==================== heap_pq
heap_pq, cells coloured by class:
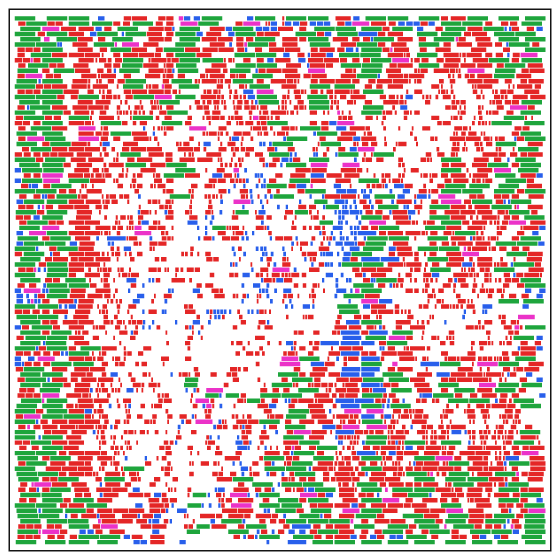
**src/rtl/heap_pq_pkg.sv**
```systemverilog
// Shared types and helpers for the heap_pq binary-heap priority queue.
// Holds the FSM state type, heap index arithmetic and the key ordering
// function. The ordering function takes the heap direction as an argument.
package heap_pq_pkg;

  // Controller states: idle, or walking one heap level per cycle.
  typedef enum logic [1:0] {
    ST_IDLE      = 2'd0,
    ST_SIFT_UP   = 2'd1,
    ST_SIFT_DOWN = 2'd2
  } state_e;

  // Keys are zero-extended to this width before comparison; DATA_W must not exceed it.
  localparam int unsigned CMP_W = 32'd256;

  // Parent of node i (only meaningful for i > 0).
  function automatic int unsigned parent_idx(input int unsigned i);
    return (i - 32'd1) >> 1;
  endfunction

  // Left child of node i.
  function automatic int unsigned left_idx(input int unsigned i);
    return (i << 1) + 32'd1;
  endfunction

  // Right child of node i.
  function automatic int unsigned right_idx(input int unsigned i);
    return (i << 1) + 32'd2;
  endfunction

  // True when key a must sit above key b; ties are never "better".
  function automatic logic key_better(input logic max_first,
                                      input logic [CMP_W-1:0] a,
                                      input logic [CMP_W-1:0] b);
    logic r;
    if (max_first) begin
      r = (a > b);
    end else begin
      r = (a < b);
    end
    return r;
  endfunction

endpackage

```
**src/rtl/heap_pq_cmp.sv**
```systemverilog
// Sift-down decision for one heap level: picks the better of the existing
// children and reports whether it must swap with the current node.
module heap_pq_cmp
  import heap_pq_pkg::*;
#(
  parameter int unsigned DATA_W    = 32'd32,
  parameter int unsigned MAX_FIRST = 32'd0
) (
  input  logic [DATA_W-1:0] node_i,
  input  logic [DATA_W-1:0] left_i,
  input  logic [DATA_W-1:0] right_i,
  input  logic              left_ok_i,
  input  logic              right_ok_i,
  output logic              sel_right_o,
  output logic              swap_o
);

  localparam logic MAXF = (MAX_FIRST != 32'd0);

  logic [DATA_W-1:0] child_s;

  // Choose the better child (left wins ties), then decide on the swap.
  always_comb begin
    sel_right_o = 1'b0;
    child_s     = left_i;
    swap_o      = 1'b0;
    if (right_ok_i && key_better(MAXF, CMP_W'(right_i), CMP_W'(left_i))) begin
      sel_right_o = 1'b1;
      child_s     = right_i;
    end else begin
      sel_right_o = 1'b0;
      child_s     = left_i;
    end
    if (left_ok_i) begin
      swap_o = key_better(MAXF, CMP_W'(child_s), CMP_W'(node_i));
    end else begin
      swap_o = 1'b0;
    end
  end

endmodule

```
**src/rtl/heap_pq.sv**
```systemverilog
// Binary-heap priority queue with valid/ready push and pop ports.
// Keys live in a register array; after each push or pop the controller
// restores heap order one level per cycle while the ports stall.
// Optional feature: define HEAP_PQ_HWM_EN to add the hwm (high-water mark) output.
module heap_pq
  import heap_pq_pkg::*;
#(
  parameter int unsigned DATA_W    = 32'd32,
  parameter int unsigned DEPTH     = 32'd15,
  parameter int unsigned MAX_FIRST = 32'd0
) (
  input  logic                         system1000,
  input  logic                         system1000_rst,
  input  logic                         flush,
  input  logic                         push_valid,
  output logic                         push_ready,
  input  logic [DATA_W-1:0]            push_data,
  output logic                         pop_valid,
  input  logic                         pop_ready,
  output logic [DATA_W-1:0]            pop_data,
  output logic [$clog2(DEPTH+1)-1:0]   count,
  output logic                         empty,
  output logic                         full
`ifdef HEAP_PQ_HWM_EN
  ,
  output logic [$clog2(DEPTH+1)-1:0]   hwm
`endif
);

  localparam int unsigned CNT_W = $clog2(DEPTH + 32'd1);
  // Index width covers child indices up to 2*DEPTH.
  localparam int unsigned IDX_W = CNT_W + 32'd1;
  localparam int unsigned AW    = $clog2(DEPTH);
  localparam logic        MAXF  = (MAX_FIRST != 32'd0);

  logic [DATA_W-1:0] heap_q [DEPTH];
  state_e            state_q, state_d;
  logic [CNT_W-1:0]  count_q, count_d;
  logic [IDX_W-1:0]  idx_q, idx_d;
`ifdef HEAP_PQ_HWM_EN
  logic [CNT_W-1:0]  hwm_q, hwm_d;
`endif

  logic              wr_a_en_s, wr_b_en_s;
  logic [IDX_W-1:0]  wr_a_idx_s, wr_b_idx_s;
  logic [DATA_W-1:0] wr_a_data_s, wr_b_data_s;

  logic              push_fire_s, pop_fire_s;
  logic [IDX_W-1:0]  cnt_ext_s, up_par_s, dn_left_s, dn_right_s, dn_child_s;
  logic [DATA_W-1:0] node_key_s, par_key_s, left_key_s, right_key_s, last_key_s;
  logic              up_swap_s, dn_swap_s, dn_sel_right_s, left_ok_s, right_ok_s;

  // Out-of-range reads return zero so no index ever leaves the array.
  function automatic logic [DATA_W-1:0] rd_key(input logic [IDX_W-1:0] i);
    logic [DATA_W-1:0] k;
    if (i < IDX_W'(DEPTH)) begin
      k = heap_q[AW'(i)];
    end else begin
      k = '0;
    end
    return k;
  endfunction

  assign push_ready  = (state_q == ST_IDLE) && (count_q != CNT_W'(DEPTH));
  assign pop_valid   = (state_q == ST_IDLE) && (count_q != '0);
  assign pop_data    = heap_q[0];
  assign count       = count_q;
  assign empty       = (count_q == '0);
  assign full        = (count_q == CNT_W'(DEPTH));
`ifdef HEAP_PQ_HWM_EN
  assign hwm         = hwm_q;
`endif

  assign push_fire_s = push_valid && push_ready;
  assign pop_fire_s  = pop_valid && pop_ready;
  assign cnt_ext_s   = IDX_W'(count_q);

  assign up_par_s    = IDX_W'(parent_idx(32'(idx_q)));
  assign dn_left_s   = IDX_W'(left_idx(32'(idx_q)));
  assign dn_right_s  = IDX_W'(right_idx(32'(idx_q)));
  assign left_ok_s   = (dn_left_s < cnt_ext_s);
  assign right_ok_s  = (dn_right_s < cnt_ext_s);

  assign node_key_s  = rd_key(idx_q);
  assign par_key_s   = rd_key(up_par_s);
  assign left_key_s  = rd_key(dn_left_s);
  assign right_key_s = rd_key(dn_right_s);
  assign last_key_s  = rd_key(cnt_ext_s - IDX_W'(1));

  assign up_swap_s   = key_better(MAXF, CMP_W'(node_key_s), CMP_W'(par_key_s));
  assign dn_child_s  = dn_sel_right_s ? dn_right_s : dn_left_s;

  heap_pq_cmp #(
    .DATA_W   (DATA_W),
    .MAX_FIRST(MAX_FIRST)
  ) u_cmp (
    .node_i     (node_key_s),
    .left_i     (left_key_s),
    .right_i    (right_key_s),
    .left_ok_i  (left_ok_s),
    .right_ok_i (right_ok_s),
    .sel_right_o(dn_sel_right_s),
    .swap_o     (dn_swap_s)
  );

  // Next-state, count, sift index and up to two heap writes per cycle.
  always_comb begin
    state_d     = state_q;
    count_d     = count_q;
    idx_d       = idx_q;
    wr_a_en_s   = 1'b0;
    wr_a_idx_s  = idx_q;
    wr_a_data_s = push_data;
    wr_b_en_s   = 1'b0;
    wr_b_idx_s  = idx_q;
    wr_b_data_s = push_data;
    if (flush) begin
      state_d = ST_IDLE;
      count_d = '0;
      idx_d   = '0;
    end else begin
      case (state_q)
        ST_IDLE: begin
          if (push_fire_s && pop_fire_s) begin
            // Replace: new key overwrites the root and sinks.
            wr_a_en_s   = 1'b1;
            wr_a_idx_s  = '0;
            wr_a_data_s = push_data;
            idx_d       = '0;
            state_d     = ST_SIFT_DOWN;
          end else if (push_fire_s) begin
            wr_a_en_s   = 1'b1;
            wr_a_idx_s  = cnt_ext_s;
            wr_a_data_s = push_data;
            count_d     = count_q + CNT_W'(1);
            idx_d       = cnt_ext_s;
            state_d     = ST_SIFT_UP;
          end else if (pop_fire_s) begin
            // Last leaf moves to the root; a single key needs no sift.
            wr_a_en_s   = 1'b1;
            wr_a_idx_s  = '0;
            wr_a_data_s = last_key_s;
            count_d     = count_q - CNT_W'(1);
            idx_d       = '0;
            state_d     = (count_q == CNT_W'(1)) ? ST_IDLE : ST_SIFT_DOWN;
          end else begin
            state_d = ST_IDLE;
          end
        end
        ST_SIFT_UP: begin
          if (idx_q == '0) begin
            state_d = ST_IDLE;
          end else if (up_swap_s) begin
            wr_a_en_s   = 1'b1;
            wr_a_idx_s  = up_par_s;
            wr_a_data_s = node_key_s;
            wr_b_en_s   = 1'b1;
            wr_b_idx_s  = idx_q;
            wr_b_data_s = par_key_s;
            idx_d       = up_par_s;
          end else begin
            state_d = ST_IDLE;
          end
        end
        ST_SIFT_DOWN: begin
          if (dn_swap_s) begin
            wr_a_en_s   = 1'b1;
            wr_a_idx_s  = idx_q;
            wr_a_data_s = dn_sel_right_s ? right_key_s : left_key_s;
            wr_b_en_s   = 1'b1;
            wr_b_idx_s  = dn_child_s;
            wr_b_data_s = node_key_s;
            idx_d       = dn_child_s;
          end else begin
            state_d = ST_IDLE;
          end
        end
        default: begin
          state_d = ST_IDLE;
        end
      endcase
    end
`ifdef HEAP_PQ_HWM_EN
    if (flush) begin
      hwm_d = '0;
    end else if (count_d > hwm_q) begin
      hwm_d = count_d;
    end else begin
      hwm_d = hwm_q;
    end
`endif
  end

  // State registers with synchronous reset; heap storage is never reset.
  always_ff @(posedge system1000) begin
    if (system1000_rst) begin
      state_q <= ST_IDLE;
      count_q <= '0;
      idx_q   <= '0;
`ifdef HEAP_PQ_HWM_EN
      hwm_q   <= '0;
`endif
    end else begin
      state_q <= state_d;
      count_q <= count_d;
      idx_q   <= idx_d;
`ifdef HEAP_PQ_HWM_EN
      hwm_q   <= hwm_d;
`endif
      if (wr_a_en_s) begin
        heap_q[AW'(wr_a_idx_s)] <= wr_a_data_s;
      end
      if (wr_b_en_s) begin
        heap_q[AW'(wr_b_idx_s)] <= wr_b_data_s;
      end
    end
  end

endmodule

```
**config.mk**
```make
export PLATFORM = sky130hd
export DESIGN_NAME = heap_pq
export DESIGN_NICKNAME = d
export VERILOG_FILES = /design/src/rtl/heap_pq_pkg.sv /design/src/rtl/heap_pq_cmp.sv /design/src/rtl/heap_pq.sv
export SDC_FILE = /design/constraint.sdc
export NUM_CORES = 2
export LEC_CHECK = 0
export CAP_MARGIN = 30
export CORE_MARGIN = 2
export CORE_UTILIZATION = 55
export DETAILED_ROUTE_END_ITERATION = 6
export GPL_TIMING_DRIVEN = 0
export PLACE_DENSITY = 0.8
export SLEW_MARGIN = 20
export SYNTH_ARGS = -nofsm -noshare
export SYNTH_HDL_FRONTEND = slang
export SYNTH_SLANG_ARGS = --single-unit
```
**constraint.sdc**
```tcl
create_clock -name system1000 -period 27.1 [get_ports system1000]
set_input_delay 5.42 -clock system1000 [delete_from_list [all_inputs] [get_ports system1000]]
set_output_delay 5.42 -clock system1000 [all_outputs]
set_load 0.005 [all_outputs]
```
==> results.json <==
{
  "status": "finished with violations",
  "clk_pin_slew_worst_paths_ns": 0.07,
  "violations": "DRC",
  "num_rows": 101,
  "cp_slowest_cell": "nor3_2",
  "num_vias": 40200,
  "largest_class": "logic gates",
  "drc": 82,
  "edf_count": 480,
  "use_met1_pct": 67.8,
  "seq_cell_count": 495,
  "nonClkBufAreaFrac_pct": 8.68,
  "placed_area_um2": 46100,
  "comb_cells": 2482,
  "hold_slack_ns": 0.583,
  "yosys.area_share.simple_pct": 7.38,
  "ant_nets": 0,
  "powerClk_w": 0.000811,
  "rsz0062_at_grt": "false",
  "netlist_instances": 3429,
  "path_delay_family": "buffers and inverters"
}
Notes on 'cells coloured by class' of heap_pq above:
Magenta shows clock drivers and dummy loads, cells 99, share of their area 3.9%. Green shows flip-flops, cells 495, share of their area 31%. Red shows all other logic, cells 2569, share of their area 56%. Blue shows other buffers and delay cells, cells 557, share of their area 8.9%.


==================== frame_buffer_ctrl
frame_buffer_ctrl, cells coloured by class:
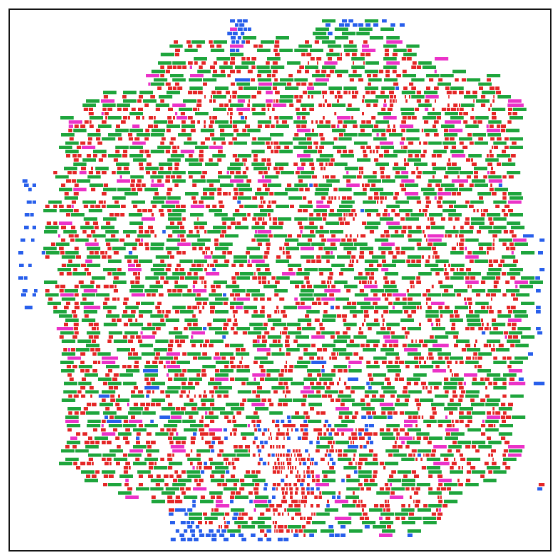
frame_buffer_ctrl, sizing map:
Bar = 100 um.
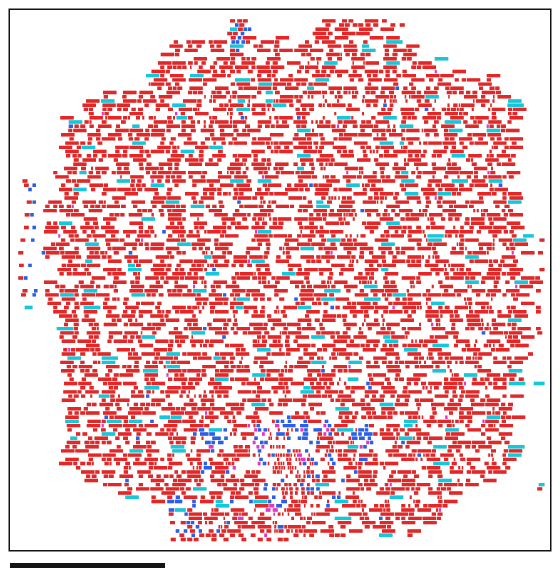
[src/rtl/frame_buffer_ctrl_pkg.sv]
// Shared types and constants for the double-buffered row frame store.
// Latency: n/a (declarations only).
// Backpressure: n/a.
package frame_buffer_ctrl_pkg;

    localparam int NCOLS      = 32;
    localparam int NROWS      = 16;
    localparam int CLR_CYCLES = NROWS;
    localparam int ROW_W      = 4;

    typedef logic [NCOLS-1:0] row_t;

    typedef enum logic [1:0] {
        IDLE,
        CLEAR,
        SWAP_PEND,
        SWAP
    } state_t;

endpackage

[src/rtl/frame_buffer_ctrl_bank.sv]
// One NROWS x NCOLS bit buffer: write port, synchronous row-clear port, combinational read port.
// Latency: writes/clears land on the next rising edge; read is combinational.
// Backpressure: none; the caller gates we/clr.
module fb_bank #(
    parameter int NCOLS = 32,
    parameter int NROWS = 16
) (
    input  logic             clk,
    input  logic             reset,
    input  logic             we,
    input  logic [3:0]       wrow,
    input  logic [NCOLS-1:0] wdata,
    input  logic             clr,
    input  logic [3:0]       crow,
    input  logic [3:0]       rrow,
    output logic [NCOLS-1:0] rdata
);

    logic [NCOLS-1:0] mem [NROWS];

    always_ff @(posedge clk or posedge reset) begin
        if (reset) begin
            for (int i = 0; i < NROWS; i++) begin
                mem[i] <= '0;
            end
        end else if (clr) begin
            mem[crow] <= '0;
        end else if (we) begin
            mem[wrow] <= wdata;
        end
    end

    assign rdata = mem[rrow];

endmodule

[src/rtl/frame_buffer_ctrl.sv]
// Double-buffered panel frame store: writer fills the back buffer, swaps align to frame_done.
// Latency: rd_data is 1 cycle after rd_row; swap_ack/front_sel change 1 cycle after frame_done.
// Backpressure: wr_ready drops while clearing, while a swap is pending, and when clr/swap is requested.
module frame_buffer_ctrl #(
    parameter int NCOLS = 32,
    parameter int NROWS = 16
) (
    input  logic             clk,
    input  logic             reset,
    input  logic             wr_valid,
    output logic             wr_ready,
    input  logic [3:0]       wr_row,
    input  logic [NCOLS-1:0] wr_data,
    input  logic             clr_req,
    input  logic             swap_req,
    output logic             swap_ack,
    input  logic             frame_done,
    input  logic [3:0]       rd_row,
    output logic [NCOLS-1:0] rd_data,
    output logic             front_sel,
    output logic             busy,
    output logic [7:0]       frame_cnt
);

    import frame_buffer_ctrl_pkg::*;

    localparam logic [3:0] CLR_LAST = 4'(NROWS - 1);

    state_t           state;
    logic [3:0]       clr_row;
    logic             wr_acc;
    logic             clearing;
    logic [NCOLS-1:0] rdata0;
    logic [NCOLS-1:0] rdata1;

    // Control requests outrank a write presented in the same cycle.
    assign wr_ready = (state == IDLE) && !clr_req && !swap_req;
    assign wr_acc   = wr_valid && wr_ready;
    assign busy     = (state != IDLE);
    assign clearing = (state == CLEAR);

    // Bank b is the back buffer whenever front_sel != b.
    fb_bank #(.NCOLS(NCOLS), .NROWS(NROWS)) u_bank0 (
        .clk   (clk),
        .reset (reset),
        .we    (wr_acc && front_sel),
        .wrow  (wr_row),
        .wdata (wr_data),
        .clr   (clearing && front_sel),
        .crow  (clr_row),
        .rrow  (rd_row),
        .rdata (rdata0)
    );

    fb_bank #(.NCOLS(NCOLS), .NROWS(NROWS)) u_bank1 (
        .clk   (clk),
        .reset (reset),
        .we    (wr_acc && !front_sel),
        .wrow  (wr_row),
        .wdata (wr_data),
        .clr   (clearing && !front_sel),
        .crow  (clr_row),
        .rrow  (rd_row),
        .rdata (rdata1)
    );

    always_ff @(posedge clk or posedge reset) begin
        if (reset) begin
            state     <= IDLE;
            front_sel <= 1'b0;
            swap_ack  <= 1'b0;
            frame_cnt <= '0;
            clr_row   <= '0;
        end else begin
            swap_ack <= 1'b0;
            case (state)
                IDLE: begin
                    if (clr_req) begin
                        state   <= CLEAR;
                        clr_row <= '0;
                    end else if (swap_req) begin
                        state <= SWAP_PEND;
                    end
                end
                CLEAR: begin
                    clr_row <= clr_row + 4'd1;
                    if (clr_row == CLR_LAST) begin
                        state <= IDLE;
                    end
                end
                // Committed once entered: a dropped swap_req does not cancel.
                SWAP_PEND: begin
                    if (frame_done) begin
                        state     <= SWAP;
                        front_sel <= !front_sel;
                        swap_ack  <= 1'b1;
                        frame_cnt <= frame_cnt + 8'd1;
                    end
                end
                SWAP:    state <= IDLE;
                default: state <= IDLE;
            endcase
        end
    end

    // Uses the pre-edge front_sel, so a read sampled on the toggle edge returns the old front.
    always_ff @(posedge clk or posedge reset) begin
        if (reset) begin
            rd_data <= '0;
        end else begin
            rd_data <= front_sel ? rdata1 : rdata0;
        end
    end

endmodule
[config.mk]
export PLATFORM = sky130hd
export DESIGN_NAME = frame_buffer_ctrl
export DESIGN_NICKNAME = d
export VERILOG_FILES = /design/src/rtl/frame_buffer_ctrl_pkg.sv /design/src/rtl/frame_buffer_ctrl_bank.sv /design/src/rtl/frame_buffer_ctrl.sv
export SDC_FILE = /design/constraint.sdc
export NUM_CORES = 2
export LEC_CHECK = 0
export CAP_MARGIN = 20
export CORE_MARGIN = 3
export CORE_UTILIZATION = 40
export DETAILED_ROUTE_END_ITERATION = 10
export PLACE_DENSITY_LB_ADDON = 0.2
export SETUP_SLACK_MARGIN = 0.1
export SLEW_MARGIN = 20
export SYNTH_ARGS = -nofsm -noshare
export SYNTH_HDL_FRONTEND = slang
export SYNTH_SLANG_ARGS = --single-unit
export TNS_END_PERCENT = 100
[constraint.sdc]
create_clock -name clk -period 97.1 [get_ports clk]
set_input_delay 9.71 -clock clk [delete_from_list [all_inputs] [get_ports clk]]
set_output_delay 9.71 -clock clk [all_outputs]
set_load 0.02 [all_outputs]
==> results.json <==
{
  "num_vias": 33600,
  "top_cell": "a22o_1",
  "slew_headroom_pct": 19.9,
  "cp_common_cell": "clkdlybuf4s50_1",
  "drv_slew": 0,
  "clockNetworkAreaShare_pct": 7.50,
  "drc": 0,
  "status": "complete, no violations",
  "cp-startpoint": "clr_req",
  "layout.cells.most_common": "a22o_1",
  "ys_sh_xor_pct": 0.149,
  "comb_cells": 2246,
  "chipArea_um2": 121000,
  "edf_count": 0,
  "cts_root_buf": "clkbuf_16",
  "finalPower_w": 0.00120,
  "grt.met2_usage_pct": 36.6,
  "synth_flops": 1072,
  "hold_slack_ns": 0.474,
  "cp_slowest_cell": "clkdlybuf4s50_1",
  "die_y_um": 348,
  "grt_pass1_wl_um": 226000,
  "yosysTopAreaCell": "dfrtp_1",
  "pwr_density_cell_nw_per_um2": 22.5,
  "gr-usage-all-layers_pct": 24.3,
  "top_regs": "u_bank0.mem: 512 flops, u_bank1.mem: 512 flops, rd_data: 32 flops",
  "worstPathRequired_ns": 87.39,
  "logic_area_um2": 18500,
  "internal_power_w": 0.000813,
  "h-tree-depth": 3,
  "crit_cells": 4,
  "ys_seq_share_pct": 57.2,
  "ys_sh_mux_pct": 11.0,
  "ant_nets": 0,
  "layout.nets": 3711,
  "final_cells": 5274,
  "synth_area_per_cell_um2": 12.5,
  "grt_pass1_vias": 34200
}
Notes on 'cells coloured by class' of frame_buffer_ctrl above:
Red shows all other logic, cells 2253, share of their area 36%. Magenta shows clock drivers and dummy loads, cells 216, share of their area 7.8%. Green shows flip-flops, cells 1072, share of their area 52%. Blue shows other buffers and delay cells, cells 219, share of their area 4.0%.
post-route cell area: 53300 um^2
Core Rows: 124

Notes on 'sizing map' of frame_buffer_ctrl above:
Blue shows drive 3 to 4, cells 153, share 4.1%. Cyan shows drive 6 and up, cells 170, share 4.5%. Magenta shows drive 2, cells 55, share 1.5%. Red shows drive 1 or less, cells 3382, share 90%.
Area growth, synth to finish: 13.6%
final setup margin: 76.00 ns


==================== cell_luma_quantizer
### src/rtl/cell_luma_quantizer.sv
// Averages CELL_W x CELL_H luma cells and quantizes each to a 0..47 glyph index.
// Build option: CELL_LUMA_INVERT_EN selects dark-on-light indexing (47 - id).
module cell_luma_quantizer #(
   parameter int H_ACTIVE = 640,
   parameter int V_ACTIVE = 480,
   parameter int CELL_W   = 8,
   parameter int CELL_H   = 16
) (
   input  logic                                 clk,
   input  logic                                 rst_n,
   input  logic                                 pix_valid,
   input  logic [7:0]                           pix_luma,
   input  logic                                 pix_sof,
   output logic                                 id_valid,
   output logic [5:0]                           id,
   output logic [$clog2(H_ACTIVE/CELL_W)-1:0]   cell_x,
   output logic [$clog2(V_ACTIVE/CELL_H)-1:0]   cell_y,
   output logic                                 frame_done
);

   localparam int NCX   = H_ACTIVE / CELL_W;
   localparam int NCY   = V_ACTIVE / CELL_H;
   localparam int CXW   = $clog2(NCX);
   localparam int CYW   = $clog2(NCY);
   localparam int LXW   = $clog2(CELL_W);
   localparam int LYW   = $clog2(CELL_H);
   localparam int SH    = $clog2(CELL_W * CELL_H);
   localparam int SUM_W = 8 + SH;
   localparam int PXW   = $clog2(H_ACTIVE);
   localparam int PYW   = $clog2(V_ACTIVE);

   localparam logic [PXW-1:0] PX_LAST = PXW'(H_ACTIVE - 1);
   localparam logic [PYW-1:0] PY_LAST = PYW'(V_ACTIVE - 1);
   localparam logic [CXW-1:0] CX_LAST = CXW'(NCX - 1);
   localparam logic [CYW-1:0] CY_LAST = CYW'(NCY - 1);

   generate
      if ((1 << SH) != CELL_W * CELL_H || SH > 8)
         $error("CELL_W*CELL_H must be a power of two <= 256");
      if (H_ACTIVE % CELL_W != 0 || V_ACTIVE % CELL_H != 0)
         $error("active size must be a multiple of the cell size");
      if (CELL_W < 2 || CELL_H < 2 || NCX < 2 || NCY < 2)
         $error("cell grid must be at least 2x2 with cells of 2x2");
   endgenerate

   logic [PXW-1:0]   px, ex, px_nxt;
   logic [PYW-1:0]   py, ey, py_nxt;
   logic [LXW-1:0]   lx;
   logic [LYW-1:0]   ly;
   logic [CXW-1:0]   cx;
   logic [CYW-1:0]   cy;
   logic             fresh;
   logic             cell_end;
   logic             frame_end;
   logic [SUM_W-1:0] acc [NCX];
   logic [SUM_W-1:0] base;
   logic [SUM_W-1:0] sum;
   logic [7:0]       avg;
   logic [13:0]      prod;
   logic [5:0]       qid;
   logic [5:0]       id_nxt;

   // A start-of-frame pixel overrides the running count.
   always_comb begin
      ex = pix_sof ? '0 : px;
      ey = pix_sof ? '0 : py;
   end

   assign lx = ex[LXW-1:0];
   assign cx = ex[PXW-1:LXW];
   assign ly = ey[LYW-1:0];
   assign cy = ey[PYW-1:LYW];

   assign fresh     = (lx == '0) && (ly == '0);
   assign cell_end  = (&lx) && (&ly);
   assign frame_end = cell_end && (cx == CX_LAST) && (cy == CY_LAST);

   always_comb begin
      px_nxt = ex + PXW'(1);
      py_nxt = ey;
      if (ex == PX_LAST) begin
         px_nxt = '0;
         py_nxt = (ey == PY_LAST) ? '0 : ey + PYW'(1);
      end
   end

   always_comb begin
      base = fresh ? '0 : acc[cx];
      sum  = base + SUM_W'(pix_luma);
      avg  = 8'(sum >> SH);
      prod = {6'd0, avg} * 14'd48;
      qid  = 6'(prod >> 8);
   end

`ifdef CELL_LUMA_INVERT_EN
   assign id_nxt = 6'd47 - qid;
`else
   assign id_nxt = qid;
`endif

   always_ff @(posedge clk or negedge rst_n) begin
      if (!rst_n) begin
         px <= '0;
         py <= '0;
      end else if (pix_valid) begin
         px <= px_nxt;
         py <= py_nxt;
      end
   end

   // Accumulator contents need no reset: every cell starts fresh.
   always_ff @(posedge clk) begin
      if (pix_valid)
         acc[cx] <= sum;
   end

   always_ff @(posedge clk or negedge rst_n) begin
      if (!rst_n) begin
         id_valid   <= 1'b0;
         id         <= '0;
         cell_x     <= '0;
         cell_y     <= '0;
         frame_done <= 1'b0;
      end else begin
         id_valid   <= pix_valid && cell_end;
         frame_done <= pix_valid && frame_end;
         if (pix_valid && cell_end) begin
            id     <= id_nxt;
            cell_x <= cx;
            cell_y <= cy;
         end
      end
   end

endmodule

### config.mk
export PLATFORM = sky130hd
export DESIGN_NAME = cell_luma_quantizer
export DESIGN_NICKNAME = d
export VERILOG_FILES = /design/src/rtl/cell_luma_quantizer.sv
export SDC_FILE = /design/constraint.sdc
export NUM_CORES = 1
export LEC_CHECK = 0
export ABC_AREA = 1
export ABC_CLOCK_PERIOD_IN_PS = 6300
export CAP_MARGIN = 20
export CORE_UTILIZATION = 57
export CTS_BUF_LIST = sky130_fd_sc_hd__clkbuf_16
export DETAILED_ROUTE_END_ITERATION = 10
export PLACE_DENSITY = 0.76
export RECOVER_POWER = 50
export SLEW_MARGIN = 20
export SYNTH_ARGS = -nofsm -noshare
export SYNTH_HDL_FRONTEND = slang
export SYNTH_SLANG_ARGS = --single-unit
### constraint.sdc
create_clock -name clk -period 6.3 [get_ports clk]
set_input_delay 1.26 -clock clk [delete_from_list [all_inputs] [get_ports clk]]
set_output_delay 1.26 -clock clk [all_outputs]
set_load 0.02 [all_outputs]
cell_luma_quantizer, cells coloured by class:
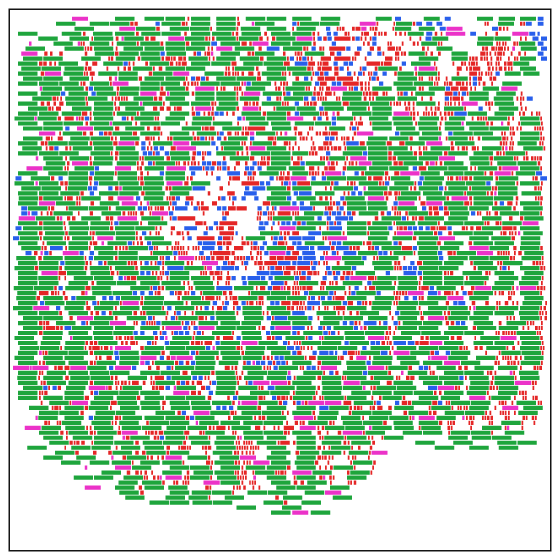
Blue shows other buffers and delay cells, cells 522, share of their area 8.1%. Green shows flip-flops, cells 1239, share of their area 65%. Red shows all other logic, cells 2224, share of their area 20%. Magenta shows clock drivers and dummy loads, cells 211, share of their area 6.5%.

cell_luma_quantizer, clock wiring as the flow saved it:
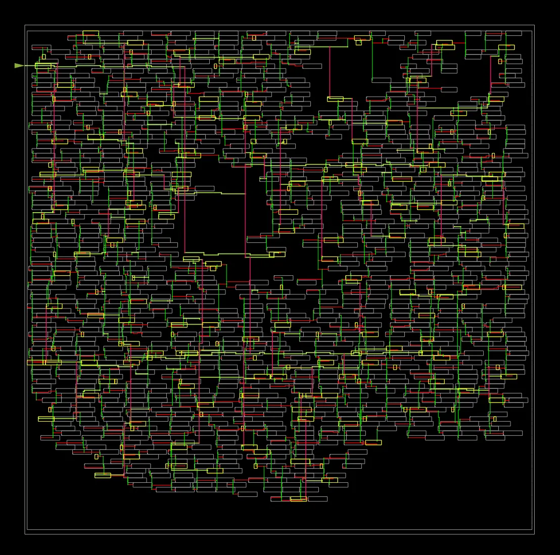
CTS sink cnt: 1239
Clock Latency Late Sink: 0.71 ns
clock buffer count from CTS: 116

==> results.json <==
{
  "status": "finished with violations",
  "violations": "capacitance limit, slew limit",
  "seq_share_pct": 63.7,
  "critPathLaunchType": "primary input",
  "layout.cells.most_common": "edfxtp_1",
  "drv_slew": 40,
  "area_growth_pct": 19.1,
  "drive_above_1_share_pct": 18.7,
  "ctsResizeCount": 17,
  "edf_count": 1200,
  "yosys_cells": 3640,
  "slew_headroom_pct": -53.8,
  "grt_pass1_wl_um": 207000,
  "r2r-end": "id[3]",
  "worst_r2r_path_depth": 34,
  "hold_slack_ns": 0.472,
  "synth_adder_area_share_pct": 0.554,
  "reg2reg_from": "px[4]",
  "yosysChipArea_um2": 48800,
  "synth_cell_types": 61,
  "flop_cell": "edfxtp_1",
  "min_to": "cell_y[1]",
  "drv_cap": 1,
  "power_leader": "sequential cells",
  "ant_nets": 0,
  "common_cells": "edfxtp_1 (1200), nand2_1 (705), nor2_1 (393), o22ai_1 (226), o21ai_0 (173)",
  "grt.met2_usage_pct": 51.2,
  "max_freq_mhz": 162,
  "wl_um": 144000
}

==================== pipelined_rca
[config.mk]
export PLATFORM = sky130hd
export DESIGN_NAME = pipelined_rca
export DESIGN_NICKNAME = d
export VERILOG_FILES = /design/src/rtl/pipelined_rca.sv
export SDC_FILE = /design/constraint.sdc
export NUM_CORES = 1
export LEC_CHECK = 0
export CORE_ASPECT_RATIO = 2
export CORE_MARGIN = 8
export CORE_UTILIZATION = 40
export CTS_BUF_LIST = sky130_fd_sc_hd__clkbuf_16
export DETAILED_ROUTE_END_ITERATION = 7
export GPL_TIMING_DRIVEN = 0
export SKIP_CTS_REPAIR_TIMING = 1
export SLEW_MARGIN = 20
export SYNTH_ARGS = -nofsm -noshare
export SYNTH_HDL_FRONTEND = slang
export SYNTH_SLANG_ARGS = --single-unit
[constraint.sdc]
create_clock -name clk -period 3.9 [get_ports clk]
set_input_delay 0.39 -clock clk [delete_from_list [all_inputs] [get_ports clk]]
set_output_delay 0.39 -clock clk [all_outputs]
set_load 0.005 [all_outputs]
[src/rtl/pipelined_rca.sv]
// Pipelined ripple-carry adder: N-bit add split into N/SEG ripple slices, one register stage per slice.
// Define PIPE_RCA_OVF_EN to add the registered signed-overflow output ovf.
module pipelined_rca #(
    parameter int N   = 16,
    parameter int SEG = 4
) (
    input  logic         clk,
    input  logic         rst_n,
    input  logic         in_valid,
    output logic         in_ready,
    input  logic [N-1:0] a,
    input  logic [N-1:0] b,
    input  logic         cin,
    output logic         out_valid,
    input  logic         out_ready,
    output logic [N-1:0] s,
    output logic         cout
`ifdef PIPE_RCA_OVF_EN
    ,
    output logic         ovf
`endif
);

    localparam int STAGES = N / SEG;

    // Handshake: a beat moves on every edge where adv=1; the whole pipe stalls together otherwise.
    logic              adv;
    logic [STAGES-1:0] valid_q;
    logic [STAGES-1:0] valid_d;
    logic [STAGES-1:0] carry_q;
    logic [STAGES-1:0] carry_d;
    logic [N-1:0]      op_a;
    logic [N-1:0]      op_b;
    logic [N-1:0]      sum_d;

    assign adv       = !valid_q[STAGES-1] || out_ready;
    assign in_ready  = adv;
    assign out_valid = valid_q[STAGES-1];
    assign cout      = carry_q[STAGES-1];

    always_comb begin
        valid_d    = '0;
        valid_d[0] = in_valid;
        for (int i = 1; i < STAGES; i++) begin
            valid_d[i] = valid_q[i-1];
        end
    end

    always_ff @(posedge clk or negedge rst_n) begin
        if (!rst_n) begin
            valid_q <= '0;
            carry_q <= '0;
        end else if (adv) begin
            valid_q <= valid_d;
            carry_q <= carry_d;
        end
    end

    for (genvar k = 0; k < STAGES; k++) begin : g_slice
        logic           c_in;
        logic [SEG-1:0] sum_q [STAGES-k];

        if (k == 0) begin : g_direct
            assign op_a[SEG-1:0] = a[SEG-1:0];
            assign op_b[SEG-1:0] = b[SEG-1:0];
            assign c_in          = cin;
        end else begin : g_skew
            // Slice k of the operands waits k cycles so it meets the carry from slice k-1.
            logic [SEG-1:0] a_dly_q [k];
            logic [SEG-1:0] b_dly_q [k];

            always_ff @(posedge clk or negedge rst_n) begin
                if (!rst_n) begin
                    for (int i = 0; i < k; i++) begin
                        a_dly_q[i] <= '0;
                        b_dly_q[i] <= '0;
                    end
                end else if (adv) begin
                    a_dly_q[0] <= a[k*SEG +: SEG];
                    b_dly_q[0] <= b[k*SEG +: SEG];
                    for (int i = 1; i < k; i++) begin
                        a_dly_q[i] <= a_dly_q[i-1];
                        b_dly_q[i] <= b_dly_q[i-1];
                    end
                end
            end

            assign op_a[k*SEG +: SEG] = a_dly_q[k-1];
            assign op_b[k*SEG +: SEG] = b_dly_q[k-1];
            assign c_in               = carry_q[k-1];
        end

        assign {carry_d[k], sum_d[k*SEG +: SEG]} = {1'b0, op_a[k*SEG +: SEG]}
                                                 + {1'b0, op_b[k*SEG +: SEG]}
                                                 + {{SEG{1'b0}}, c_in};

        // Early slices wait here so every slice of a beat reaches the output together.
        always_ff @(posedge clk or negedge rst_n) begin
            if (!rst_n) begin
                for (int i = 0; i < STAGES - k; i++) begin
                    sum_q[i] <= '0;
                end
            end else if (adv) begin
                sum_q[0] <= sum_d[k*SEG +: SEG];
                for (int i = 1; i < STAGES - k; i++) begin
                    sum_q[i] <= sum_q[i-1];
                end
            end
        end

        assign s[k*SEG +: SEG] = sum_q[STAGES-k-1];
    end

`ifdef PIPE_RCA_OVF_EN
    logic ovf_q;
    logic ovf_d;

    // Carry into the MSB is recovered as a^b^sum at that bit.
    assign ovf_d = carry_d[STAGES-1] ^ (op_a[N-1] ^ op_b[N-1] ^ sum_d[N-1]);

    always_ff @(posedge clk or negedge rst_n) begin
        if (!rst_n) begin
            ovf_q <= 1'b0;
        end else if (adv) begin
            ovf_q <= ovf_d;
        end
    end

    assign ovf = ovf_q;
`endif

endmodule

pipelined_rca, clock wiring as the flow saved it:
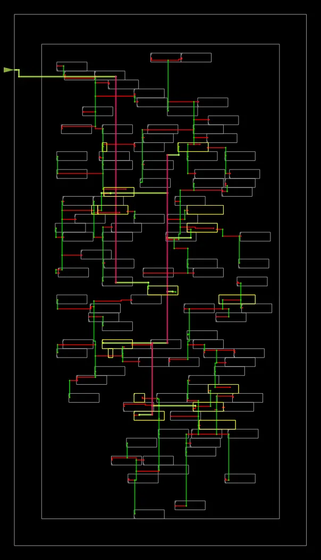
clock buffer count from CTS: 9
clock skew: 0.00588 ns

==> results.json <==
{
  "viasPerCell": 4.55,
  "seq_share_pct": 45.1,
  "dr.max_layer_used": "met4",
  "synth_area_um2": 4230,
  "antenna_found_initial": 0,
  "design_area_um2": 5320,
  "pin_count": 56,
  "max_flop_register": "g_slice.sum_q",
  "clkbuf_count": 9,
  "combPwrFrac_pct": 35.3,
  "placed_area_um2": 4980,
  "flop_area_um2": 2400,
  "cp-startpoint": "out_ready",
  "post-place-cells": 650,
  "yosys-top-cells-area": "dfrtp_1 (57%), nand2_1 (21%), fa_1 (3.8%), ha_1 (3.6%), buf_4 (2.5%)",
  "synth_top_area_share_pct": 56.8,
  "path_delay_family": "buffers and inverters",
  "layout.nets": 582,
  "grt_pass1_wl_um": 14800,
  "ys_seq_share_pct": 56.8,
  "cp.buffers_inverters": 5,
  "nonClkBufAreaFrac_pct": 15.7,
  "area_growth_pct": 26.0,
  "r2r_slack_ns": 2.06,
  "async_reset_ff_share_pct": 100,
  "top_cell": "nand2_1",
  "status": "complete, no violations",
  "worst_r2r_path_depth": 5,
  "core_um2": 10400,
  "cts_root_buf": "clkbuf_16",
  "p_sw_w": 0.00134,
  "reg2reg_from": "carry_q[1]",
  "initialDrtViolationCount": 112,
  "crit_cells": 6,
  "chipArea_um2": 14300
}
pipelined_rca, clock network drawn from the DEF:
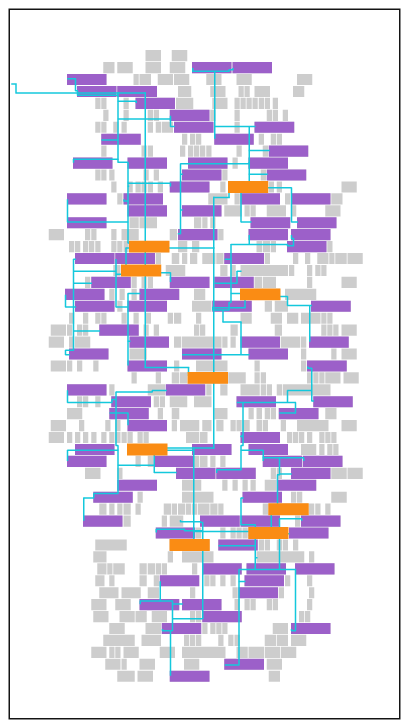
Purple shows flip-flops, count 96. Cyan shows clock wires, length 1110 um. Orange shows cells driving clock nets, count 9.
There are 10 routed clock nets.
Clk network pwr share: 23.7%
Clock Power: 0.000980 W
Clock Latency Late Sink: 0.33 ns


==================== mem_port_arbiter
### config.mk
export PLATFORM = sky130hd
export DESIGN_NAME = mem_port_arbiter
export DESIGN_NICKNAME = d
export VERILOG_FILES = /design/src/rtl/mem_arb_pkg.sv /design/src/rtl/mem_arb_pick.sv /design/src/rtl/mem_port_arbiter.sv
export SDC_FILE = /design/constraint.sdc
export NUM_CORES = 1
export LEC_CHECK = 0
export ABC_AREA = 1
export ABC_CLOCK_PERIOD_IN_PS = 2200
export CORE_UTILIZATION = 45
export CTS_CLUSTER_DIAMETER = 100
export DETAILED_ROUTE_END_ITERATION = 12
export HOLD_SLACK_MARGIN = 0.08
export PLACE_DENSITY = 0.93
export SLEW_MARGIN = 10
export SYNTH_ARGS = -nofsm -noshare
export SYNTH_HDL_FRONTEND = slang
export SYNTH_HIERARCHICAL = 1
export SYNTH_SLANG_ARGS = --single-unit
### constraint.sdc
create_clock -name clk -period 2.2 [get_ports clk]
set_input_delay 0.55 -clock clk [delete_from_list [all_inputs] [get_ports clk]]
set_output_delay 0.55 -clock clk [all_outputs]
set_load 0.02 [all_outputs]
### src/rtl/mem_arb_pkg.sv
// Shared types and constants for the two-requester memory port arbiter.
package mem_arb_pkg;

  typedef enum logic [1:0] {
    IDLE  = 2'd0,
    ISSUE = 2'd1,
    WAIT  = 2'd2,
    ACK   = 2'd3
  } arb_state_e;

  localparam logic OWNER_CPU = 1'b0;
  localparam logic OWNER_DMA = 1'b1;

  localparam int unsigned BURST_W = 4;
  localparam int unsigned WAIT_W  = 3;

endpackage

### src/rtl/mem_arb_pick.sv
// Combinational winner selection: bounded lock hold first, then round-robin.
module mem_arb_pick
  import mem_arb_pkg::*;
#(
  parameter int unsigned MAX_BURST = 4
) (
  input  logic               cpu_req_i,
  input  logic               dma_req_i,
  input  logic               cpu_lock_i,
  input  logic               dma_lock_i,
  input  logic               last_owner_i,
  input  logic [BURST_W-1:0] burst_cnt_i,
  output logic               grant_valid_o,
  output logic               grant_owner_o
);

  localparam logic [BURST_W-1:0] MAX_BURST_C = BURST_W'(MAX_BURST);

  logic last_req;
  logic last_lock;
  logic keep_last;

  assign last_req  = (last_owner_i == OWNER_DMA) ? dma_req_i  : cpu_req_i;
  assign last_lock = (last_owner_i == OWNER_DMA) ? dma_lock_i : cpu_lock_i;
  // A lock only counts while its owner is actually requesting.
  assign keep_last = last_req && last_lock && (burst_cnt_i < MAX_BURST_C);

  always_comb begin
    grant_valid_o = cpu_req_i | dma_req_i;
    grant_owner_o = last_owner_i;
    if (keep_last) begin
      grant_owner_o = last_owner_i;
    end else if (cpu_req_i && dma_req_i) begin
      grant_owner_o = ~last_owner_i;
    end else if (dma_req_i) begin
      grant_owner_o = OWNER_DMA;
    end else begin
      grant_owner_o = OWNER_CPU;
    end
  end

endmodule

### src/rtl/mem_port_arbiter.sv
// Shares one synchronous 8-bit memory port between the CPU and a DMA engine.
//
// state | meaning
// IDLE  | arbitrate; latch winner's access fields
// ISSUE | one-cycle read or write strobe to memory
// WAIT  | count down read latency, capture read data on terminal count
// ACK   | one-cycle acknowledge to the owner
module mem_port_arbiter
  import mem_arb_pkg::*;
#(
  parameter int unsigned ADDR_W     = 16,
  parameter int unsigned DATA_W     = 8,
  parameter int unsigned RD_LATENCY = 1,
  parameter int unsigned MAX_BURST  = 4
) (
  input  logic              clk,
  input  logic              rst_n,
  input  logic              cpu_req,
  input  logic              cpu_we,
  input  logic [ADDR_W-1:0] cpu_addr,
  input  logic [DATA_W-1:0] cpu_wdata,
  input  logic              cpu_lock,
  output logic              cpu_ack,
  output logic [DATA_W-1:0] cpu_rdata,
  input  logic              dma_req,
  input  logic              dma_we,
  input  logic [ADDR_W-1:0] dma_addr,
  input  logic [DATA_W-1:0] dma_wdata,
  input  logic              dma_lock,
  output logic              dma_ack,
  output logic [DATA_W-1:0] dma_rdata,
  output logic [ADDR_W-1:0] mem_addr,
  output logic [DATA_W-1:0] mem_data_out,
  input  logic [DATA_W-1:0] mem_data_in,
  output logic              mem_read_en,
  output logic              mem_write_en,
  output logic              owner,
  output logic              busy
);

  localparam logic [BURST_W-1:0] MAX_BURST_C = BURST_W'(MAX_BURST);
  localparam logic [WAIT_W-1:0]  WAIT_LOAD   = WAIT_W'(RD_LATENCY - 1);

  arb_state_e          state_q, state_d;
  logic                owner_q, owner_d;
  logic                last_q, last_d;
  logic [BURST_W-1:0]  burst_q, burst_d;
  logic [WAIT_W-1:0]   wait_q, wait_d;
  logic                we_q, we_d;
  logic [ADDR_W-1:0]   addr_q, addr_d;
  logic [DATA_W-1:0]   wdata_q, wdata_d;
  logic [DATA_W-1:0]   cpu_rdata_q, cpu_rdata_d;
  logic [DATA_W-1:0]   dma_rdata_q, dma_rdata_d;
  logic                cpu_ack_q, cpu_ack_d;
  logic                dma_ack_q, dma_ack_d;

  logic grant_valid;
  logic grant_owner;
  logic last_req;
  logic last_lock;
  logic locked_rpt;
  logic enter_ack;

  mem_arb_pick #(
    .MAX_BURST (MAX_BURST)
  ) u_pick (
    .cpu_req_i     (cpu_req),
    .dma_req_i     (dma_req),
    .cpu_lock_i    (cpu_lock),
    .dma_lock_i    (dma_lock),
    .last_owner_i  (last_q),
    .burst_cnt_i   (burst_q),
    .grant_valid_o (grant_valid),
    .grant_owner_o (grant_owner)
  );

  assign last_req   = (last_q == OWNER_DMA) ? dma_req  : cpu_req;
  assign last_lock  = (last_q == OWNER_DMA) ? dma_lock : cpu_lock;
  // Only a grant won through the lock rule extends the burst.
  assign locked_rpt = (grant_owner == last_q) && last_req && last_lock &&
                      (burst_q < MAX_BURST_C);

  always_comb begin
    state_d     = state_q;
    owner_d     = owner_q;
    last_d      = last_q;
    burst_d     = burst_q;
    wait_d      = wait_q;
    we_d        = we_q;
    addr_d      = addr_q;
    wdata_d     = wdata_q;
    cpu_rdata_d = cpu_rdata_q;
    dma_rdata_d = dma_rdata_q;
    cpu_ack_d   = 1'b0;
    dma_ack_d   = 1'b0;
    enter_ack   = 1'b0;

    case (state_q)
      IDLE: begin
        if (grant_valid) begin
          state_d = ISSUE;
          owner_d = grant_owner;
          last_d  = grant_owner;
          burst_d = locked_rpt ? burst_q + 1'b1 : BURST_W'(1);
          if (grant_owner == OWNER_DMA) begin
            we_d    = dma_we;
            addr_d  = dma_addr;
            wdata_d = dma_wdata;
          end else begin
            we_d    = cpu_we;
            addr_d  = cpu_addr;
            wdata_d = cpu_wdata;
          end
        end
      end
      ISSUE: begin
        if (we_q) begin
          state_d   = ACK;
          enter_ack = 1'b1;
        end else begin
          state_d = WAIT;
          wait_d  = WAIT_LOAD;
        end
      end
      WAIT: begin
        if (wait_q == '0) begin
          state_d   = ACK;
          enter_ack = 1'b1;
          if (owner_q == OWNER_DMA) begin
            dma_rdata_d = mem_data_in;
          end else begin
            cpu_rdata_d = mem_data_in;
          end
        end else begin
          wait_d = wait_q - 1'b1;
        end
      end
      ACK: begin
        state_d = IDLE;
      end
      default: begin
        state_d = IDLE;
      end
    endcase

    if (enter_ack) begin
      cpu_ack_d = (owner_q == OWNER_CPU);
      dma_ack_d = (owner_q == OWNER_DMA);
    end
  end

  always_ff @(posedge clk or negedge rst_n) begin
    if (!rst_n) begin
      state_q     <= IDLE;
      owner_q     <= OWNER_CPU;
      last_q      <= OWNER_DMA;
      burst_q     <= '0;
      wait_q      <= '0;
      we_q        <= 1'b0;
      addr_q      <= '0;
      wdata_q     <= '0;
      cpu_rdata_q <= '0;
      dma_rdata_q <= '0;
      cpu_ack_q   <= 1'b0;
      dma_ack_q   <= 1'b0;
    end else begin
      state_q     <= state_d;
      owner_q     <= owner_d;
      last_q      <= last_d;
      burst_q     <= burst_d;
      wait_q      <= wait_d;
      we_q        <= we_d;
      addr_q      <= addr_d;
      wdata_q     <= wdata_d;
      cpu_rdata_q <= cpu_rdata_d;
      dma_rdata_q <= dma_rdata_d;
      cpu_ack_q   <= cpu_ack_d;
      dma_ack_q   <= dma_ack_d;
    end
  end

  // Strobes decode straight from the state register so reset kills them at once.
  assign mem_read_en  = (state_q == ISSUE) && !we_q;
  assign mem_write_en = (state_q == ISSUE) && we_q;
  assign mem_addr     = addr_q;
  assign mem_data_out = wdata_q;
  assign cpu_ack      = cpu_ack_q;
  assign dma_ack      = dma_ack_q;
  assign cpu_rdata    = cpu_rdata_q;
  assign dma_rdata    = dma_rdata_q;
  assign owner        = owner_q;
  assign busy         = (state_q != IDLE);

endmodule

mem_port_arbiter, clock wiring as the flow saved it:
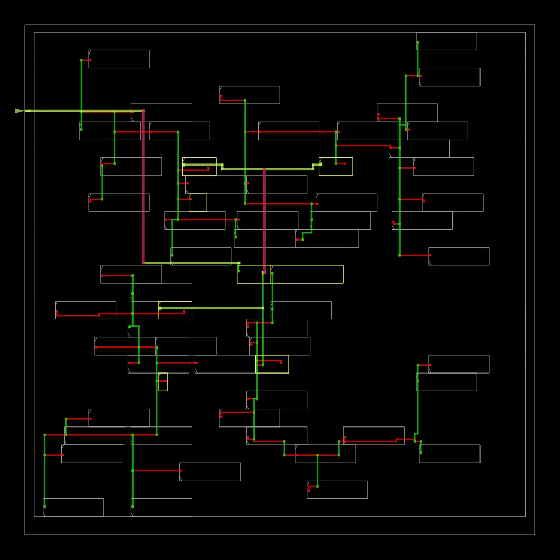
CTS sink cnt: 54
flip-flops: 54
clock skew: 0.00873 ns
clock buffer count: 6

==> results.json <==
{
  "status": "complete, no violations",
  "fp_util_pct": 46.6,
  "layout.non_clock_buffers": 115,
  "wl_per_cell_um": 12.9,
  "fin_ws_ns": 0.148,
  "dr.pass1.iters": 4,
  "mostFrequentLayoutCells": "clkdlybuf4s50_1 (105), nand2_1 (65), a21oi_1 (53), dfrtp_1 (53), nor2_1 (33)",
  "flop_area_um2": 1350,
  "synth_area_per_cell_um2": 8.82,
  "yosysChipArea_um2": 2550,
  "critPathLaunchType": "register",
  "synth_cell_types": 22,
  "comb_cells": 193,
  "yosys_cells": 289,
  "postCtsHoldBufs": 0,
  "p_leak_nw": 1.74,
  "cp-endpoint": "mem_write_en",
  "yosys_warnings": 6,
  "top_cell": "nand2_1",
  "drv_cap": 0,
  "hold_slack_ns": 0.164,
  "finalPower_w": 0.00520,
  "tns_ns": 0,
  "synth_flops": 54,
  "hold_viol": 0,
  "synth_adder_area_share_pct": 3.44,
  "drv_slew": 0,
  "internal_power_w": 0.00307,
  "hold_path.class": "in -> async",
  "design_area_um2": 3790,
  "grt.met2_usage_pct": 37.6,
  "ys_sh_mux_pct": 0,
  "drc": 0,
  "yosys-top-cells-area": "dfrtp_1 (52%), a21oi_1 (10%), nand2_1 (9.6%), o21ai_2 (5.5%), nor2_1 (5.0%)",
  "h-tree-depth": 2
}
mem_port_arbiter, clock network drawn from the DEF:
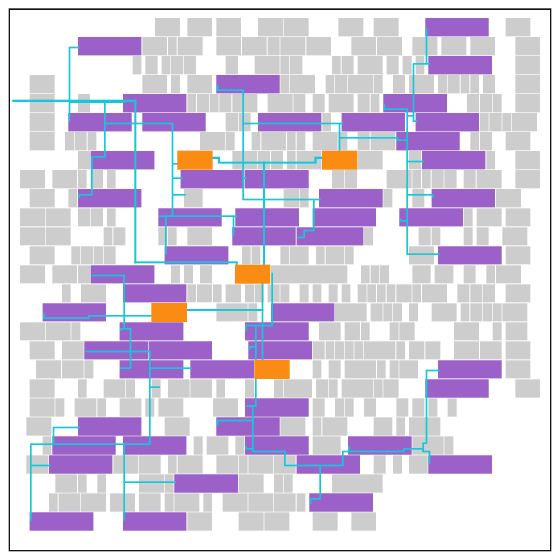
Purple shows flip-flops, count 54. Orange shows cells driving clock nets, count 5. Cyan shows clock wires, length 560 um.
Position of the flops: all over the die.


==================== alu_seq_ctrl
==> src/rtl/alu_seq_ctrl.sv <==
// Sequencing controller for a multi-step ALU: IDLE -> EXEC [-> SHIFT] -> WB.
// Define ALU_SEQ_STALL_EN to add a stall input that freezes the sequence.
module alu_seq_ctrl (
  input  logic        clk,
  input  logic        rst,
`ifdef ALU_SEQ_STALL_EN
  input  logic        stall,
`endif
  input  logic        req_valid,
  input  logic [1:0]  req_op,
  output logic        req_ready,
  output logic [1:0]  alusrc,
  output logic        alu_en,
  output logic        shift_en,
  output logic        result_we,
  output logic        err,
  output logic [15:0] op_count
);

  typedef enum logic [1:0] {IDLE, EXEC, SHIFT, WB} state_t;

  localparam logic [1:0] OP_R   = 2'b00;
  localparam logic [1:0] OP_LUI = 2'b10;
  localparam logic [1:0] OP_ILL = 2'b11;

  localparam logic [1:0] SRC_REG = 2'b00;
  localparam logic [1:0] SRC_IMM = 2'b01;
  localparam logic [1:0] SRC_K16 = 2'b10;

  state_t     state, state_nxt;
  logic [1:0] op_q;
  logic       stall_i;
  logic       accept;

`ifdef ALU_SEQ_STALL_EN
  assign stall_i = stall;
`else
  assign stall_i = 1'b0;
`endif

  assign accept = req_valid && req_ready;

  // All datapath controls decode from state and latched op, never from req_valid.
  always_comb begin
    state_nxt = state;
    req_ready = 1'b0;
    alusrc    = SRC_REG;
    alu_en    = 1'b0;
    shift_en  = 1'b0;
    result_we = 1'b0;
    case (state)
      IDLE: begin
        req_ready = !stall_i;
        if (req_valid && !stall_i && (req_op != OP_ILL))
          state_nxt = EXEC;
      end
      EXEC: begin
        alu_en    = 1'b1;
        alusrc    = (op_q == OP_R) ? SRC_REG : SRC_IMM;
        state_nxt = (op_q == OP_LUI) ? SHIFT : WB;
      end
      SHIFT: begin
        alu_en    = 1'b1;
        shift_en  = 1'b1;
        alusrc    = SRC_K16;
        state_nxt = WB;
      end
      WB: begin
        result_we = 1'b1;
        state_nxt = IDLE;
      end
      default: state_nxt = IDLE;
    endcase
    // A stall holds the state but keeps alusrc at its decoded value.
    if (stall_i) begin
      state_nxt = state;
      alu_en    = 1'b0;
      shift_en  = 1'b0;
      result_we = 1'b0;
    end
  end

  always_ff @(posedge clk) begin
    if (rst) begin
      state    <= IDLE;
      op_q     <= 2'b00;
      op_count <= 16'h0000;
      err      <= 1'b0;
    end else begin
      state <= state_nxt;
      err   <= accept && (req_op == OP_ILL);
      if (accept)
        op_q <= req_op;
      if ((state == WB) && !stall_i)
        op_count <= op_count + 16'd1;
    end
  end

endmodule

==> config.mk <==
export PLATFORM = sky130hd
export DESIGN_NAME = alu_seq_ctrl
export DESIGN_NICKNAME = d
export VERILOG_FILES = /design/src/rtl/alu_seq_ctrl.sv
export SDC_FILE = /design/constraint.sdc
export NUM_CORES = 1
export LEC_CHECK = 0
export CORE_UTILIZATION = 30
export DETAILED_ROUTE_END_ITERATION = 10
export PLACE_DENSITY = 0.63
export SLEW_MARGIN = 20
export SYNTH_ARGS = -nofsm -noshare
export SYNTH_HDL_FRONTEND = slang
export SYNTH_SLANG_ARGS = --single-unit
==> constraint.sdc <==
create_clock -name clk -period 2.1 [get_ports clk]
set_input_delay 0.315 -clock clk [delete_from_list [all_inputs] [get_ports clk]]
set_output_delay 0.315 -clock clk [all_outputs]
set_load 0.05 [all_outputs]
alu_seq_ctrl, sequential cells grouped by signal name:
Bar = 20 um. Other sequential cells in the stronger grey, the rest of the logic in the fainter grey.
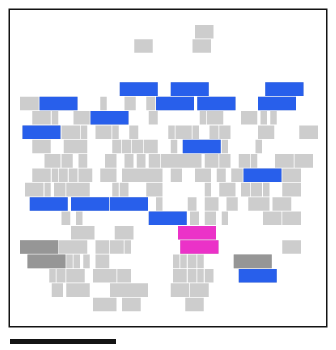
Blue shows op_count, placed flops 16. Magenta shows op_q, placed flops 2.
Another 3 sequential cells are not coloured.
final core occ: 43.7%
Seq/total area: 31.0%
Register Area: 420 um^2

alu_seq_ctrl, cells coloured by class:
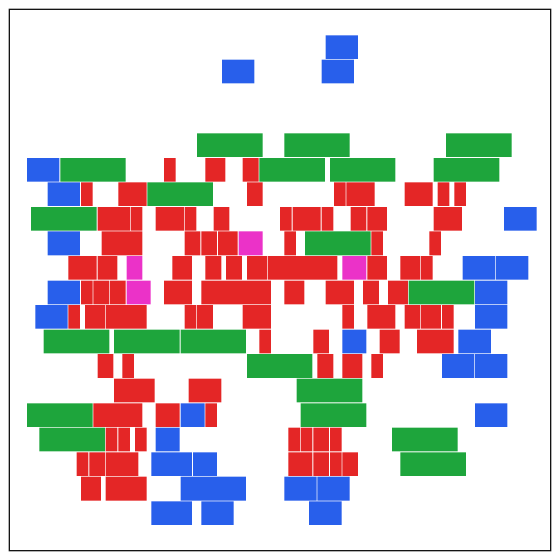
Blue shows other buffers and delay cells, cells 28, share of their area 22%. Green shows flip-flops, cells 21, share of their area 32%. Red shows all other logic, cells 89, share of their area 44%. Magenta shows clock drivers and dummy loads, cells 4, share of their area 2.1%.
Core Box Area: 3100 um^2
Core Rows: 20
post-route cell area: 1360 um^2

==> results.json <==
{
  "status": "complete, no violations",
  "max_flop_register": "op_count",
  "drc": 0,
  "peakVddDrop_v": 0.000783,
  "power_leader": "combinational logic",
  "grt_pass1_vias": 846,
  "pwr_density_cell_nw_per_um2": 836,
  "r2r_slack_ns": 0.33,
  "powerComb_w": 0.000480,
  "crit_arrival_ns": 1.67,
  "logic_area_um2": 548,
  "timing.final.crit_share_pct": 94.3,
  "wl_per_cell_um": 11.8,
  "clk_pin_slew_worst_paths_ns": 0.12,
  "yosys-top-cells-area": "dfxtp_1 (42%), ha_1 (6.2%), nor2_1 (6.0%), xnor2_1 (5.2%), a21oi_1 (4.0%)",
  "wl_met1_um": 1020,
  "fp_util_pct": 32.4,
  "cp.buffers_inverters": 1,
  "synth_flops": 21,
  "critPathKind": "reg -> out",
  "holdCritStartpoint": "op_q[1]",
  "yosysTopAreaCell": "dfxtp_1",
  "n_all_inverters": 5,
  "critPathLaunchType": "register",
  "slew_headroom_pct": 66.2,
  "chipArea_um2": 3580,
  "ant_nets": 0,
  "tns_ns": 0,
  "cts_setup_buffers": 0,
  "synth_adder_area_share_pct": 6.23,
  "clockNetworkAreaShare_pct": 2.03,
  "nonClkBufAreaFrac_pct": 21.1,
  "synth_cell_types": 27,
  "cp-startpoint": "op_count[3]",
  "seq_cell_count": 21,
  "die_x_um": 59.9,
  "ys_sh_xor_pct": 7.85
}

==================== stl_wb_arbiter
stl_wb_arbiter, sequential cells grouped by signal name:
Bar = 50 um. Other sequential cells in the stronger grey, the rest of the logic in the fainter grey.
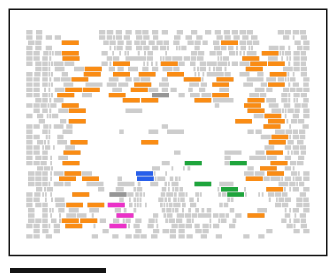
stl_wb_arbiter, cells coloured by class:
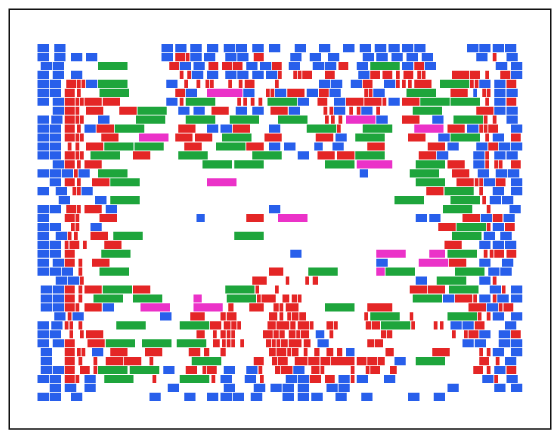
**src/rtl/stl_wb_arbiter.sv**
```systemverilog
// rtl/stl_wb_arbiter.sv - round-robin writeback arbiter with burst lock for the GPR write port
//
// Ports:
//   i_clk, i_rst_n         clock, asynchronous active-low reset
//   i_hold                 pipeline hold, suppresses every grant
//   i_req_valid[NREQ]      per-requester write request
//   i_req_lock[NREQ]       requester keeps the port after this grant
//   i_req_addr[NREQ*AW]    packed addresses, requester k at [k*AW +: AW]
//   i_req_data[NREQ*DW]    packed data, requester k at [k*DW +: DW]
//   o_req_ready[NREQ]      one-hot combinational grant
//   o_rf_wen/waddr/wdata   registered register-file write port
//   o_owner[NREQ]          registered one-hot lock owner, 0 when free
module stl_wb_arbiter #(
  parameter int NREQ      = 3,
  parameter int AW        = 5,
  parameter int DW        = 64,
  parameter int ZERO_DROP = 1
) (
  input  logic               i_clk,
  input  logic               i_rst_n,
  input  logic               i_hold,
  input  logic [NREQ-1:0]    i_req_valid,
  input  logic [NREQ-1:0]    i_req_lock,
  input  logic [NREQ*AW-1:0] i_req_addr,
  input  logic [NREQ*DW-1:0] i_req_data,
  output logic [NREQ-1:0]    o_req_ready,
  output logic               o_rf_wen,
  output logic [AW-1:0]      o_rf_waddr,
  output logic [DW-1:0]      o_rf_wdata,
  output logic [NREQ-1:0]    o_owner
);

  localparam int PW = (NREQ > 1) ? $clog2(NREQ) : 1;
  localparam int IW = PW + 1;

  typedef enum logic {
    ST_FREE   = 1'b0,
    ST_LOCKED = 1'b1
  } state_t;

  state_t            state_q, state_d;
  logic [NREQ-1:0]   owner_q, owner_d;
  logic [PW-1:0]     ptr_q, ptr_d;
  logic              wen_q, wen_d;
  logic [AW-1:0]     waddr_q, waddr_d;
  logic [DW-1:0]     wdata_q, wdata_d;

  logic [NREQ-1:0]   gnt_free;
  logic [NREQ-1:0]   gnt;
  logic [IW-1:0]     idx;
  logic              found;
  logic              xfer;
  logic [PW-1:0]     win_idx;
  logic [PW-1:0]     ptr_inc;
  logic              win_lock;
  logic [AW-1:0]     win_addr;
  logic [DW-1:0]     win_data;
  logic              drop;

  // Rotating priority search: walk from the pointer upward, wrapping at NREQ,
  // and take the first valid requester.
  always_comb begin
    gnt_free = '0;
    found    = 1'b0;
    idx      = '0;
    for (int i = 0; i < NREQ; i++) begin
      idx = {1'b0, ptr_q} + IW'(i);
      if (idx >= IW'(NREQ)) begin
        idx = idx - IW'(NREQ);
      end
      if (!found && i_req_valid[idx[PW-1:0]]) begin
        gnt_free[idx[PW-1:0]] = 1'b1;
        found = 1'b1;
      end
    end
  end

  // While locked only the owner may transfer; other requesters see no ready
  // even if the owner is idle.
  always_comb begin
    gnt = '0;
    if (!i_hold) begin
      if (state_q == ST_LOCKED) begin
        gnt = owner_q & i_req_valid;
      end else begin
        gnt = gnt_free;
      end
    end
  end

  assign o_req_ready = gnt;
  assign xfer        = |gnt;

  // Steer the single granted requester's lock, address and data.
  always_comb begin
    win_idx  = '0;
    win_lock = 1'b0;
    win_addr = '0;
    win_data = '0;
    for (int i = 0; i < NREQ; i++) begin
      if (gnt[i]) begin
        win_idx  = PW'(i);
        win_lock = i_req_lock[i];
        win_addr = i_req_addr[i*AW +: AW];
        win_data = i_req_data[i*DW +: DW];
      end
    end
  end

  assign ptr_inc = (win_idx == PW'(NREQ - 1)) ? '0 : win_idx + PW'(1);
  assign drop    = (ZERO_DROP != 0) && (win_addr == '0);

  always_comb begin
    state_d = state_q;
    owner_d = owner_q;
    ptr_d   = ptr_q;
    wen_d   = 1'b0;
    waddr_d = waddr_q;
    wdata_d = wdata_q;
    if (xfer) begin
      if (state_q == ST_FREE) begin
        ptr_d = ptr_inc;
        if (win_lock) begin
          state_d = ST_LOCKED;
          owner_d = gnt;
        end
      end else if (!win_lock) begin
        // The last beat of a burst still transfers; the pointer then moves
        // past the owner so the others get the next turn.
        state_d = ST_FREE;
        owner_d = '0;
        ptr_d   = ptr_inc;
      end
      // A write to register 0 is accepted but never reaches the file, and
      // the port keeps showing the previous address and data.
      if (!drop) begin
        wen_d   = 1'b1;
        waddr_d = win_addr;
        wdata_d = win_data;
      end
    end
  end

  always_ff @(posedge i_clk or negedge i_rst_n) begin
    if (!i_rst_n) begin
      state_q <= ST_FREE;
      owner_q <= '0;
      ptr_q   <= '0;
      wen_q   <= 1'b0;
      waddr_q <= '0;
      wdata_q <= '0;
    end else begin
      state_q <= state_d;
      owner_q <= owner_d;
      ptr_q   <= ptr_d;
      wen_q   <= wen_d;
      waddr_q <= waddr_d;
      wdata_q <= wdata_d;
    end
  end

  assign o_rf_wen   = wen_q;
  assign o_rf_waddr = waddr_q;
  assign o_rf_wdata = wdata_q;
  assign o_owner    = owner_q;

endmodule

```
**config.mk**
```make
export PLATFORM = sky130hd
export DESIGN_NAME = stl_wb_arbiter
export DESIGN_NICKNAME = d
export VERILOG_FILES = /design/src/rtl/stl_wb_arbiter.sv
export SDC_FILE = /design/constraint.sdc
export NUM_CORES = 1
export LEC_CHECK = 0
export ABC_CLOCK_PERIOD_IN_PS = 7770
export CELL_PAD_IN_SITES_DETAIL_PLACEMENT = 0
export CELL_PAD_IN_SITES_GLOBAL_PLACEMENT = 1
export CORE_ASPECT_RATIO = 0.75
export CORE_MARGIN = 8
export CORE_UTILIZATION = 29
export DETAILED_ROUTE_END_ITERATION = 12
export PLACE_DENSITY = 0.87
export RECOVER_POWER = 25
export SYNTH_ARGS = -nofsm -noshare
export SYNTH_HDL_FRONTEND = slang
export SYNTH_SLANG_ARGS = --single-unit
```
**constraint.sdc**
```tcl
create_clock -name i_clk -period 7.77 [get_ports i_clk]
set_input_delay 1.554 -clock i_clk [delete_from_list [all_inputs] [get_ports i_clk]]
set_output_delay 1.554 -clock i_clk [all_outputs]
set_load 0.01 [all_outputs]
```
==> results.json <==
{
  "cts_root_buf": "clkbuf_16",
  "wl_per_cell_um": 19.4,
  "synth_cell_types": 40,
  "netlist_instances": 475,
  "critPathLaunchType": "primary input",
  "grt_start_max_net_pins": 77,
  "seq_cell_count": 76,
  "dr.max_layer_used": "met4",
  "drv_slew": 77,
  "fp_nets": 696,
  "min_period_ns": 5.96,
  "area_growth_pct": 69.7,
  "final_cells": 957,
  "power_leader": "combinational logic",
  "violations": "capacitance limit, slew limit",
  "status": "finished with violations",
  "ant_nets": 0,
  "viasPerCell": 5.04,
  "hold_slack_ns": 0.507,
  "worstPathCellList": "clkdlybuf4s50_1 -> nand2_1 -> or3_1 -> o221a_1 -> or3_2 -> inv_2 -> clkdlybuf4s50_1",
  "cts_setup_buffers": 0,
  "drv_cap": 1,
  "largest_class": "buffers",
  "mostFrequentLayoutCells": "clkdlybuf4s50_1 (290), nor2_1 (134), dfrtp_1 (76), a221oi_1 (66), mux2_4 (64)",
  "async_reset_ff_share_pct": 100,
  "clkbuf_count": 10,
  "num_antenna_cells": 0
}
Notes on 'sequential cells grouped by signal name' of stl_wb_arbiter above:
Magenta shows o_owner, placed flops 3. Orange shows o_rf_wdata, placed flops 64. Blue shows ptr_q, placed flops 2. Green shows o_rf_waddr, placed flops 5.

Notes on 'cells coloured by class' of stl_wb_arbiter above:
Magenta shows clock drivers and dummy loads, cells 14, share of their area 4.0%. Red shows all other logic, cells 361, share of their area 34%. Green shows flip-flops, cells 76, share of their area 24%. Blue shows other buffers and delay cells, cells 296, share of their area 38%.
post-route cell area: 8110 um^2
Core Box Area: 16100 um^2
Seq/total area: 23.4%
final core occ: 50.5%


==================== action_decoder
<file path="src/rtl/action_decoder.sv">
// Loopback decoder for the two-digit action display: debounces the active-low
// gfedcba segment pair and recovers the action code, flagging unknown pairs.
module action_decoder #(
  parameter logic [2:0]  dn            = 3'b000,
  parameter logic [2:0]  A1            = 3'b001,
  parameter logic [2:0]  up            = 3'b010,
  parameter logic [2:0]  A2            = 3'b011,
  parameter logic [2:0]  r1            = 3'b100,
  parameter logic [2:0]  r2            = 3'b101,
  parameter logic [2:0]  nothing       = 3'b110,
  parameter int unsigned STABLE_CYCLES = 4
) (
  input  logic       clk,
  input  logic       rst_n,
  input  logic [6:0] seg1_in,
  input  logic [6:0] seg2_in,
  output logic [2:0] action,
  output logic       action_valid,
  output logic       action_strobe,
  output logic       err,
  output logic [7:0] err_cnt
);

  localparam int unsigned PAIR_W = 14;
  localparam int unsigned CNT_W  = 8;
  localparam logic [CNT_W-1:0]  CNT_MAX  = CNT_W'(STABLE_CYCLES);
  localparam logic [CNT_W-1:0]  CNT_ACC  = CNT_W'(STABLE_CYCLES - 1);
  localparam logic [CNT_W-1:0]  ERR_MAX  = '1;
  localparam logic [PAIR_W-1:0] P_BLANK  = '1;
  localparam logic [PAIR_W-1:0] P_DN     = {7'b0100001, 7'b0101011};
  localparam logic [PAIR_W-1:0] P_A1     = {7'b0001000, 7'b1111001};
  localparam logic [PAIR_W-1:0] P_UP     = {7'b1000001, 7'b0001100};
  localparam logic [PAIR_W-1:0] P_A2     = {7'b0001000, 7'b0100100};
  localparam logic [PAIR_W-1:0] P_R1     = {7'b0101111, 7'b1111001};
  localparam logic [PAIR_W-1:0] P_R2     = {7'b0101111, 7'b0100100};

  typedef enum logic [1:0] {S_EMPTY, S_VALID, S_BAD} state_t;

  state_t             r_state, w_state_nxt;
  logic [PAIR_W-1:0]  r_samp;
  logic [CNT_W-1:0]   r_cnt;
  logic               r_fired;
  logic [2:0]         r_action, w_action_nxt;
  logic               r_strobe, w_strobe_nxt;
  logic               r_valid, r_err;
  logic [CNT_W-1:0]   r_err_cnt, w_err_cnt_nxt;
  logic [PAIR_W-1:0]  w_pair;
  logic               w_same, w_accept, w_hit;
  logic [2:0]         w_code;

  assign w_pair   = {seg1_in, seg2_in};
  assign w_same   = (w_pair == r_samp);
  assign w_accept = w_same && !r_fired && (r_cnt == CNT_ACC);

  // Both digits must match: single digits are shared between table entries.
  always_comb begin : pair_decode
    w_hit  = 1'b1;
    w_code = nothing;
    case (w_pair)
      P_DN:    w_code = dn;
      P_A1:    w_code = A1;
      P_UP:    w_code = up;
      P_A2:    w_code = A2;
      P_R1:    w_code = r1;
      P_R2:    w_code = r2;
      P_BLANK: w_code = nothing;
      default: w_hit  = 1'b0;
    endcase
  end

  always_ff @(posedge clk or negedge rst_n) begin : stability
    if (!rst_n) begin
      r_samp  <= P_BLANK;
      r_cnt   <= '0;
      r_fired <= 1'b0;
    end else begin
      r_samp <= w_pair;
      if (!w_same) begin
        r_cnt   <= '0;
        r_fired <= 1'b0;
      end else begin
        if (r_cnt < CNT_MAX) r_cnt <= r_cnt + CNT_W'(1);
        if (w_accept) r_fired <= 1'b1;
      end
    end
  end

  always_ff @(posedge clk or negedge rst_n) begin : state_reg
    if (!rst_n) r_state <= S_EMPTY;
    else        r_state <= w_state_nxt;
  end

  always_comb begin : fsm_next
    w_state_nxt   = r_state;
    w_action_nxt  = r_action;
    w_strobe_nxt  = 1'b0;
    w_err_cnt_nxt = r_err_cnt;
    if (w_accept) begin
      if (w_hit) begin
        w_state_nxt  = S_VALID;
        w_action_nxt = w_code;
        w_strobe_nxt = (r_state != S_VALID) || (w_code != r_action);
      end else begin
        w_state_nxt  = S_BAD;
        w_strobe_nxt = (r_state == S_VALID);
        if (r_err_cnt != ERR_MAX) w_err_cnt_nxt = r_err_cnt + CNT_W'(1);
      end
    end
  end

  always_ff @(posedge clk or negedge rst_n) begin : out_regs
    if (!rst_n) begin
      r_action  <= nothing;
      r_strobe  <= 1'b0;
      r_valid   <= 1'b0;
      r_err     <= 1'b0;
      r_err_cnt <= '0;
    end else begin
      r_action  <= w_action_nxt;
      r_strobe  <= w_strobe_nxt;
      r_valid   <= (w_state_nxt == S_VALID);
      r_err     <= (w_state_nxt == S_BAD);
      r_err_cnt <= w_err_cnt_nxt;
    end
  end

  assign action        = r_action;
  assign action_valid  = r_valid;
  assign action_strobe = r_strobe;
  assign err           = r_err;
  assign err_cnt       = r_err_cnt;

endmodule

</file>
<file path="config.mk">
export PLATFORM = sky130hd
export DESIGN_NAME = action_decoder
export DESIGN_NICKNAME = d
export VERILOG_FILES = /design/src/rtl/action_decoder.sv
export SDC_FILE = /design/constraint.sdc
export NUM_CORES = 1
export LEC_CHECK = 0
export CORE_ASPECT_RATIO = 0.5
export CORE_MARGIN = 4
export CORE_UTILIZATION = 35
export CTS_CLUSTER_DIAMETER = 60
export CTS_CLUSTER_SIZE = 16
export DETAILED_ROUTE_END_ITERATION = 10
export GPL_ROUTABILITY_DRIVEN = 0
export GPL_TIMING_DRIVEN = 0
export PLACE_DENSITY = 0.67
export SLEW_MARGIN = 20
export SYNTH_ARGS = -nofsm -noshare
export SYNTH_HDL_FRONTEND = slang
export SYNTH_SLANG_ARGS = --single-unit
</file>
<file path="constraint.sdc">
create_clock -name clk -period 2.2 [get_ports clk]
set_clock_uncertainty 0.2 [all_clocks]
set_input_delay 0.33 -clock clk [delete_from_list [all_inputs] [get_ports clk]]
set_output_delay 0.33 -clock clk [all_outputs]
set_load 0.02 [all_outputs]
</file>
action_decoder, sequential cells grouped by signal name:
Bar = 20 um. Other sequential cells in the stronger grey, the rest of the logic in the fainter grey.
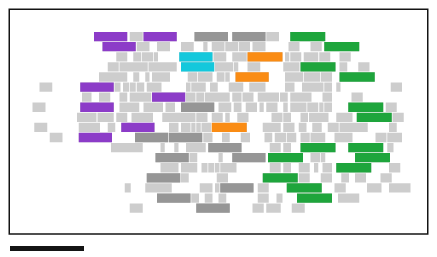
Orange shows action, placed flops 3. Green shows r_samp, placed flops 14. Purple shows err_cnt, placed flops 8. Cyan shows r_state, placed flops 2.
Another 12 sequential cells are not coloured.
Seq. pwr: 0.000747 W
final core occ: 53.4%
Register Area: 996 um^2

action_decoder, clock wiring as the flow saved it:
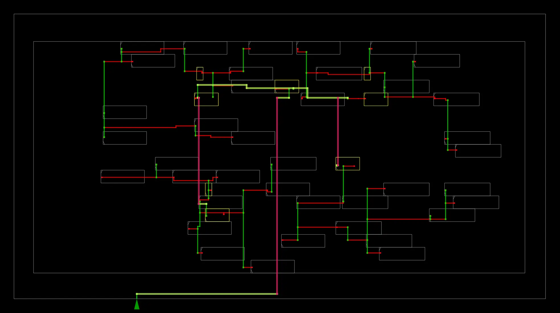
flip-flops: 39
clock buffer count: 8

==> results.json <==
{
  "status": "finished with violations",
  "violations": "setup timing",
  "worst_r2r_path_depth": 7,
  "grt.busiest_layer": "met2",
  "gr-usage-all-layers_pct": 13.8,
  "max_freq_mhz": 436,
  "max_flop_register": "r_samp",
  "area_growth_pct": 42.4,
  "chipArea_um2": 6770,
  "r2r_slack_ns": -0.07,
  "layout.cells.most_common": "dfrtp_1",
  "min_period_ns": 2.29,
  "critPathLaunchType": "primary input",
  "cp_slowest_cell": "or4b_4",
  "drive_above_1_share_pct": 34.1,
  "clkPwrFrac_pct": 34.6,
  "setup_viol": 9,
  "num_rows": 18,
  "core_um2": 5090,
  "drv_cap": 0,
  "grt_start_max_net_pins": 34,
  "placed_area_um2": 2320,
  "largest_class": "logic gates",
  "wl_per_cell_um": 15.0,
  "ctsResizeCount": 57,
  "mostFrequentLayoutCells": "dfrtp_1 (23), dfstp_2 (16), xnor2_1 (14), clkdlybuf4s50_1 (14)",
  "timing.final.crit_share_pct": 104,
  "yosys_cells": 167,
  "min_to": "r_samp[4]",
  "hpwl_um": 2760,
  "cp.buffers_inverters": 2,
  "aoi_share_pct": 9.04,
  "drv_slew": 0,
  "dr.max_layer_used": "met4",
  "synth_cell_types": 46,
  "dp_slack_ns": -0.919,
  "yosys_warnings": 0,
  "initialDrtViolationCount": 50,
  "fin_ws_ns": -0.0924,
  "ant_nets": 0,
  "netlist_instances": 167,
  "wl_met3_um": 238,
  "comb_share_pct": 39.4,
  "edf_count": 0,
  "hold_slack_ns": 0.0112
}

==================== fetch_unit
fetch_unit, sizing map:
Bar = 100 um.
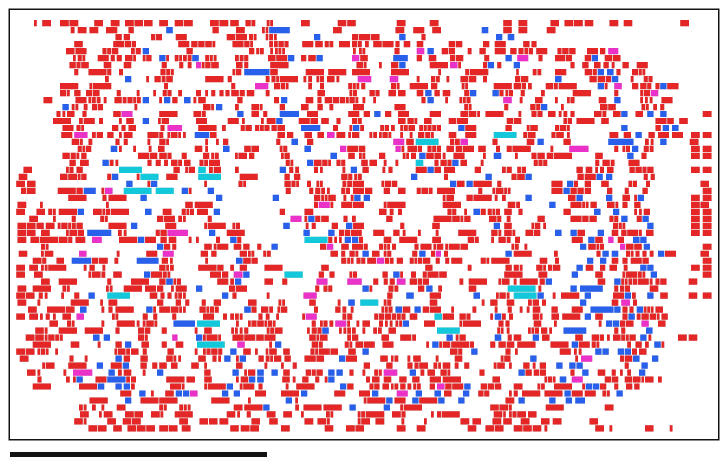
fetch_unit, clock wiring as the flow saved it:
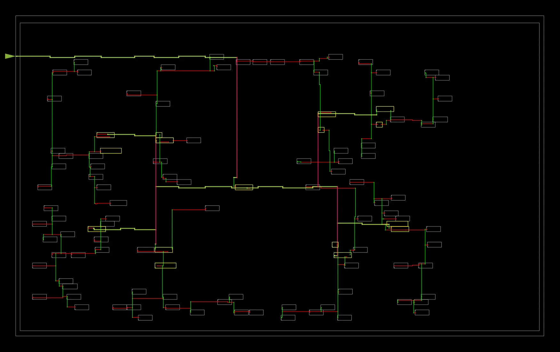
fetch_unit, sequential cells grouped by signal name:
Bar = 100 um. Other sequential cells in the stronger grey, the rest of the logic in the fainter grey.
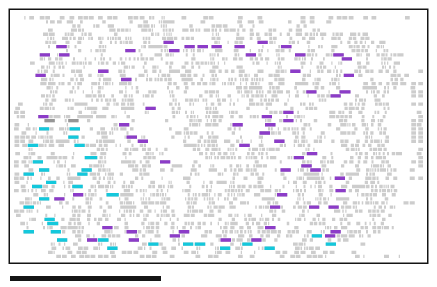
## src/rtl/fetch_unit.sv

```systemverilog
// fetch_unit: instruction supplier for a single-cycle LEGv8 datapath.
// Owns the PC, fetches 32-bit words over a req/ack imem port, holds each
// word for the datapath until it retires, and resolves B, B.cond and CBZ.
// Optional feature: define FETCH_PERF_EN to add saturating retire/taken
// performance counters (perf_retired, perf_taken).
module fetch_unit #(
  parameter int              PC_W     = 64,
  parameter logic [PC_W-1:0] RESET_PC = '0
) (
  input  logic            clk,
  input  logic            reset,
  output logic            imem_req,
  output logic [PC_W-1:0] imem_addr,
  input  logic            imem_ack,
  input  logic [31:0]     imem_data,
  output logic [31:0]     instruction,
  output logic            instr_valid,
  input  logic            stall,
  input  logic            zero,
  input  logic [3:0]      frOut,
  output logic            retire,
  output logic [PC_W-1:0] pc
`ifdef FETCH_PERF_EN
  ,
  output logic [31:0]     perf_retired,
  output logic [31:0]     perf_taken
`endif
);

  typedef enum logic [0:0] {
    S_REQ  = 1'b0,
    S_HOLD = 1'b1
  } state_t;

  // Reset PC with its byte-offset bits cleared so pc stays word aligned.
  localparam logic [PC_W-1:0] RESET_PC_ALIGNED = {RESET_PC[PC_W-1:2], 2'b00};
  localparam logic [PC_W-1:0] PC_STEP          = {{(PC_W-3){1'b0}}, 3'b100};

  state_t          state_r;
  logic [PC_W-1:0] pc_plus4_s;
  logic [PC_W-1:0] off26_s;
  logic [PC_W-1:0] off19_s;
  logic [PC_W-1:0] next_pc_s;
  logic            is_b_s;
  logic            is_bcond_s;
  logic            is_cbz_s;
  logic            taken_s;
  logic            unused_carry_s;

  // B.cond evaluation on {V,N,Z}; unsupported codes are never taken.
  function automatic logic cond_holds(input logic [3:0] code, input logic [2:0] vnz);
    logic v;
    logic n;
    logic z;
    v = vnz[2];
    n = vnz[1];
    z = vnz[0];
    case (code)
      4'b0000: cond_holds = z;
      4'b0001: cond_holds = ~z;
      4'b1010: cond_holds = (n == v);
      4'b1011: cond_holds = (n != v);
      4'b1100: cond_holds = ~z & (n == v);
      4'b1101: cond_holds = z | (n != v);
      default: cond_holds = 1'b0;
    endcase
  endfunction

  // Carry flag plays no part in the supported branch conditions.
  assign unused_carry_s = frOut[0];

  // Port-facing decodes of the registered state; request drops while reset is held.
  assign imem_req  = (state_r == S_REQ) & ~reset;
  assign imem_addr = pc;
  assign retire    = instr_valid & ~stall;

  // Branch decode and next-PC selection from the held instruction; flags are
  // only consumed when the instruction actually retires.
  always_comb begin
    pc_plus4_s = pc + PC_STEP;
    off26_s    = {{(PC_W-28){instruction[25]}}, instruction[25:0], 2'b00};
    off19_s    = {{(PC_W-21){instruction[23]}}, instruction[23:5], 2'b00};
    is_b_s     = (instruction[31:26] == 6'b000101);
    is_bcond_s = (instruction[31:24] == 8'b01010100);
    is_cbz_s   = (instruction[31:24] == 8'b10110100);
    taken_s    = 1'b0;
    next_pc_s  = pc_plus4_s;
    if (is_b_s) begin
      taken_s   = 1'b1;
      next_pc_s = pc + off26_s;
    end else if (is_bcond_s) begin
      taken_s   = cond_holds(instruction[3:0], frOut[3:1]);
      next_pc_s = taken_s ? (pc + off19_s) : pc_plus4_s;
    end else if (is_cbz_s) begin
      taken_s   = zero;
      next_pc_s = taken_s ? (pc + off19_s) : pc_plus4_s;
    end else begin
      taken_s   = 1'b0;
      next_pc_s = pc_plus4_s;
    end
  end

  // Fetch FSM: REQ waits for the imem ack, HOLD presents the word until it retires.
  always_ff @(posedge clk) begin
    if (reset) begin
      state_r     <= S_REQ;
      pc          <= RESET_PC_ALIGNED;
      instruction <= 32'h0000_0000;
      instr_valid <= 1'b0;
    end else begin
      case (state_r)
        S_REQ: begin
          if (imem_ack) begin
            instruction <= imem_data;
            instr_valid <= 1'b1;
            state_r     <= S_HOLD;
          end
        end
        S_HOLD: begin
          if (!stall) begin
            pc          <= next_pc_s;
            instr_valid <= 1'b0;
            state_r     <= S_REQ;
          end
        end
        default: begin
          instr_valid <= 1'b0;
          state_r     <= S_REQ;
        end
      endcase
    end
  end

`ifdef FETCH_PERF_EN
  // Saturating counters of retired instructions and of retires that left the sequential path.
  always_ff @(posedge clk) begin
    if (reset) begin
      perf_retired <= 32'h0000_0000;
      perf_taken   <= 32'h0000_0000;
    end else if (retire) begin
      if (perf_retired != 32'hFFFF_FFFF) begin
        perf_retired <= perf_retired + 32'd1;
      end
      if ((next_pc_s != pc_plus4_s) && (perf_taken != 32'hFFFF_FFFF)) begin
        perf_taken <= perf_taken + 32'd1;
      end
    end
  end
`endif

endmodule

```

## config.mk

```make
export PLATFORM = sky130hd
export DESIGN_NAME = fetch_unit
export DESIGN_NICKNAME = d
export VERILOG_FILES = /design/src/rtl/fetch_unit.sv
export SDC_FILE = /design/constraint.sdc
export NUM_CORES = 1
export LEC_CHECK = 0
export CAP_MARGIN = 5
export CORE_ASPECT_RATIO = 0.6
export CORE_MARGIN = 2
export CORE_UTILIZATION = 30
export DETAILED_ROUTE_END_ITERATION = 10
export PLACE_DENSITY_LB_ADDON = 0.05
export SLEW_MARGIN = 10
export SYNTH_ARGS = -nofsm -noshare
export SYNTH_HDL_FRONTEND = slang
export SYNTH_SLANG_ARGS = --single-unit
export TNS_END_PERCENT = 30
```

## constraint.sdc

```tcl
create_clock -name clk -period 3.7 [get_ports clk]
set_input_delay 0.555 -clock clk [delete_from_list [all_inputs] [get_ports clk]]
set_output_delay 0.555 -clock clk [all_outputs]
set_load 0.01 [all_outputs]
```

==> results.json <==
{
  "holdCritStartpoint": "instruction[26]",
  "initialDrtViolationCount": 1691,
  "path_delay_family": "AND-OR/OR-AND gates",
  "die_x_um": 276,
  "p_sw_w": 0.00136,
  "layout.non_clock_buffers": 450,
  "num_antenna_cells": 0,
  "synth_cell_types": 81,
  "layout.cells.most_common": "nand2_1",
  "num_rows": 59,
  "cp-endpoint": "imem_addr[60]",
  "use_met3_pct": 4.97,
  "worstPathRequired_ns": 4.02,
  "cts_buffer_depth": 2,
  "edf_count": 0,
  "viasPerCell": 5.59,
  "fillCellCount": 4496,
  "min_period_ns": 3.63,
  "critPathMaxStageDelay_ns": 0.37,
  "drc": 0,
  "nonClkBufAreaFrac_pct": 22.2,
  "synth_adder_area_share_pct": 11.8,
  "min_to": "instruction[26]",
  "timing.final.crit_share_pct": 98.0,
  "ctsResizeCount": 11,
  "finalPower_w": 0.00372,
  "cp_common_cell": "buf_4",
  "comb_cells": 1604,
  "status": "complete, no violations",
  "r2r_slack_ns": 0.07,
  "logic_area_um2": 10600,
  "dr.max_layer_used": "met4",
  "drv_slew": 0,
  "chipArea_um2": 46000,
  "cp-startpoint": "imem_addr[7]",
  "antenna_found_initial": 0,
  "top_cell": "nand2_1",
  "seq_cell_count": 96,
  "worst_r2r_path_depth": 16,
  "grt_start_max_net_pins": 51,
  "yosysTopAreaCell": "dfxtp_1"
}
Notes on 'sizing map' of fetch_unit above:
Blue shows drive 3 to 4, cells 268, share 12%. Red shows drive 1 or less, cells 1862, share 85%. Magenta shows drive 2, cells 52, share 2.4%. Cyan shows drive 6 and up, cells 19, share 0.86%.

Notes on 'clock wiring as the flow saved it' of fetch_unit above:
Clock Latency Late Sink: 0.38 ns
clock skew: 0.0109 ns

Notes on 'sequential cells grouped by signal name' of fetch_unit above:
Cyan shows instruction, placed flops 32. Purple shows imem_addr, placed flops 62, where all over the die.
Another 2 sequential cells are not coloured.
Seq. pwr: 0.00117 W
final core occ: 40.6%
Seq/total area: 10.9%
Register Area: 1930 um^2


==================== dcache_mem_ctrl
## src/rtl/dcache_mem_ctrl.sv

```systemverilog
// dcache_mem_ctrl: funnels dcache writebacks, write-miss stores and read
// misses through one in-order request FIFO onto the memory bus, tracks
// accepted loads in a small tag table, and turns tagged memory returns into
// a dcache line refill plus a sized, zero-extended load result for the LSQ.
//
// Handshakes:
//   upstream -> FIFO : wb_en/wr_en/rd_en are per-cycle valids; the upstream
//                      ready is !mem_busy, so a request may only be presented
//                      while mem_busy is low. Requests beyond the free slot
//                      count are dropped, never overwriting queued entries.
//   FIFO -> memory   : proc2mem_command != BUS_NONE is the valid; a nonzero
//                      mem2proc_response in the same cycle is the ready and
//                      carries the transaction tag. Without it the head is
//                      held unchanged and re-presented next cycle.
//   memory -> dcache : mem2proc_tag != 0 marks a return; mem_wr_en/ld_valid
//                      are single-cycle pulses with no backpressure.

`ifndef LSQSZ
`define LSQSZ 8
`endif
`ifndef BUS_NONE
`define BUS_NONE 2'h0
`endif
`ifndef BUS_LOAD
`define BUS_LOAD 2'h1
`endif
`ifndef BUS_STORE
`define BUS_STORE 2'h2
`endif
`ifndef BYTE
`define BYTE 2'h0
`endif
`ifndef HALF
`define HALF 2'h1
`endif
`ifndef WORD
`define WORD 2'h2
`endif
`ifndef DOUBLE
`define DOUBLE 2'h3
`endif

module dcache_mem_ctrl #(
  parameter int QDEPTH = 8,
  parameter int NLD    = 4
) (
  input  logic               clock,
  input  logic               reset,
  input  logic               wb_en,
  input  logic [15:0]        wb_addr,
  input  logic [63:0]        wb_data,
  input  logic [1:0]         wb_size,
  input  logic               wr_en,
  input  logic [15:0]        wr_addr,
  input  logic [63:0]        wr_data,
  input  logic [1:0]         wr_size,
  input  logic               rd_en,
  input  logic [15:0]        rd_addr,
  input  logic [1:0]         rd_size,
  input  logic [`LSQSZ-1:0]  rd_gnt,
  output logic               mem_busy,
  output logic [1:0]         proc2mem_command,
  output logic [15:0]        proc2mem_addr,
  output logic [63:0]        proc2mem_data,
  output logic [1:0]         proc2mem_size,
  input  logic [3:0]         mem2proc_response,
  input  logic [63:0]        mem2proc_data,
  input  logic [3:0]         mem2proc_tag,
  output logic               mem_wr_en,
  output logic [4:0]         mem_wr_idx,
  output logic [7:0]         mem_wr_tag,
  output logic [63:0]        mem_wr_data,
  output logic               ld_valid,
  output logic [63:0]        ld_data,
  output logic [`LSQSZ-1:0]  ld_gnt
);

  localparam int PW = $clog2(QDEPTH);
  localparam int CW = PW + 1;
  localparam int IW = (NLD > 1) ? $clog2(NLD) : 1;

  // Request FIFO storage: one entry per store or read miss.
  logic              r_q_store [QDEPTH];
  logic [15:0]       r_q_addr  [QDEPTH];
  logic [63:0]       r_q_data  [QDEPTH];
  logic [1:0]        r_q_size  [QDEPTH];
  logic [`LSQSZ-1:0] r_q_gnt   [QDEPTH];
  logic [PW-1:0]     r_head;
  logic [PW-1:0]     r_tail;
  logic [CW-1:0]     r_count;
  logic              r_mem_busy;

  // Outstanding-load table.
  logic [NLD-1:0]    r_t_valid;
  logic [3:0]        r_t_tag  [NLD];
  logic [15:0]       r_t_addr [NLD];
  logic [1:0]        r_t_size [NLD];
  logic [`LSQSZ-1:0] r_t_gnt  [NLD];

  // Registered return outputs.
  logic              r_mem_wr_en;
  logic [4:0]        r_mem_wr_idx;
  logic [7:0]        r_mem_wr_tag;
  logic [63:0]       r_mem_wr_data;
  logic              r_ld_valid;
  logic [63:0]       r_ld_data;
  logic [`LSQSZ-1:0] r_ld_gnt;

  logic              w_not_empty;
  logic              w_head_store;
  logic              w_tbl_full;
  logic [1:0]        w_cmd;
  logic [15:0]       w_addr;
  logic [63:0]       w_data;
  logic [1:0]        w_size;
  logic              w_pop;
  logic [CW-1:0]     w_free;
  logic              w_acc_wb;
  logic              w_acc_wr;
  logic              w_acc_rd;
  logic [CW-1:0]     w_n1;
  logic [CW-1:0]     w_n2;
  logic [CW-1:0]     w_npush;
  logic [CW-1:0]     w_count_next;
  logic [CW-1:0]     w_free_next;
  logic [PW-1:0]     w_slot_wb;
  logic [PW-1:0]     w_slot_wr;
  logic [PW-1:0]     w_slot_rd;
  logic              w_match;
  logic [IW-1:0]     w_match_idx;
  logic              w_alloc;
  logic [IW-1:0]     w_alloc_idx;
  logic [15:0]       w_m_addr;
  logic [1:0]        w_m_size;
  logic [`LSQSZ-1:0] w_m_gnt;
  logic [63:0]       w_shifted;
  logic [63:0]       w_ld_data;

  assign w_not_empty  = (r_count != '0);
  assign w_head_store = r_q_store[r_head];
  assign w_tbl_full   = &r_t_valid;

  // Drive the memory port straight from the registered FIFO head; a load
  // head waits (BUS_NONE) while every table entry is in use.
  always_comb begin
    w_cmd  = `BUS_NONE;
    w_addr = '0;
    w_data = '0;
    w_size = '0;
    if (w_not_empty) begin
      if (w_head_store) begin
        w_cmd  = `BUS_STORE;
        w_addr = r_q_addr[r_head];
        w_data = r_q_data[r_head];
        w_size = r_q_size[r_head];
      end else if (!w_tbl_full) begin
        w_cmd  = `BUS_LOAD;
        w_addr = {r_q_addr[r_head][15:3], 3'b000};
        w_size = `DOUBLE;
      end
    end
  end

  assign w_pop   = (w_cmd != `BUS_NONE) && (mem2proc_response != 4'd0);
  assign w_alloc = w_pop && !w_head_store;

  // Admit up to three requests in wb, wr, rd order while slots remain;
  // the head slot being popped this cycle counts as free.
  always_comb begin
    w_free   = CW'(QDEPTH) - r_count + CW'(w_pop);
    w_acc_wb = wb_en && (w_free != '0);
    w_n1     = CW'(w_acc_wb);
    w_acc_wr = wr_en && (w_free > w_n1);
    w_n2     = w_n1 + CW'(w_acc_wr);
    w_acc_rd = rd_en && (w_free > w_n2);
    w_npush  = w_n2 + CW'(w_acc_rd);
    w_slot_wb = r_tail;
    w_slot_wr = r_tail + w_n1[PW-1:0];
    w_slot_rd = r_tail + w_n2[PW-1:0];
    w_count_next = r_count - CW'(w_pop) + w_npush;
    w_free_next  = CW'(QDEPTH) - w_count_next;
  end

  // FIFO pointers, occupancy and the registered busy flag.
  always_ff @(posedge clock) begin
    if (reset) begin
      r_head     <= '0;
      r_tail     <= '0;
      r_count    <= '0;
      r_mem_busy <= 1'b0;
    end else begin
      if (w_pop) r_head <= r_head + PW'(1);
      r_tail     <= r_tail + w_npush[PW-1:0];
      r_count    <= w_count_next;
      r_mem_busy <= (w_free_next < CW'(3));
    end
  end

  // FIFO entry writes; admitted requests always land in distinct slots.
  always_ff @(posedge clock) begin
    if (w_acc_wb) begin
      r_q_store[w_slot_wb] <= 1'b1;
      r_q_addr[w_slot_wb]  <= wb_addr;
      r_q_data[w_slot_wb]  <= wb_data;
      r_q_size[w_slot_wb]  <= wb_size;
      r_q_gnt[w_slot_wb]   <= '0;
    end
    if (w_acc_wr) begin
      r_q_store[w_slot_wr] <= 1'b1;
      r_q_addr[w_slot_wr]  <= wr_addr;
      r_q_data[w_slot_wr]  <= wr_data;
      r_q_size[w_slot_wr]  <= wr_size;
      r_q_gnt[w_slot_wr]   <= '0;
    end
    if (w_acc_rd) begin
      r_q_store[w_slot_rd] <= 1'b0;
      r_q_addr[w_slot_rd]  <= rd_addr;
      r_q_data[w_slot_rd]  <= '0;
      r_q_size[w_slot_rd]  <= rd_size;
      r_q_gnt[w_slot_rd]   <= rd_gnt;
    end
  end

  // Find the lowest valid entry matching the return tag and the lowest free
  // entry for allocation (free is judged before this cycle's release).
  always_comb begin
    w_match     = 1'b0;
    w_match_idx = '0;
    w_alloc_idx = '0;
    for (int i = NLD - 1; i >= 0; i--) begin
      if (r_t_valid[i] && (r_t_tag[i] == mem2proc_tag) && (mem2proc_tag != 4'd0)) begin
        w_match     = 1'b1;
        w_match_idx = IW'(i);
      end
      if (!r_t_valid[i]) w_alloc_idx = IW'(i);
    end
  end

  assign w_m_addr = r_t_addr[w_match_idx];
  assign w_m_size = r_t_size[w_match_idx];
  assign w_m_gnt  = r_t_gnt[w_match_idx];

  // Extract the requested bytes from the returned doubleword.
  always_comb begin
    w_shifted = mem2proc_data >> {w_m_addr[2:0], 3'b000};
    w_ld_data = '0;
    case (w_m_size)
      `BYTE:   w_ld_data = {56'b0, w_shifted[7:0]};
      `HALF:   w_ld_data = {48'b0, w_shifted[15:0]};
      `WORD:   w_ld_data = {32'b0, w_shifted[31:0]};
      default: w_ld_data = w_shifted;
    endcase
  end

  // Table valid bits: release on return match, claim on load acceptance.
  always_ff @(posedge clock) begin
    if (reset) begin
      r_t_valid <= '0;
    end else begin
      if (w_match) r_t_valid[w_match_idx] <= 1'b0;
      if (w_alloc) r_t_valid[w_alloc_idx] <= 1'b1;
    end
  end

  // Table payload captured from the accepted load head.
  always_ff @(posedge clock) begin
    if (w_alloc) begin
      r_t_tag[w_alloc_idx]  <= mem2proc_response;
      r_t_addr[w_alloc_idx] <= r_q_addr[r_head];
      r_t_size[w_alloc_idx] <= r_q_size[r_head];
      r_t_gnt[w_alloc_idx]  <= r_q_gnt[r_head];
    end
  end

  // One-cycle refill and load-result pulse after each matched return.
  always_ff @(posedge clock) begin
    if (reset || !w_match) begin
      r_mem_wr_en   <= 1'b0;
      r_mem_wr_idx  <= '0;
      r_mem_wr_tag  <= '0;
      r_mem_wr_data <= '0;
      r_ld_valid    <= 1'b0;
      r_ld_data     <= '0;
      r_ld_gnt      <= '0;
    end else begin
      r_mem_wr_en   <= 1'b1;
      r_mem_wr_idx  <= w_m_addr[7:3];
      r_mem_wr_tag  <= w_m_addr[15:8];
      r_mem_wr_data <= mem2proc_data;
      r_ld_valid    <= 1'b1;
      r_ld_data     <= w_ld_data;
      r_ld_gnt      <= w_m_gnt;
    end
  end

  assign mem_busy         = r_mem_busy;
  assign proc2mem_command = w_cmd;
  assign proc2mem_addr    = w_addr;
  assign proc2mem_data    = w_data;
  assign proc2mem_size    = w_size;
  assign mem_wr_en        = r_mem_wr_en;
  assign mem_wr_idx       = r_mem_wr_idx;
  assign mem_wr_tag       = r_mem_wr_tag;
  assign mem_wr_data      = r_mem_wr_data;
  assign ld_valid         = r_ld_valid;
  assign ld_data          = r_ld_data;
  assign ld_gnt           = r_ld_gnt;

endmodule
```

## config.mk

```make
export PLATFORM = sky130hd
export DESIGN_NAME = dcache_mem_ctrl
export DESIGN_NICKNAME = d
export VERILOG_FILES = /design/src/rtl/dcache_mem_ctrl.sv
export SDC_FILE = /design/constraint.sdc
export NUM_CORES = 2
export LEC_CHECK = 0
export CORE_ASPECT_RATIO = 1.2
export CORE_MARGIN = 2
export CORE_UTILIZATION = 32
export DETAILED_ROUTE_END_ITERATION = 6
export GPL_ROUTABILITY_DRIVEN = 0
export SETUP_SLACK_MARGIN = 0.15
export SLEW_MARGIN = 5
export SYNTH_ARGS = -nofsm -noshare
export SYNTH_HDL_FRONTEND = slang
export SYNTH_SLANG_ARGS = --single-unit
```

## constraint.sdc

```tcl
create_clock -name clock -period 10 [get_ports clock]
set_clock_uncertainty 0.15 [all_clocks]
set_input_delay 2 -clock clock [delete_from_list [all_inputs] [get_ports clock]]
set_output_delay 2 -clock clock [all_outputs]
set_load 0.01 [all_outputs]
```

dcache_mem_ctrl, sequential cells grouped by signal name:
Bar = 100 um. Other sequential cells in the stronger grey, the rest of the logic in the fainter grey.
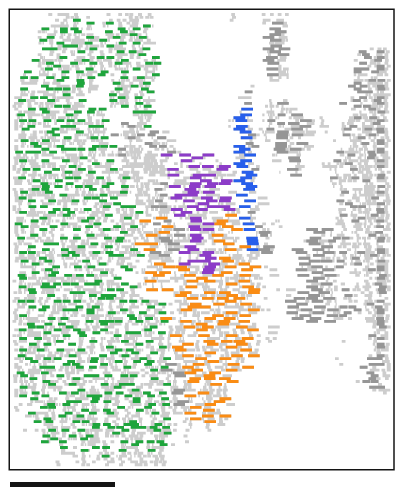
Blue shows r_t_gnt, placed flops 32. Purple shows r_q_gnt, placed flops 64, where middle. Green shows r_q_data, placed flops 512. Orange shows r_q_addr, placed flops 128.

dcache_mem_ctrl, cells coloured by class:
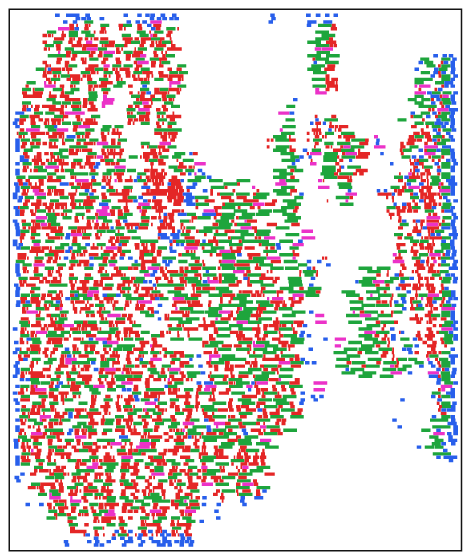
Red shows all other logic, cells 2989, share of their area 42%. Blue shows other buffers and delay cells, cells 573, share of their area 10%. Magenta shows clock drivers and dummy loads, cells 207, share of their area 6.6%. Green shows flip-flops, cells 1016, share of their area 41%.
post-route cell area: 59600 um^2
Core Rows: 158
Core Box Area: 154000 um^2

==> results.json <==
{
  "insertion_delay_ns": 0.74,
  "antenna_found_initial": 54,
  "fillCellCount": 15000,
  "flop_cell": "dfxtp_1",
  "post-place-cells": 6578,
  "topCombFamilyByArea": "multiplexers",
  "swShare_pct": 38.1,
  "cp-endpoint": "mem_busy",
  "edf_count": 328,
  "crit_cells": 33,
  "min_to": "r_q_store[2]",
  "p_sw_w": 0.00779,
  "overflow": 0,
  "grt.busiest_layer": "met2",
  "dr.max_layer_used": "met5",
  "flop_area_um2": 23600,
  "hold_slack_ns": 0.322,
  "critPathLaunchType": "register",
  "placed_area_um2": 55700,
  "synth_area_per_cell_um2": 10.9,
  "die_y_um": 435,
  "pg_seq_w": 0.00697,
  "drive_above_1_share_pct": 11.3,
  "final_cells": 6808,
  "wl_met1_um": 66400,
  "layout.nets": 4981,
  "rsz0062_at_grt": "false",
  "ys_sh_xor_pct": 0.459,
  "hold_viol": 0,
  "cts_root_buf": "clkbuf_16",
  "wl_um": 172000,
  "pwr_density_cell_nw_per_um2": 343,
  "grt_pass1_wl_um": 249000,
  "status": "complete, no violations",
  "dp_slack_ns": 1.62,
  "num_vias": 36600,
  "internal_power_w": 0.0126
}

==================== dm_dma_master
**src/rtl/dm_dma_master.sv**
```systemverilog
// Word-copy DMA initiator on the data-memory bus: RD -> WT -> WR per word, 3 cycles each.
// Optional build macro DMA_FILL_EN adds a write-only fill mode (fill_mode/fill_value ports).

`ifndef DM_OP_WD
`define DM_OP_WD 3'b010
`endif

module dm_dma_master #(
    parameter int unsigned LEN_W = 16
) (
    input  logic             clk,
    input  logic             rst,
    input  logic             start,
    input  logic             abort,
    input  logic [31:0]      src_addr,
    input  logic [31:0]      dst_addr,
    input  logic [LEN_W-1:0] len_words,
`ifdef DMA_FILL_EN
    input  logic             fill_mode,
    input  logic [31:0]      fill_value,
`endif
    output logic             busy,
    output logic             done,
    output logic             err,
    output logic [LEN_W-1:0] words_done,
    output logic             dm_w,
    output logic             dm_r,
    output logic [31:0]      addr,
    output logic [31:0]      wdata,
    output logic [2:0]       dm_op,
    input  logic [31:0]      rdata
);

    localparam logic [2:0] StIdle = 3'd0;
    localparam logic [2:0] StRd   = 3'd1;
    localparam logic [2:0] StWt   = 3'd2;
    localparam logic [2:0] StWr   = 3'd3;
    localparam logic [2:0] StDone = 3'd4;

    logic [2:0]       state_q, state_d;
    logic [31:0]      src_q, src_d;
    logic [31:0]      dst_q, dst_d;
    logic [LEN_W-1:0] rem_q, rem_d;
    logic [LEN_W-1:0] cnt_q, cnt_d;
    logic [31:0]      buf_q, buf_d;
    logic             err_q, err_d;
    logic             accept;
    logic             misaligned;
    logic             fill_q;
    logic [31:0]      fval_q;

    // Abort has priority over start in IDLE.
    assign accept = (state_q == StIdle) && start && !abort;

`ifdef DMA_FILL_EN
    assign misaligned = (dst_addr[1:0] != 2'b00) ||
                        (!fill_mode && (src_addr[1:0] != 2'b00));

    always_ff @(posedge clk or posedge rst) begin
        if (rst) begin
            fill_q <= 1'b0;
            fval_q <= 32'h0;
        end else if (accept) begin
            fill_q <= fill_mode;
            fval_q <= fill_value;
        end
    end
`else
    assign misaligned = (dst_addr[1:0] != 2'b00) || (src_addr[1:0] != 2'b00);
    assign fill_q     = 1'b0;
    assign fval_q     = 32'h0;
`endif

    always_comb begin
        state_d = state_q;
        src_d   = src_q;
        dst_d   = dst_q;
        rem_d   = rem_q;
        cnt_d   = cnt_q;
        buf_d   = buf_q;
        err_d   = err_q;
        unique case (state_q)
            StIdle: begin
                if (accept) begin
                    src_d = src_addr;
                    dst_d = dst_addr;
                    rem_d = len_words;
                    cnt_d = '0;
                    err_d = 1'b0;
                    if (len_words == '0) begin
                        state_d = StDone;
                    end else if (misaligned) begin
                        err_d   = 1'b1;
                        state_d = StDone;
                    end else begin
                        state_d = fill_q_next() ? StWr : StRd;
                    end
                end
            end
            StRd: begin
                state_d = abort ? StDone : StWt;
            end
            StWt: begin
                if (abort) begin
                    state_d = StDone;
                end else begin
                    buf_d   = rdata;
                    state_d = StWr;
                end
            end
            StWr: begin
                // The write already committed at the negedge inside WR, so it counts even on abort.
                cnt_d = cnt_q + LEN_W'(1);
                rem_d = rem_q - LEN_W'(1);
                src_d = src_q + 32'd4;
                dst_d = dst_q + 32'd4;
                if (abort || (rem_q == LEN_W'(1))) begin
                    state_d = StDone;
                end else begin
                    state_d = fill_q ? StWr : StRd;
                end
            end
            StDone: begin
                state_d = StIdle;
            end
            default: begin
                state_d = StIdle;
            end
        endcase
    end

    // Fill mode is chosen by the value being latched this cycle, not the stale register.
    function automatic logic fill_q_next();
`ifdef DMA_FILL_EN
        return fill_mode;
`else
        return 1'b0;
`endif
    endfunction

    always_ff @(posedge clk or posedge rst) begin
        if (rst) begin
            state_q <= StIdle;
            src_q   <= 32'h0;
            dst_q   <= 32'h0;
            rem_q   <= '0;
            cnt_q   <= '0;
            buf_q   <= 32'h0;
            err_q   <= 1'b0;
        end else begin
            state_q <= state_d;
            src_q   <= src_d;
            dst_q   <= dst_d;
            rem_q   <= rem_d;
            cnt_q   <= cnt_d;
            buf_q   <= buf_d;
            err_q   <= err_d;
        end
    end

    always_comb begin
        busy  = 1'b0;
        done  = 1'b0;
        dm_r  = 1'b0;
        dm_w  = 1'b0;
        addr  = 32'h0;
        wdata = 32'h0;
        unique case (state_q)
            StRd, StWt: begin
                busy = 1'b1;
                dm_r = 1'b1;
                addr = src_q;
            end
            StWr: begin
                busy  = 1'b1;
                dm_w  = 1'b1;
                addr  = dst_q;
                wdata = fill_q ? fval_q : buf_q;
            end
            StDone: begin
                done = 1'b1;
            end
            default: begin
                busy = 1'b0;
            end
        endcase
    end

    assign err        = err_q;
    assign words_done = cnt_q;
    assign dm_op      = `DM_OP_WD;

endmodule

```
**config.mk**
```make
export PLATFORM = sky130hd
export DESIGN_NAME = dm_dma_master
export DESIGN_NICKNAME = d
export VERILOG_FILES = /design/src/rtl/dm_dma_master.sv
export SDC_FILE = /design/constraint.sdc
export NUM_CORES = 1
export LEC_CHECK = 0
export ABC_CLOCK_PERIOD_IN_PS = 5400
export CAP_MARGIN = 15
export CORE_MARGIN = 1.5
export CORE_UTILIZATION = 49
export CTS_CLUSTER_DIAMETER = 150
export DETAILED_ROUTE_END_ITERATION = 8
export PLACE_DENSITY = 0.82
export SLEW_MARGIN = 20
export SYNTH_ARGS = -nofsm -noshare
export SYNTH_HDL_FRONTEND = slang
export SYNTH_SLANG_ARGS = --single-unit
```
**constraint.sdc**
```tcl
create_clock -name clk -period 5.4 [get_ports clk]
set_clock_uncertainty 0.1 [all_clocks]
set_input_delay 0.81 -clock clk [delete_from_list [all_inputs] [get_ports clk]]
set_output_delay 0.81 -clock clk [all_outputs]
set_load 0.02 [all_outputs]
```
dm_dma_master, cells coloured by class:
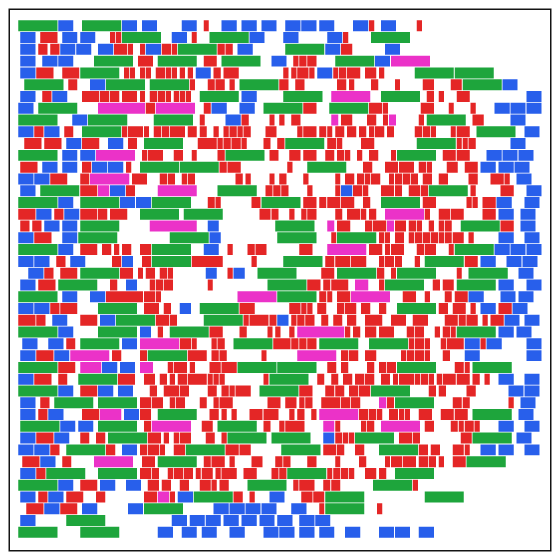
Blue shows other buffers and delay cells, cells 211, share of their area 21%. Red shows all other logic, cells 612, share of their area 39%. Green shows flip-flops, cells 132, share of their area 34%. Magenta shows clock drivers and dummy loads, cells 32, share of their area 6.2%.
final core occ: 69.0%
Seq/total area: 33.1%
Core Rows: 44
post-route cell area: 9990 um^2

dm_dma_master, sizing map:
Bar = 20 um.
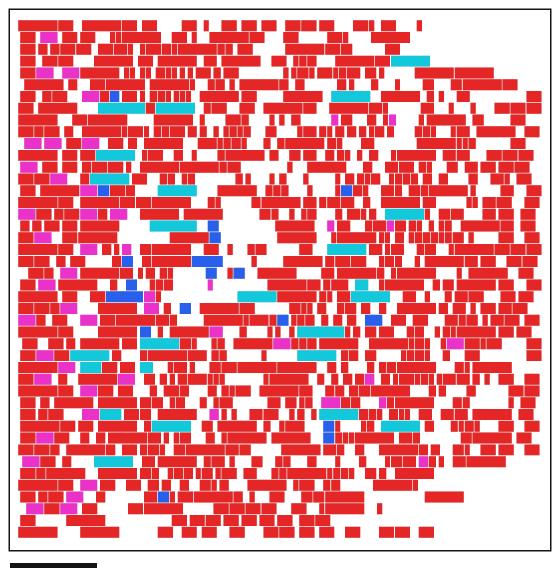
Cyan shows drive 6 and up, cells 24, share 2.4%. Red shows drive 1 or less, cells 897, share 91%. Magenta shows drive 2, cells 48, share 4.9%. Blue shows drive 3 to 4, cells 18, share 1.8%.

dm_dma_master, clock wiring as the flow saved it:
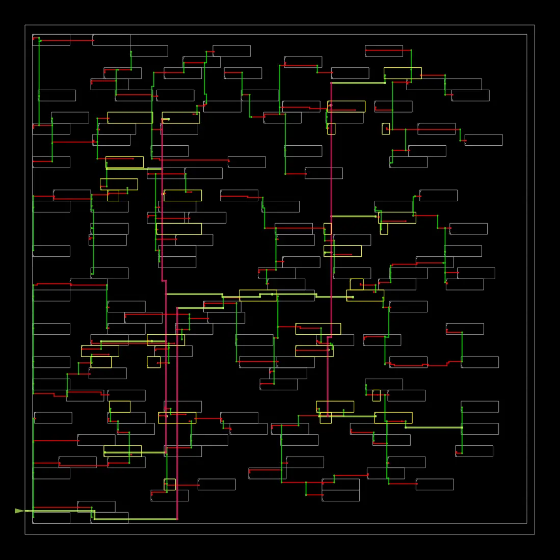
clock buffer count: 19
Clock Latency Late Sink: 0.42 ns
Clock Power: 0.00119 W
CTS sink cnt: 132

==> results.json <==
{
  "ys_sh_mux_pct": 6.76,
  "cp_slowest_cell": "clkdlybuf4s50_1",
  "yosys.area_share.simple_pct": 25.3,
  "comb_cells": 599,
  "hold_viol": 0,
  "wl_met3_um": 2240,
  "powerComb_w": 0.000416,
  "critPathLaunchType": "register",
  "dr.pass1.iters": 6,
  "area_growth_pct": 37.7,
  "layout.cells.most_common": "clkdlybuf4s50_1",
  "crit_arrival_ns": 2.79,
  "die_y_um": 125,
  "end_kind": "output pin",
  "top_regs": "buf_q: 32 flops, dst_q: 32 flops, src_q: 32 flops",
  "n_all_inverters": 13,
  "common_cells": "dfrtp_1 (132), nand2_1 (129), nand3_1 (49), nor2_1 (43), clkbuf_1 (36)",
  "placed_area_um2": 9380,
  "path_delay_family": "buffers and inverters",
  "use_met1_pct": 38.9,
  "fin_ws_ns": 1.70,
  "max_freq_mhz": 270,
  "yosys_cells": 794,
  "core_um2": 14500,
  "status": "complete, no violations",
  "worstPathRequired_ns": 4.49,
  "min_period_ns": 3.70,
  "cp-startpoint": "state_q[2]",
  "clkPwrFrac_pct": 41.1,
  "pg_seq_w": 0.00129,
  "internal_power_w": 0.00209,
  "largest_class": "logic gates",
  "worstMarginPinSlew_ns": 0.864,
  "cts_root_buf": "clkbuf_16",
  "crit_cells": 5,
  "postCtsHoldBufs": 0,
  "synth_flops": 132,
  "h-tree-depth": 4
}

==================== rr_grant_dispatch_flat
--- src/rtl/rr_grant_dispatch_if.sv ---
// Client/arbiter handshake bundle for rr_grant_dispatch.
// master = the dispatcher; slave = the clients and arbiter that surround it.
interface rr_grant_dispatch_if #(
    parameter int REQCNT   = 5,
    parameter int REQWIDTH = $clog2(REQCNT)
);
    logic [REQCNT-1:0]   req_pulse_i;
    logic [REQCNT-1:0]   req_o;
    logic                req_val_o;
    logic [REQWIDTH-1:0] req_num_i;
    logic                req_num_val_i;
    logic [REQCNT-1:0]   gnt_o;
    logic                gnt_val_o;
    logic [REQWIDTH-1:0] owner_o;
    logic                done_i;
    logic                busy_o;
    logic                tmo_o;
    logic                err_o;

    modport master (
        input  req_pulse_i, req_num_i, req_num_val_i, done_i,
        output req_o, req_val_o, gnt_o, gnt_val_o, owner_o, busy_o, tmo_o, err_o
    );

    modport slave (
        output req_pulse_i, req_num_i, req_num_val_i, done_i,
        input  req_o, req_val_o, gnt_o, gnt_val_o, owner_o, busy_o, tmo_o, err_o
    );
endinterface

--- src/rtl/rr_grant_dispatch.sv ---
// Purpose: collect client request pulses, request the arbiter, decode its winner into one grant; RR_GNT_HOLD_EN holds gnt_o for the whole ownership.
// Latency: pulse->req_val 1 cycle; winner index->grant 1 cycle; done->release 1 cycle.
// Backpressure: one grant outstanding; requests keep accumulating while busy; a silent arbiter times out and is re-requested.
module rr_grant_dispatch #(
    parameter int REQCNT     = 5,
    parameter int REQWIDTH   = $clog2(REQCNT),
    parameter int TMO_CYCLES = 16
) (
    input  logic               clk_i,
    input  logic               rst_i,
    rr_grant_dispatch_if.master bus
);
    localparam int CW = (TMO_CYCLES > 2) ? $clog2(TMO_CYCLES) : 1;

    typedef enum logic [1:0] {
        IDLE     = 2'd0,
        WAIT_GNT = 2'd1,
        BUSY     = 2'd2
    } state_t;

    state_t              state;
    logic [REQCNT-1:0]   pend;
    logic [REQCNT-1:0]   sel;
    logic [REQCNT-1:0]   clr;
    logic                grant_ok;
    logic [CW-1:0]       tmo_cnt;
    logic [REQCNT-1:0]   gnt;
    logic                gnt_val;
    logic [REQWIDTH-1:0] owner;
    logic                busy;
    logic                tmo;
    logic                err;

    // sel is all-zero for an out-of-range index, so such an index can never grant
    always_comb begin
        sel = '0;
        for (int i = 0; i < REQCNT; i++) begin
            sel[i] = (bus.req_num_i == REQWIDTH'(i));
        end
        grant_ok = (state == WAIT_GNT) && bus.req_num_val_i && (|(sel & pend));
        clr      = grant_ok ? sel : '0;
    end

    always_ff @(posedge clk_i) begin
        if (rst_i) begin
            state   <= IDLE;
            pend    <= '0;
            tmo_cnt <= '0;
            gnt     <= '0;
            gnt_val <= 1'b0;
            owner   <= '0;
            busy    <= 1'b0;
            tmo     <= 1'b0;
            err     <= 1'b0;
        end else begin
            pend    <= (pend & ~clr) | bus.req_pulse_i;
            gnt_val <= 1'b0;
            tmo     <= 1'b0;
            case (state)
                IDLE: begin
                    tmo_cnt <= '0;
                    if (bus.req_num_val_i) err <= 1'b1;
                    if (|pend) state <= WAIT_GNT;
                end
                WAIT_GNT: begin
                    tmo_cnt <= tmo_cnt + 1'b1;
                    if (bus.req_num_val_i) begin
                        if (grant_ok) begin
                            state   <= BUSY;
                            gnt     <= sel;
                            gnt_val <= 1'b1;
                            owner   <= bus.req_num_i;
                            busy    <= 1'b1;
                        end else begin
                            err   <= 1'b1;
                            state <= IDLE;
                        end
                    end else if (tmo_cnt == CW'(TMO_CYCLES - 1)) begin
                        tmo   <= 1'b1;
                        state <= IDLE;
                    end
                end
                BUSY: begin
                    if (bus.req_num_val_i) err <= 1'b1;
`ifdef RR_GNT_HOLD_EN
                    gnt <= gnt;
`else
                    gnt <= '0;
`endif
                    if (bus.done_i) begin
                        state <= IDLE;
                        busy  <= 1'b0;
                        gnt   <= '0;
                    end
                end
                default: state <= IDLE;
            endcase
        end
    end

    assign bus.req_o     = pend;
    assign bus.req_val_o = (state == IDLE) && (|pend);
    assign bus.gnt_o     = gnt;
    assign bus.gnt_val_o = gnt_val;
    assign bus.owner_o   = owner;
    assign bus.busy_o    = busy;
    assign bus.tmo_o     = tmo;
    assign bus.err_o     = err;
endmodule

--- src/flat_wrapper.sv ---
// flat-port wrapper written by rule: the top's interface ports become plain ports
module rr_grant_dispatch_flat 
#(
    parameter int REQCNT     = 5,
    parameter int REQWIDTH   = $clog2(REQCNT),
    parameter int TMO_CYCLES = 16
)
  (clk_i, rst_i, bus_req_pulse_i, bus_req_num_i, bus_req_num_val_i, bus_done_i, bus_req_o, bus_req_val_o, bus_gnt_o, bus_gnt_val_o, bus_owner_o, bus_busy_o, bus_tmo_o, bus_err_o);
  rr_grant_dispatch_if #(.REQCNT(REQCNT), .REQWIDTH(REQWIDTH)) bus_i ();
  input  logic clk_i;
  input  logic rst_i;
  input wire logic [$bits(bus_i.req_pulse_i)-1:0] bus_req_pulse_i;
  input wire logic [$bits(bus_i.req_num_i)-1:0] bus_req_num_i;
  input wire logic [$bits(bus_i.req_num_val_i)-1:0] bus_req_num_val_i;
  input wire logic [$bits(bus_i.done_i)-1:0] bus_done_i;
  output wire logic [$bits(bus_i.req_o)-1:0] bus_req_o;
  output wire logic [$bits(bus_i.req_val_o)-1:0] bus_req_val_o;
  output wire logic [$bits(bus_i.gnt_o)-1:0] bus_gnt_o;
  output wire logic [$bits(bus_i.gnt_val_o)-1:0] bus_gnt_val_o;
  output wire logic [$bits(bus_i.owner_o)-1:0] bus_owner_o;
  output wire logic [$bits(bus_i.busy_o)-1:0] bus_busy_o;
  output wire logic [$bits(bus_i.tmo_o)-1:0] bus_tmo_o;
  output wire logic [$bits(bus_i.err_o)-1:0] bus_err_o;
  assign bus_i.req_pulse_i = bus_req_pulse_i;
  assign bus_i.req_num_i = bus_req_num_i;
  assign bus_i.req_num_val_i = bus_req_num_val_i;
  assign bus_i.done_i = bus_done_i;
  assign bus_req_o = bus_i.req_o;
  assign bus_req_val_o = bus_i.req_val_o;
  assign bus_gnt_o = bus_i.gnt_o;
  assign bus_gnt_val_o = bus_i.gnt_val_o;
  assign bus_owner_o = bus_i.owner_o;
  assign bus_busy_o = bus_i.busy_o;
  assign bus_tmo_o = bus_i.tmo_o;
  assign bus_err_o = bus_i.err_o;
  rr_grant_dispatch #(.REQCNT(REQCNT), .REQWIDTH(REQWIDTH), .TMO_CYCLES(TMO_CYCLES)) u_core (.clk_i(clk_i), .rst_i(rst_i), .bus(bus_i));
endmodule
--- config.mk ---
export PLATFORM = sky130hd
export DESIGN_NAME = rr_grant_dispatch_flat
export DESIGN_NICKNAME = d
export VERILOG_FILES = /design/src/rtl/rr_grant_dispatch_if.sv /design/src/rtl/rr_grant_dispatch.sv /design/src/flat_wrapper.sv
export SDC_FILE = /design/constraint.sdc
export NUM_CORES = 1
export LEC_CHECK = 0
export CAP_MARGIN = 5
export CORE_MARGIN = 2
export CORE_UTILIZATION = 24
export CTS_CLUSTER_SIZE = 12
export DETAILED_ROUTE_END_ITERATION = 12
export PLACE_DENSITY = 0.54
export SYNTH_ARGS = -nofsm -noshare
export SYNTH_HDL_FRONTEND = slang
export SYNTH_SLANG_ARGS = --single-unit
--- constraint.sdc ---
create_clock -name clk_i -period 1.8 [get_ports clk_i]
set_clock_uncertainty 0.2 [all_clocks]
set_input_delay 0.18 -clock clk_i [delete_from_list [all_inputs] [get_ports clk_i]]
set_output_delay 0.18 -clock clk_i [all_outputs]
set_load 0.005 [all_outputs]
rr_grant_dispatch_flat, cells coloured by class:
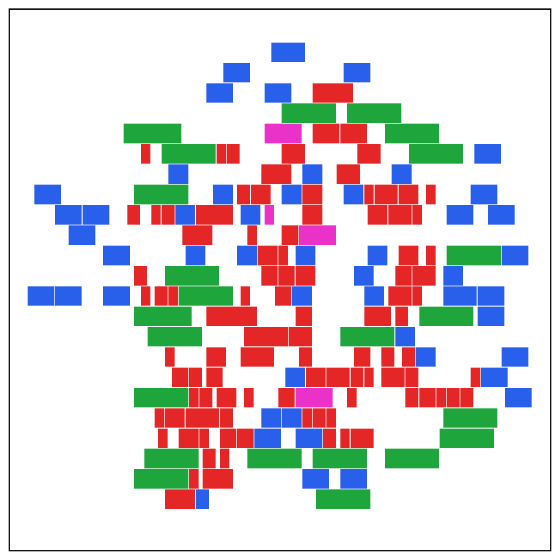
Blue shows other buffers and delay cells, cells 50, share of their area 28%. Magenta shows clock drivers and dummy loads, cells 4, share of their area 2.8%. Green shows flip-flops, cells 23, share of their area 29%. Red shows all other logic, cells 99, share of their area 40%.
Core Rows: 24
Seq/total area: 27.7%
post-route cell area: 1670 um^2
final core occ: 37.8%

rr_grant_dispatch_flat, clock wiring as the flow saved it:
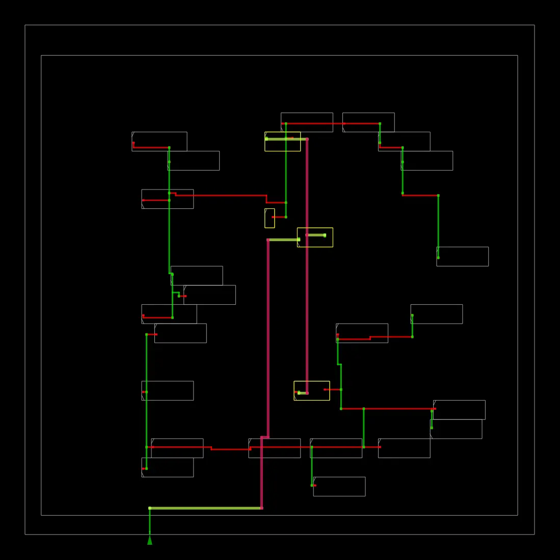
flip-flops: 23
Clock Latency Late Sink: 0.27 ns
clock buffer count: 4

rr_grant_dispatch_flat, sizing map:
Bar = 20 um.
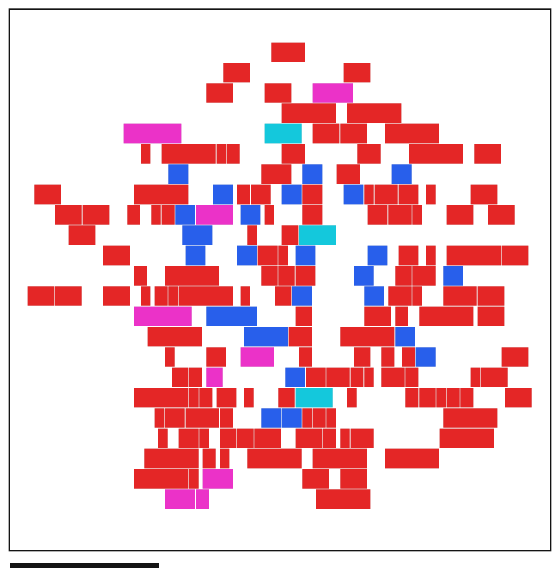
Red shows drive 1 or less, cells 140, share 80%. Magenta shows drive 2, cells 9, share 5.1%. Cyan shows drive 6 and up, cells 3, share 1.7%. Blue shows drive 3 to 4, cells 24, share 14%.
Non-CTS buffers: 50
final setup margin: -0.0184 ns
Area growth, synth to finish: 49.2%

==> results.json <==
{
  "status": "finished with violations",
  "violations": "setup timing",
  "comb_cells": 96,
  "setup_viol": 1,
  "cp-endpoint": "bus_req_val_o",
  "dr_wl_met2_um": 1350,
  "n_all_inverters": 3,
  "pin_count": 30,
  "netlist_instances": 131,
  "min_to": "u_core.bus.gnt_o[4]",
  "fillCellCount": 458,
  "post-place-cells": 224,
  "grt_pass1_wl_um": 4620,
  "finalPower_w": 0.00109,
  "topCombFamilyByArea": "simple AND/OR/NAND/NOR gates",
  "fin_ws_ns": -0.0184,
  "path_max_fanout": 2,
  "hold_depth": 3
}


## Gallery

Sequential cells grouped by signal name.
panel A
Bar = 20 um. Other sequential cells in the stronger grey, the rest of the logic in the fainter grey.
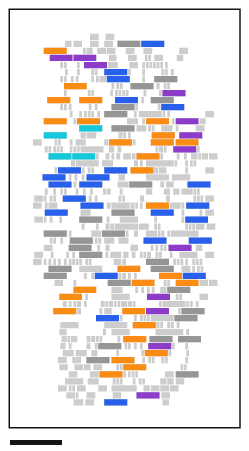
panel B
Bar = 100 um. Other sequential cells in the stronger grey, the rest of the logic in the fainter grey.
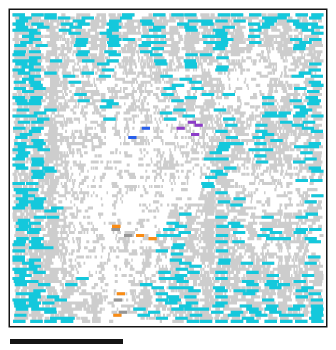
panel C
Bar = 20 um. Other sequential cells in the stronger grey, the rest of the logic in the fainter grey.
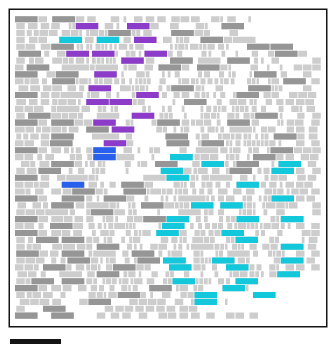
panel D
Bar = 100 um. Other sequential cells in the stronger grey, the rest of the logic in the fainter grey.
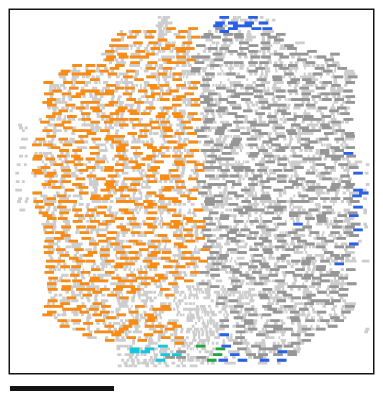
panel E
Bar = 100 um. Other sequential cells in the stronger grey, the rest of the logic in the fainter grey.
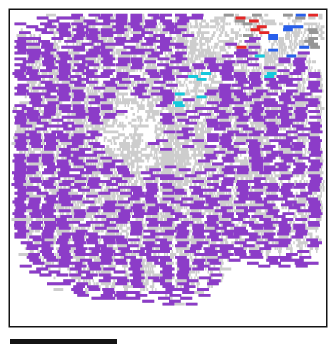
panel F
Bar = 20 um. Other sequential cells in the stronger grey, the rest of the logic in the fainter grey.
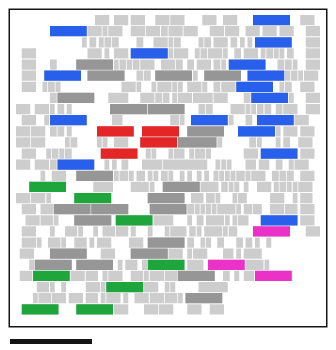
- largest die: panel D
- fewest cells: panel F
pipelined_rca -> panel A
heap_pq -> panel B
mem_port_arbiter -> panel F
dm_dma_master -> panel C
cell_luma_quantizer -> panel E
frame_buffer_ctrl -> panel D

Key to panel C:
Purple shows words_done, placed flops 16. Blue shows state_q, placed flops 3. Cyan shows dst_q, placed flops 32.
Another 81 sequential cells are not coloured.


==> layout pictures side by side <==
Clock wiring as the flow saved it.
picture 1
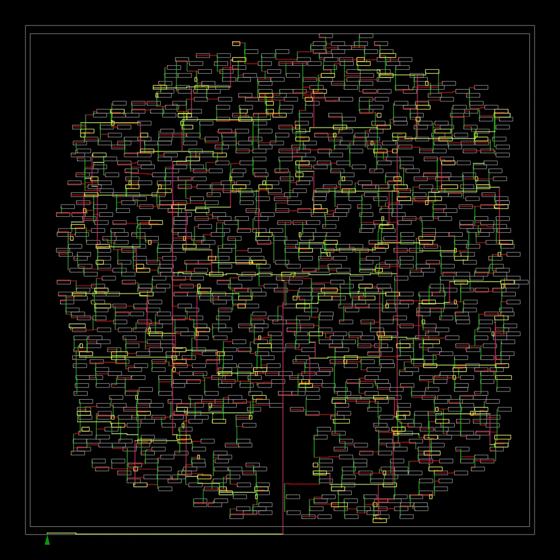
picture 2
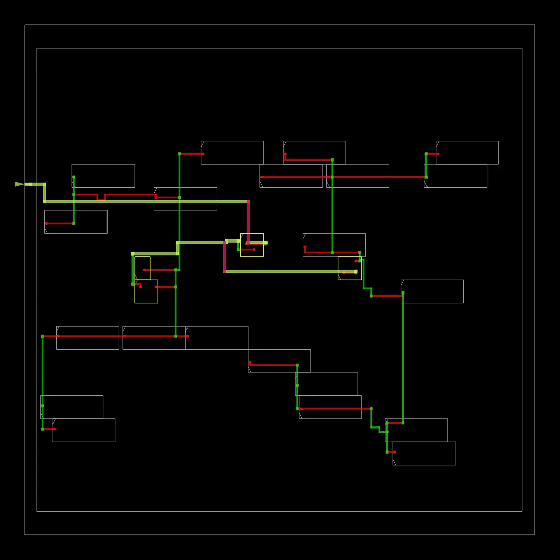
picture 3
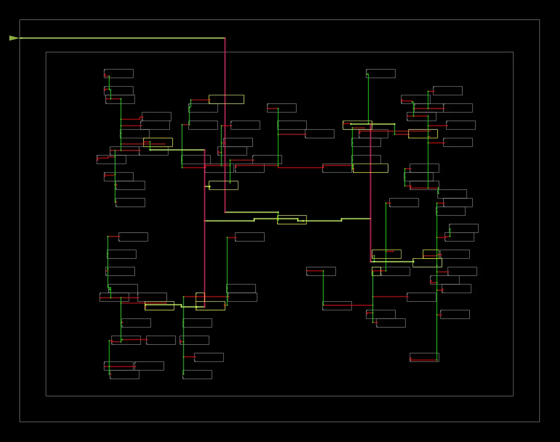
picture 4
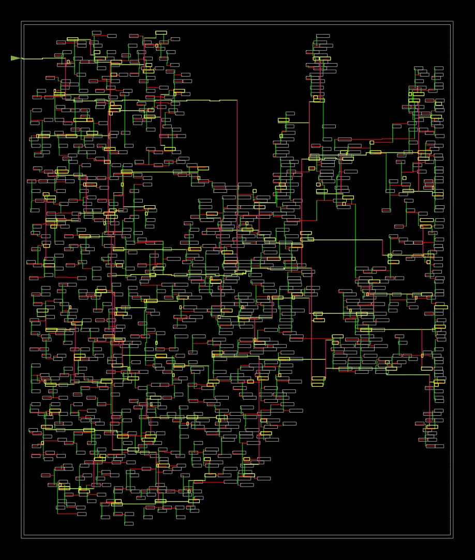
picture 5
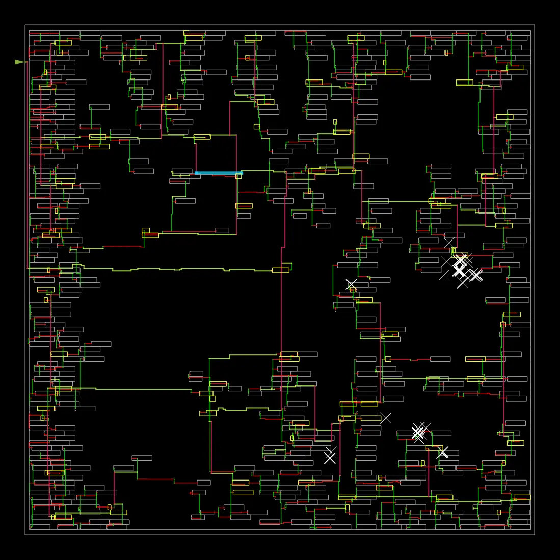
- dcache_mem_ctrl = picture 4
- alu_seq_ctrl = picture 2
- heap_pq = picture 5
- stl_wb_arbiter = picture 3
- frame_buffer_ctrl = picture 1
Of these, fewest sequential cells: picture 2
Of these, fewest clock buffers: picture 2

Power and IR drop assume default switching activity.
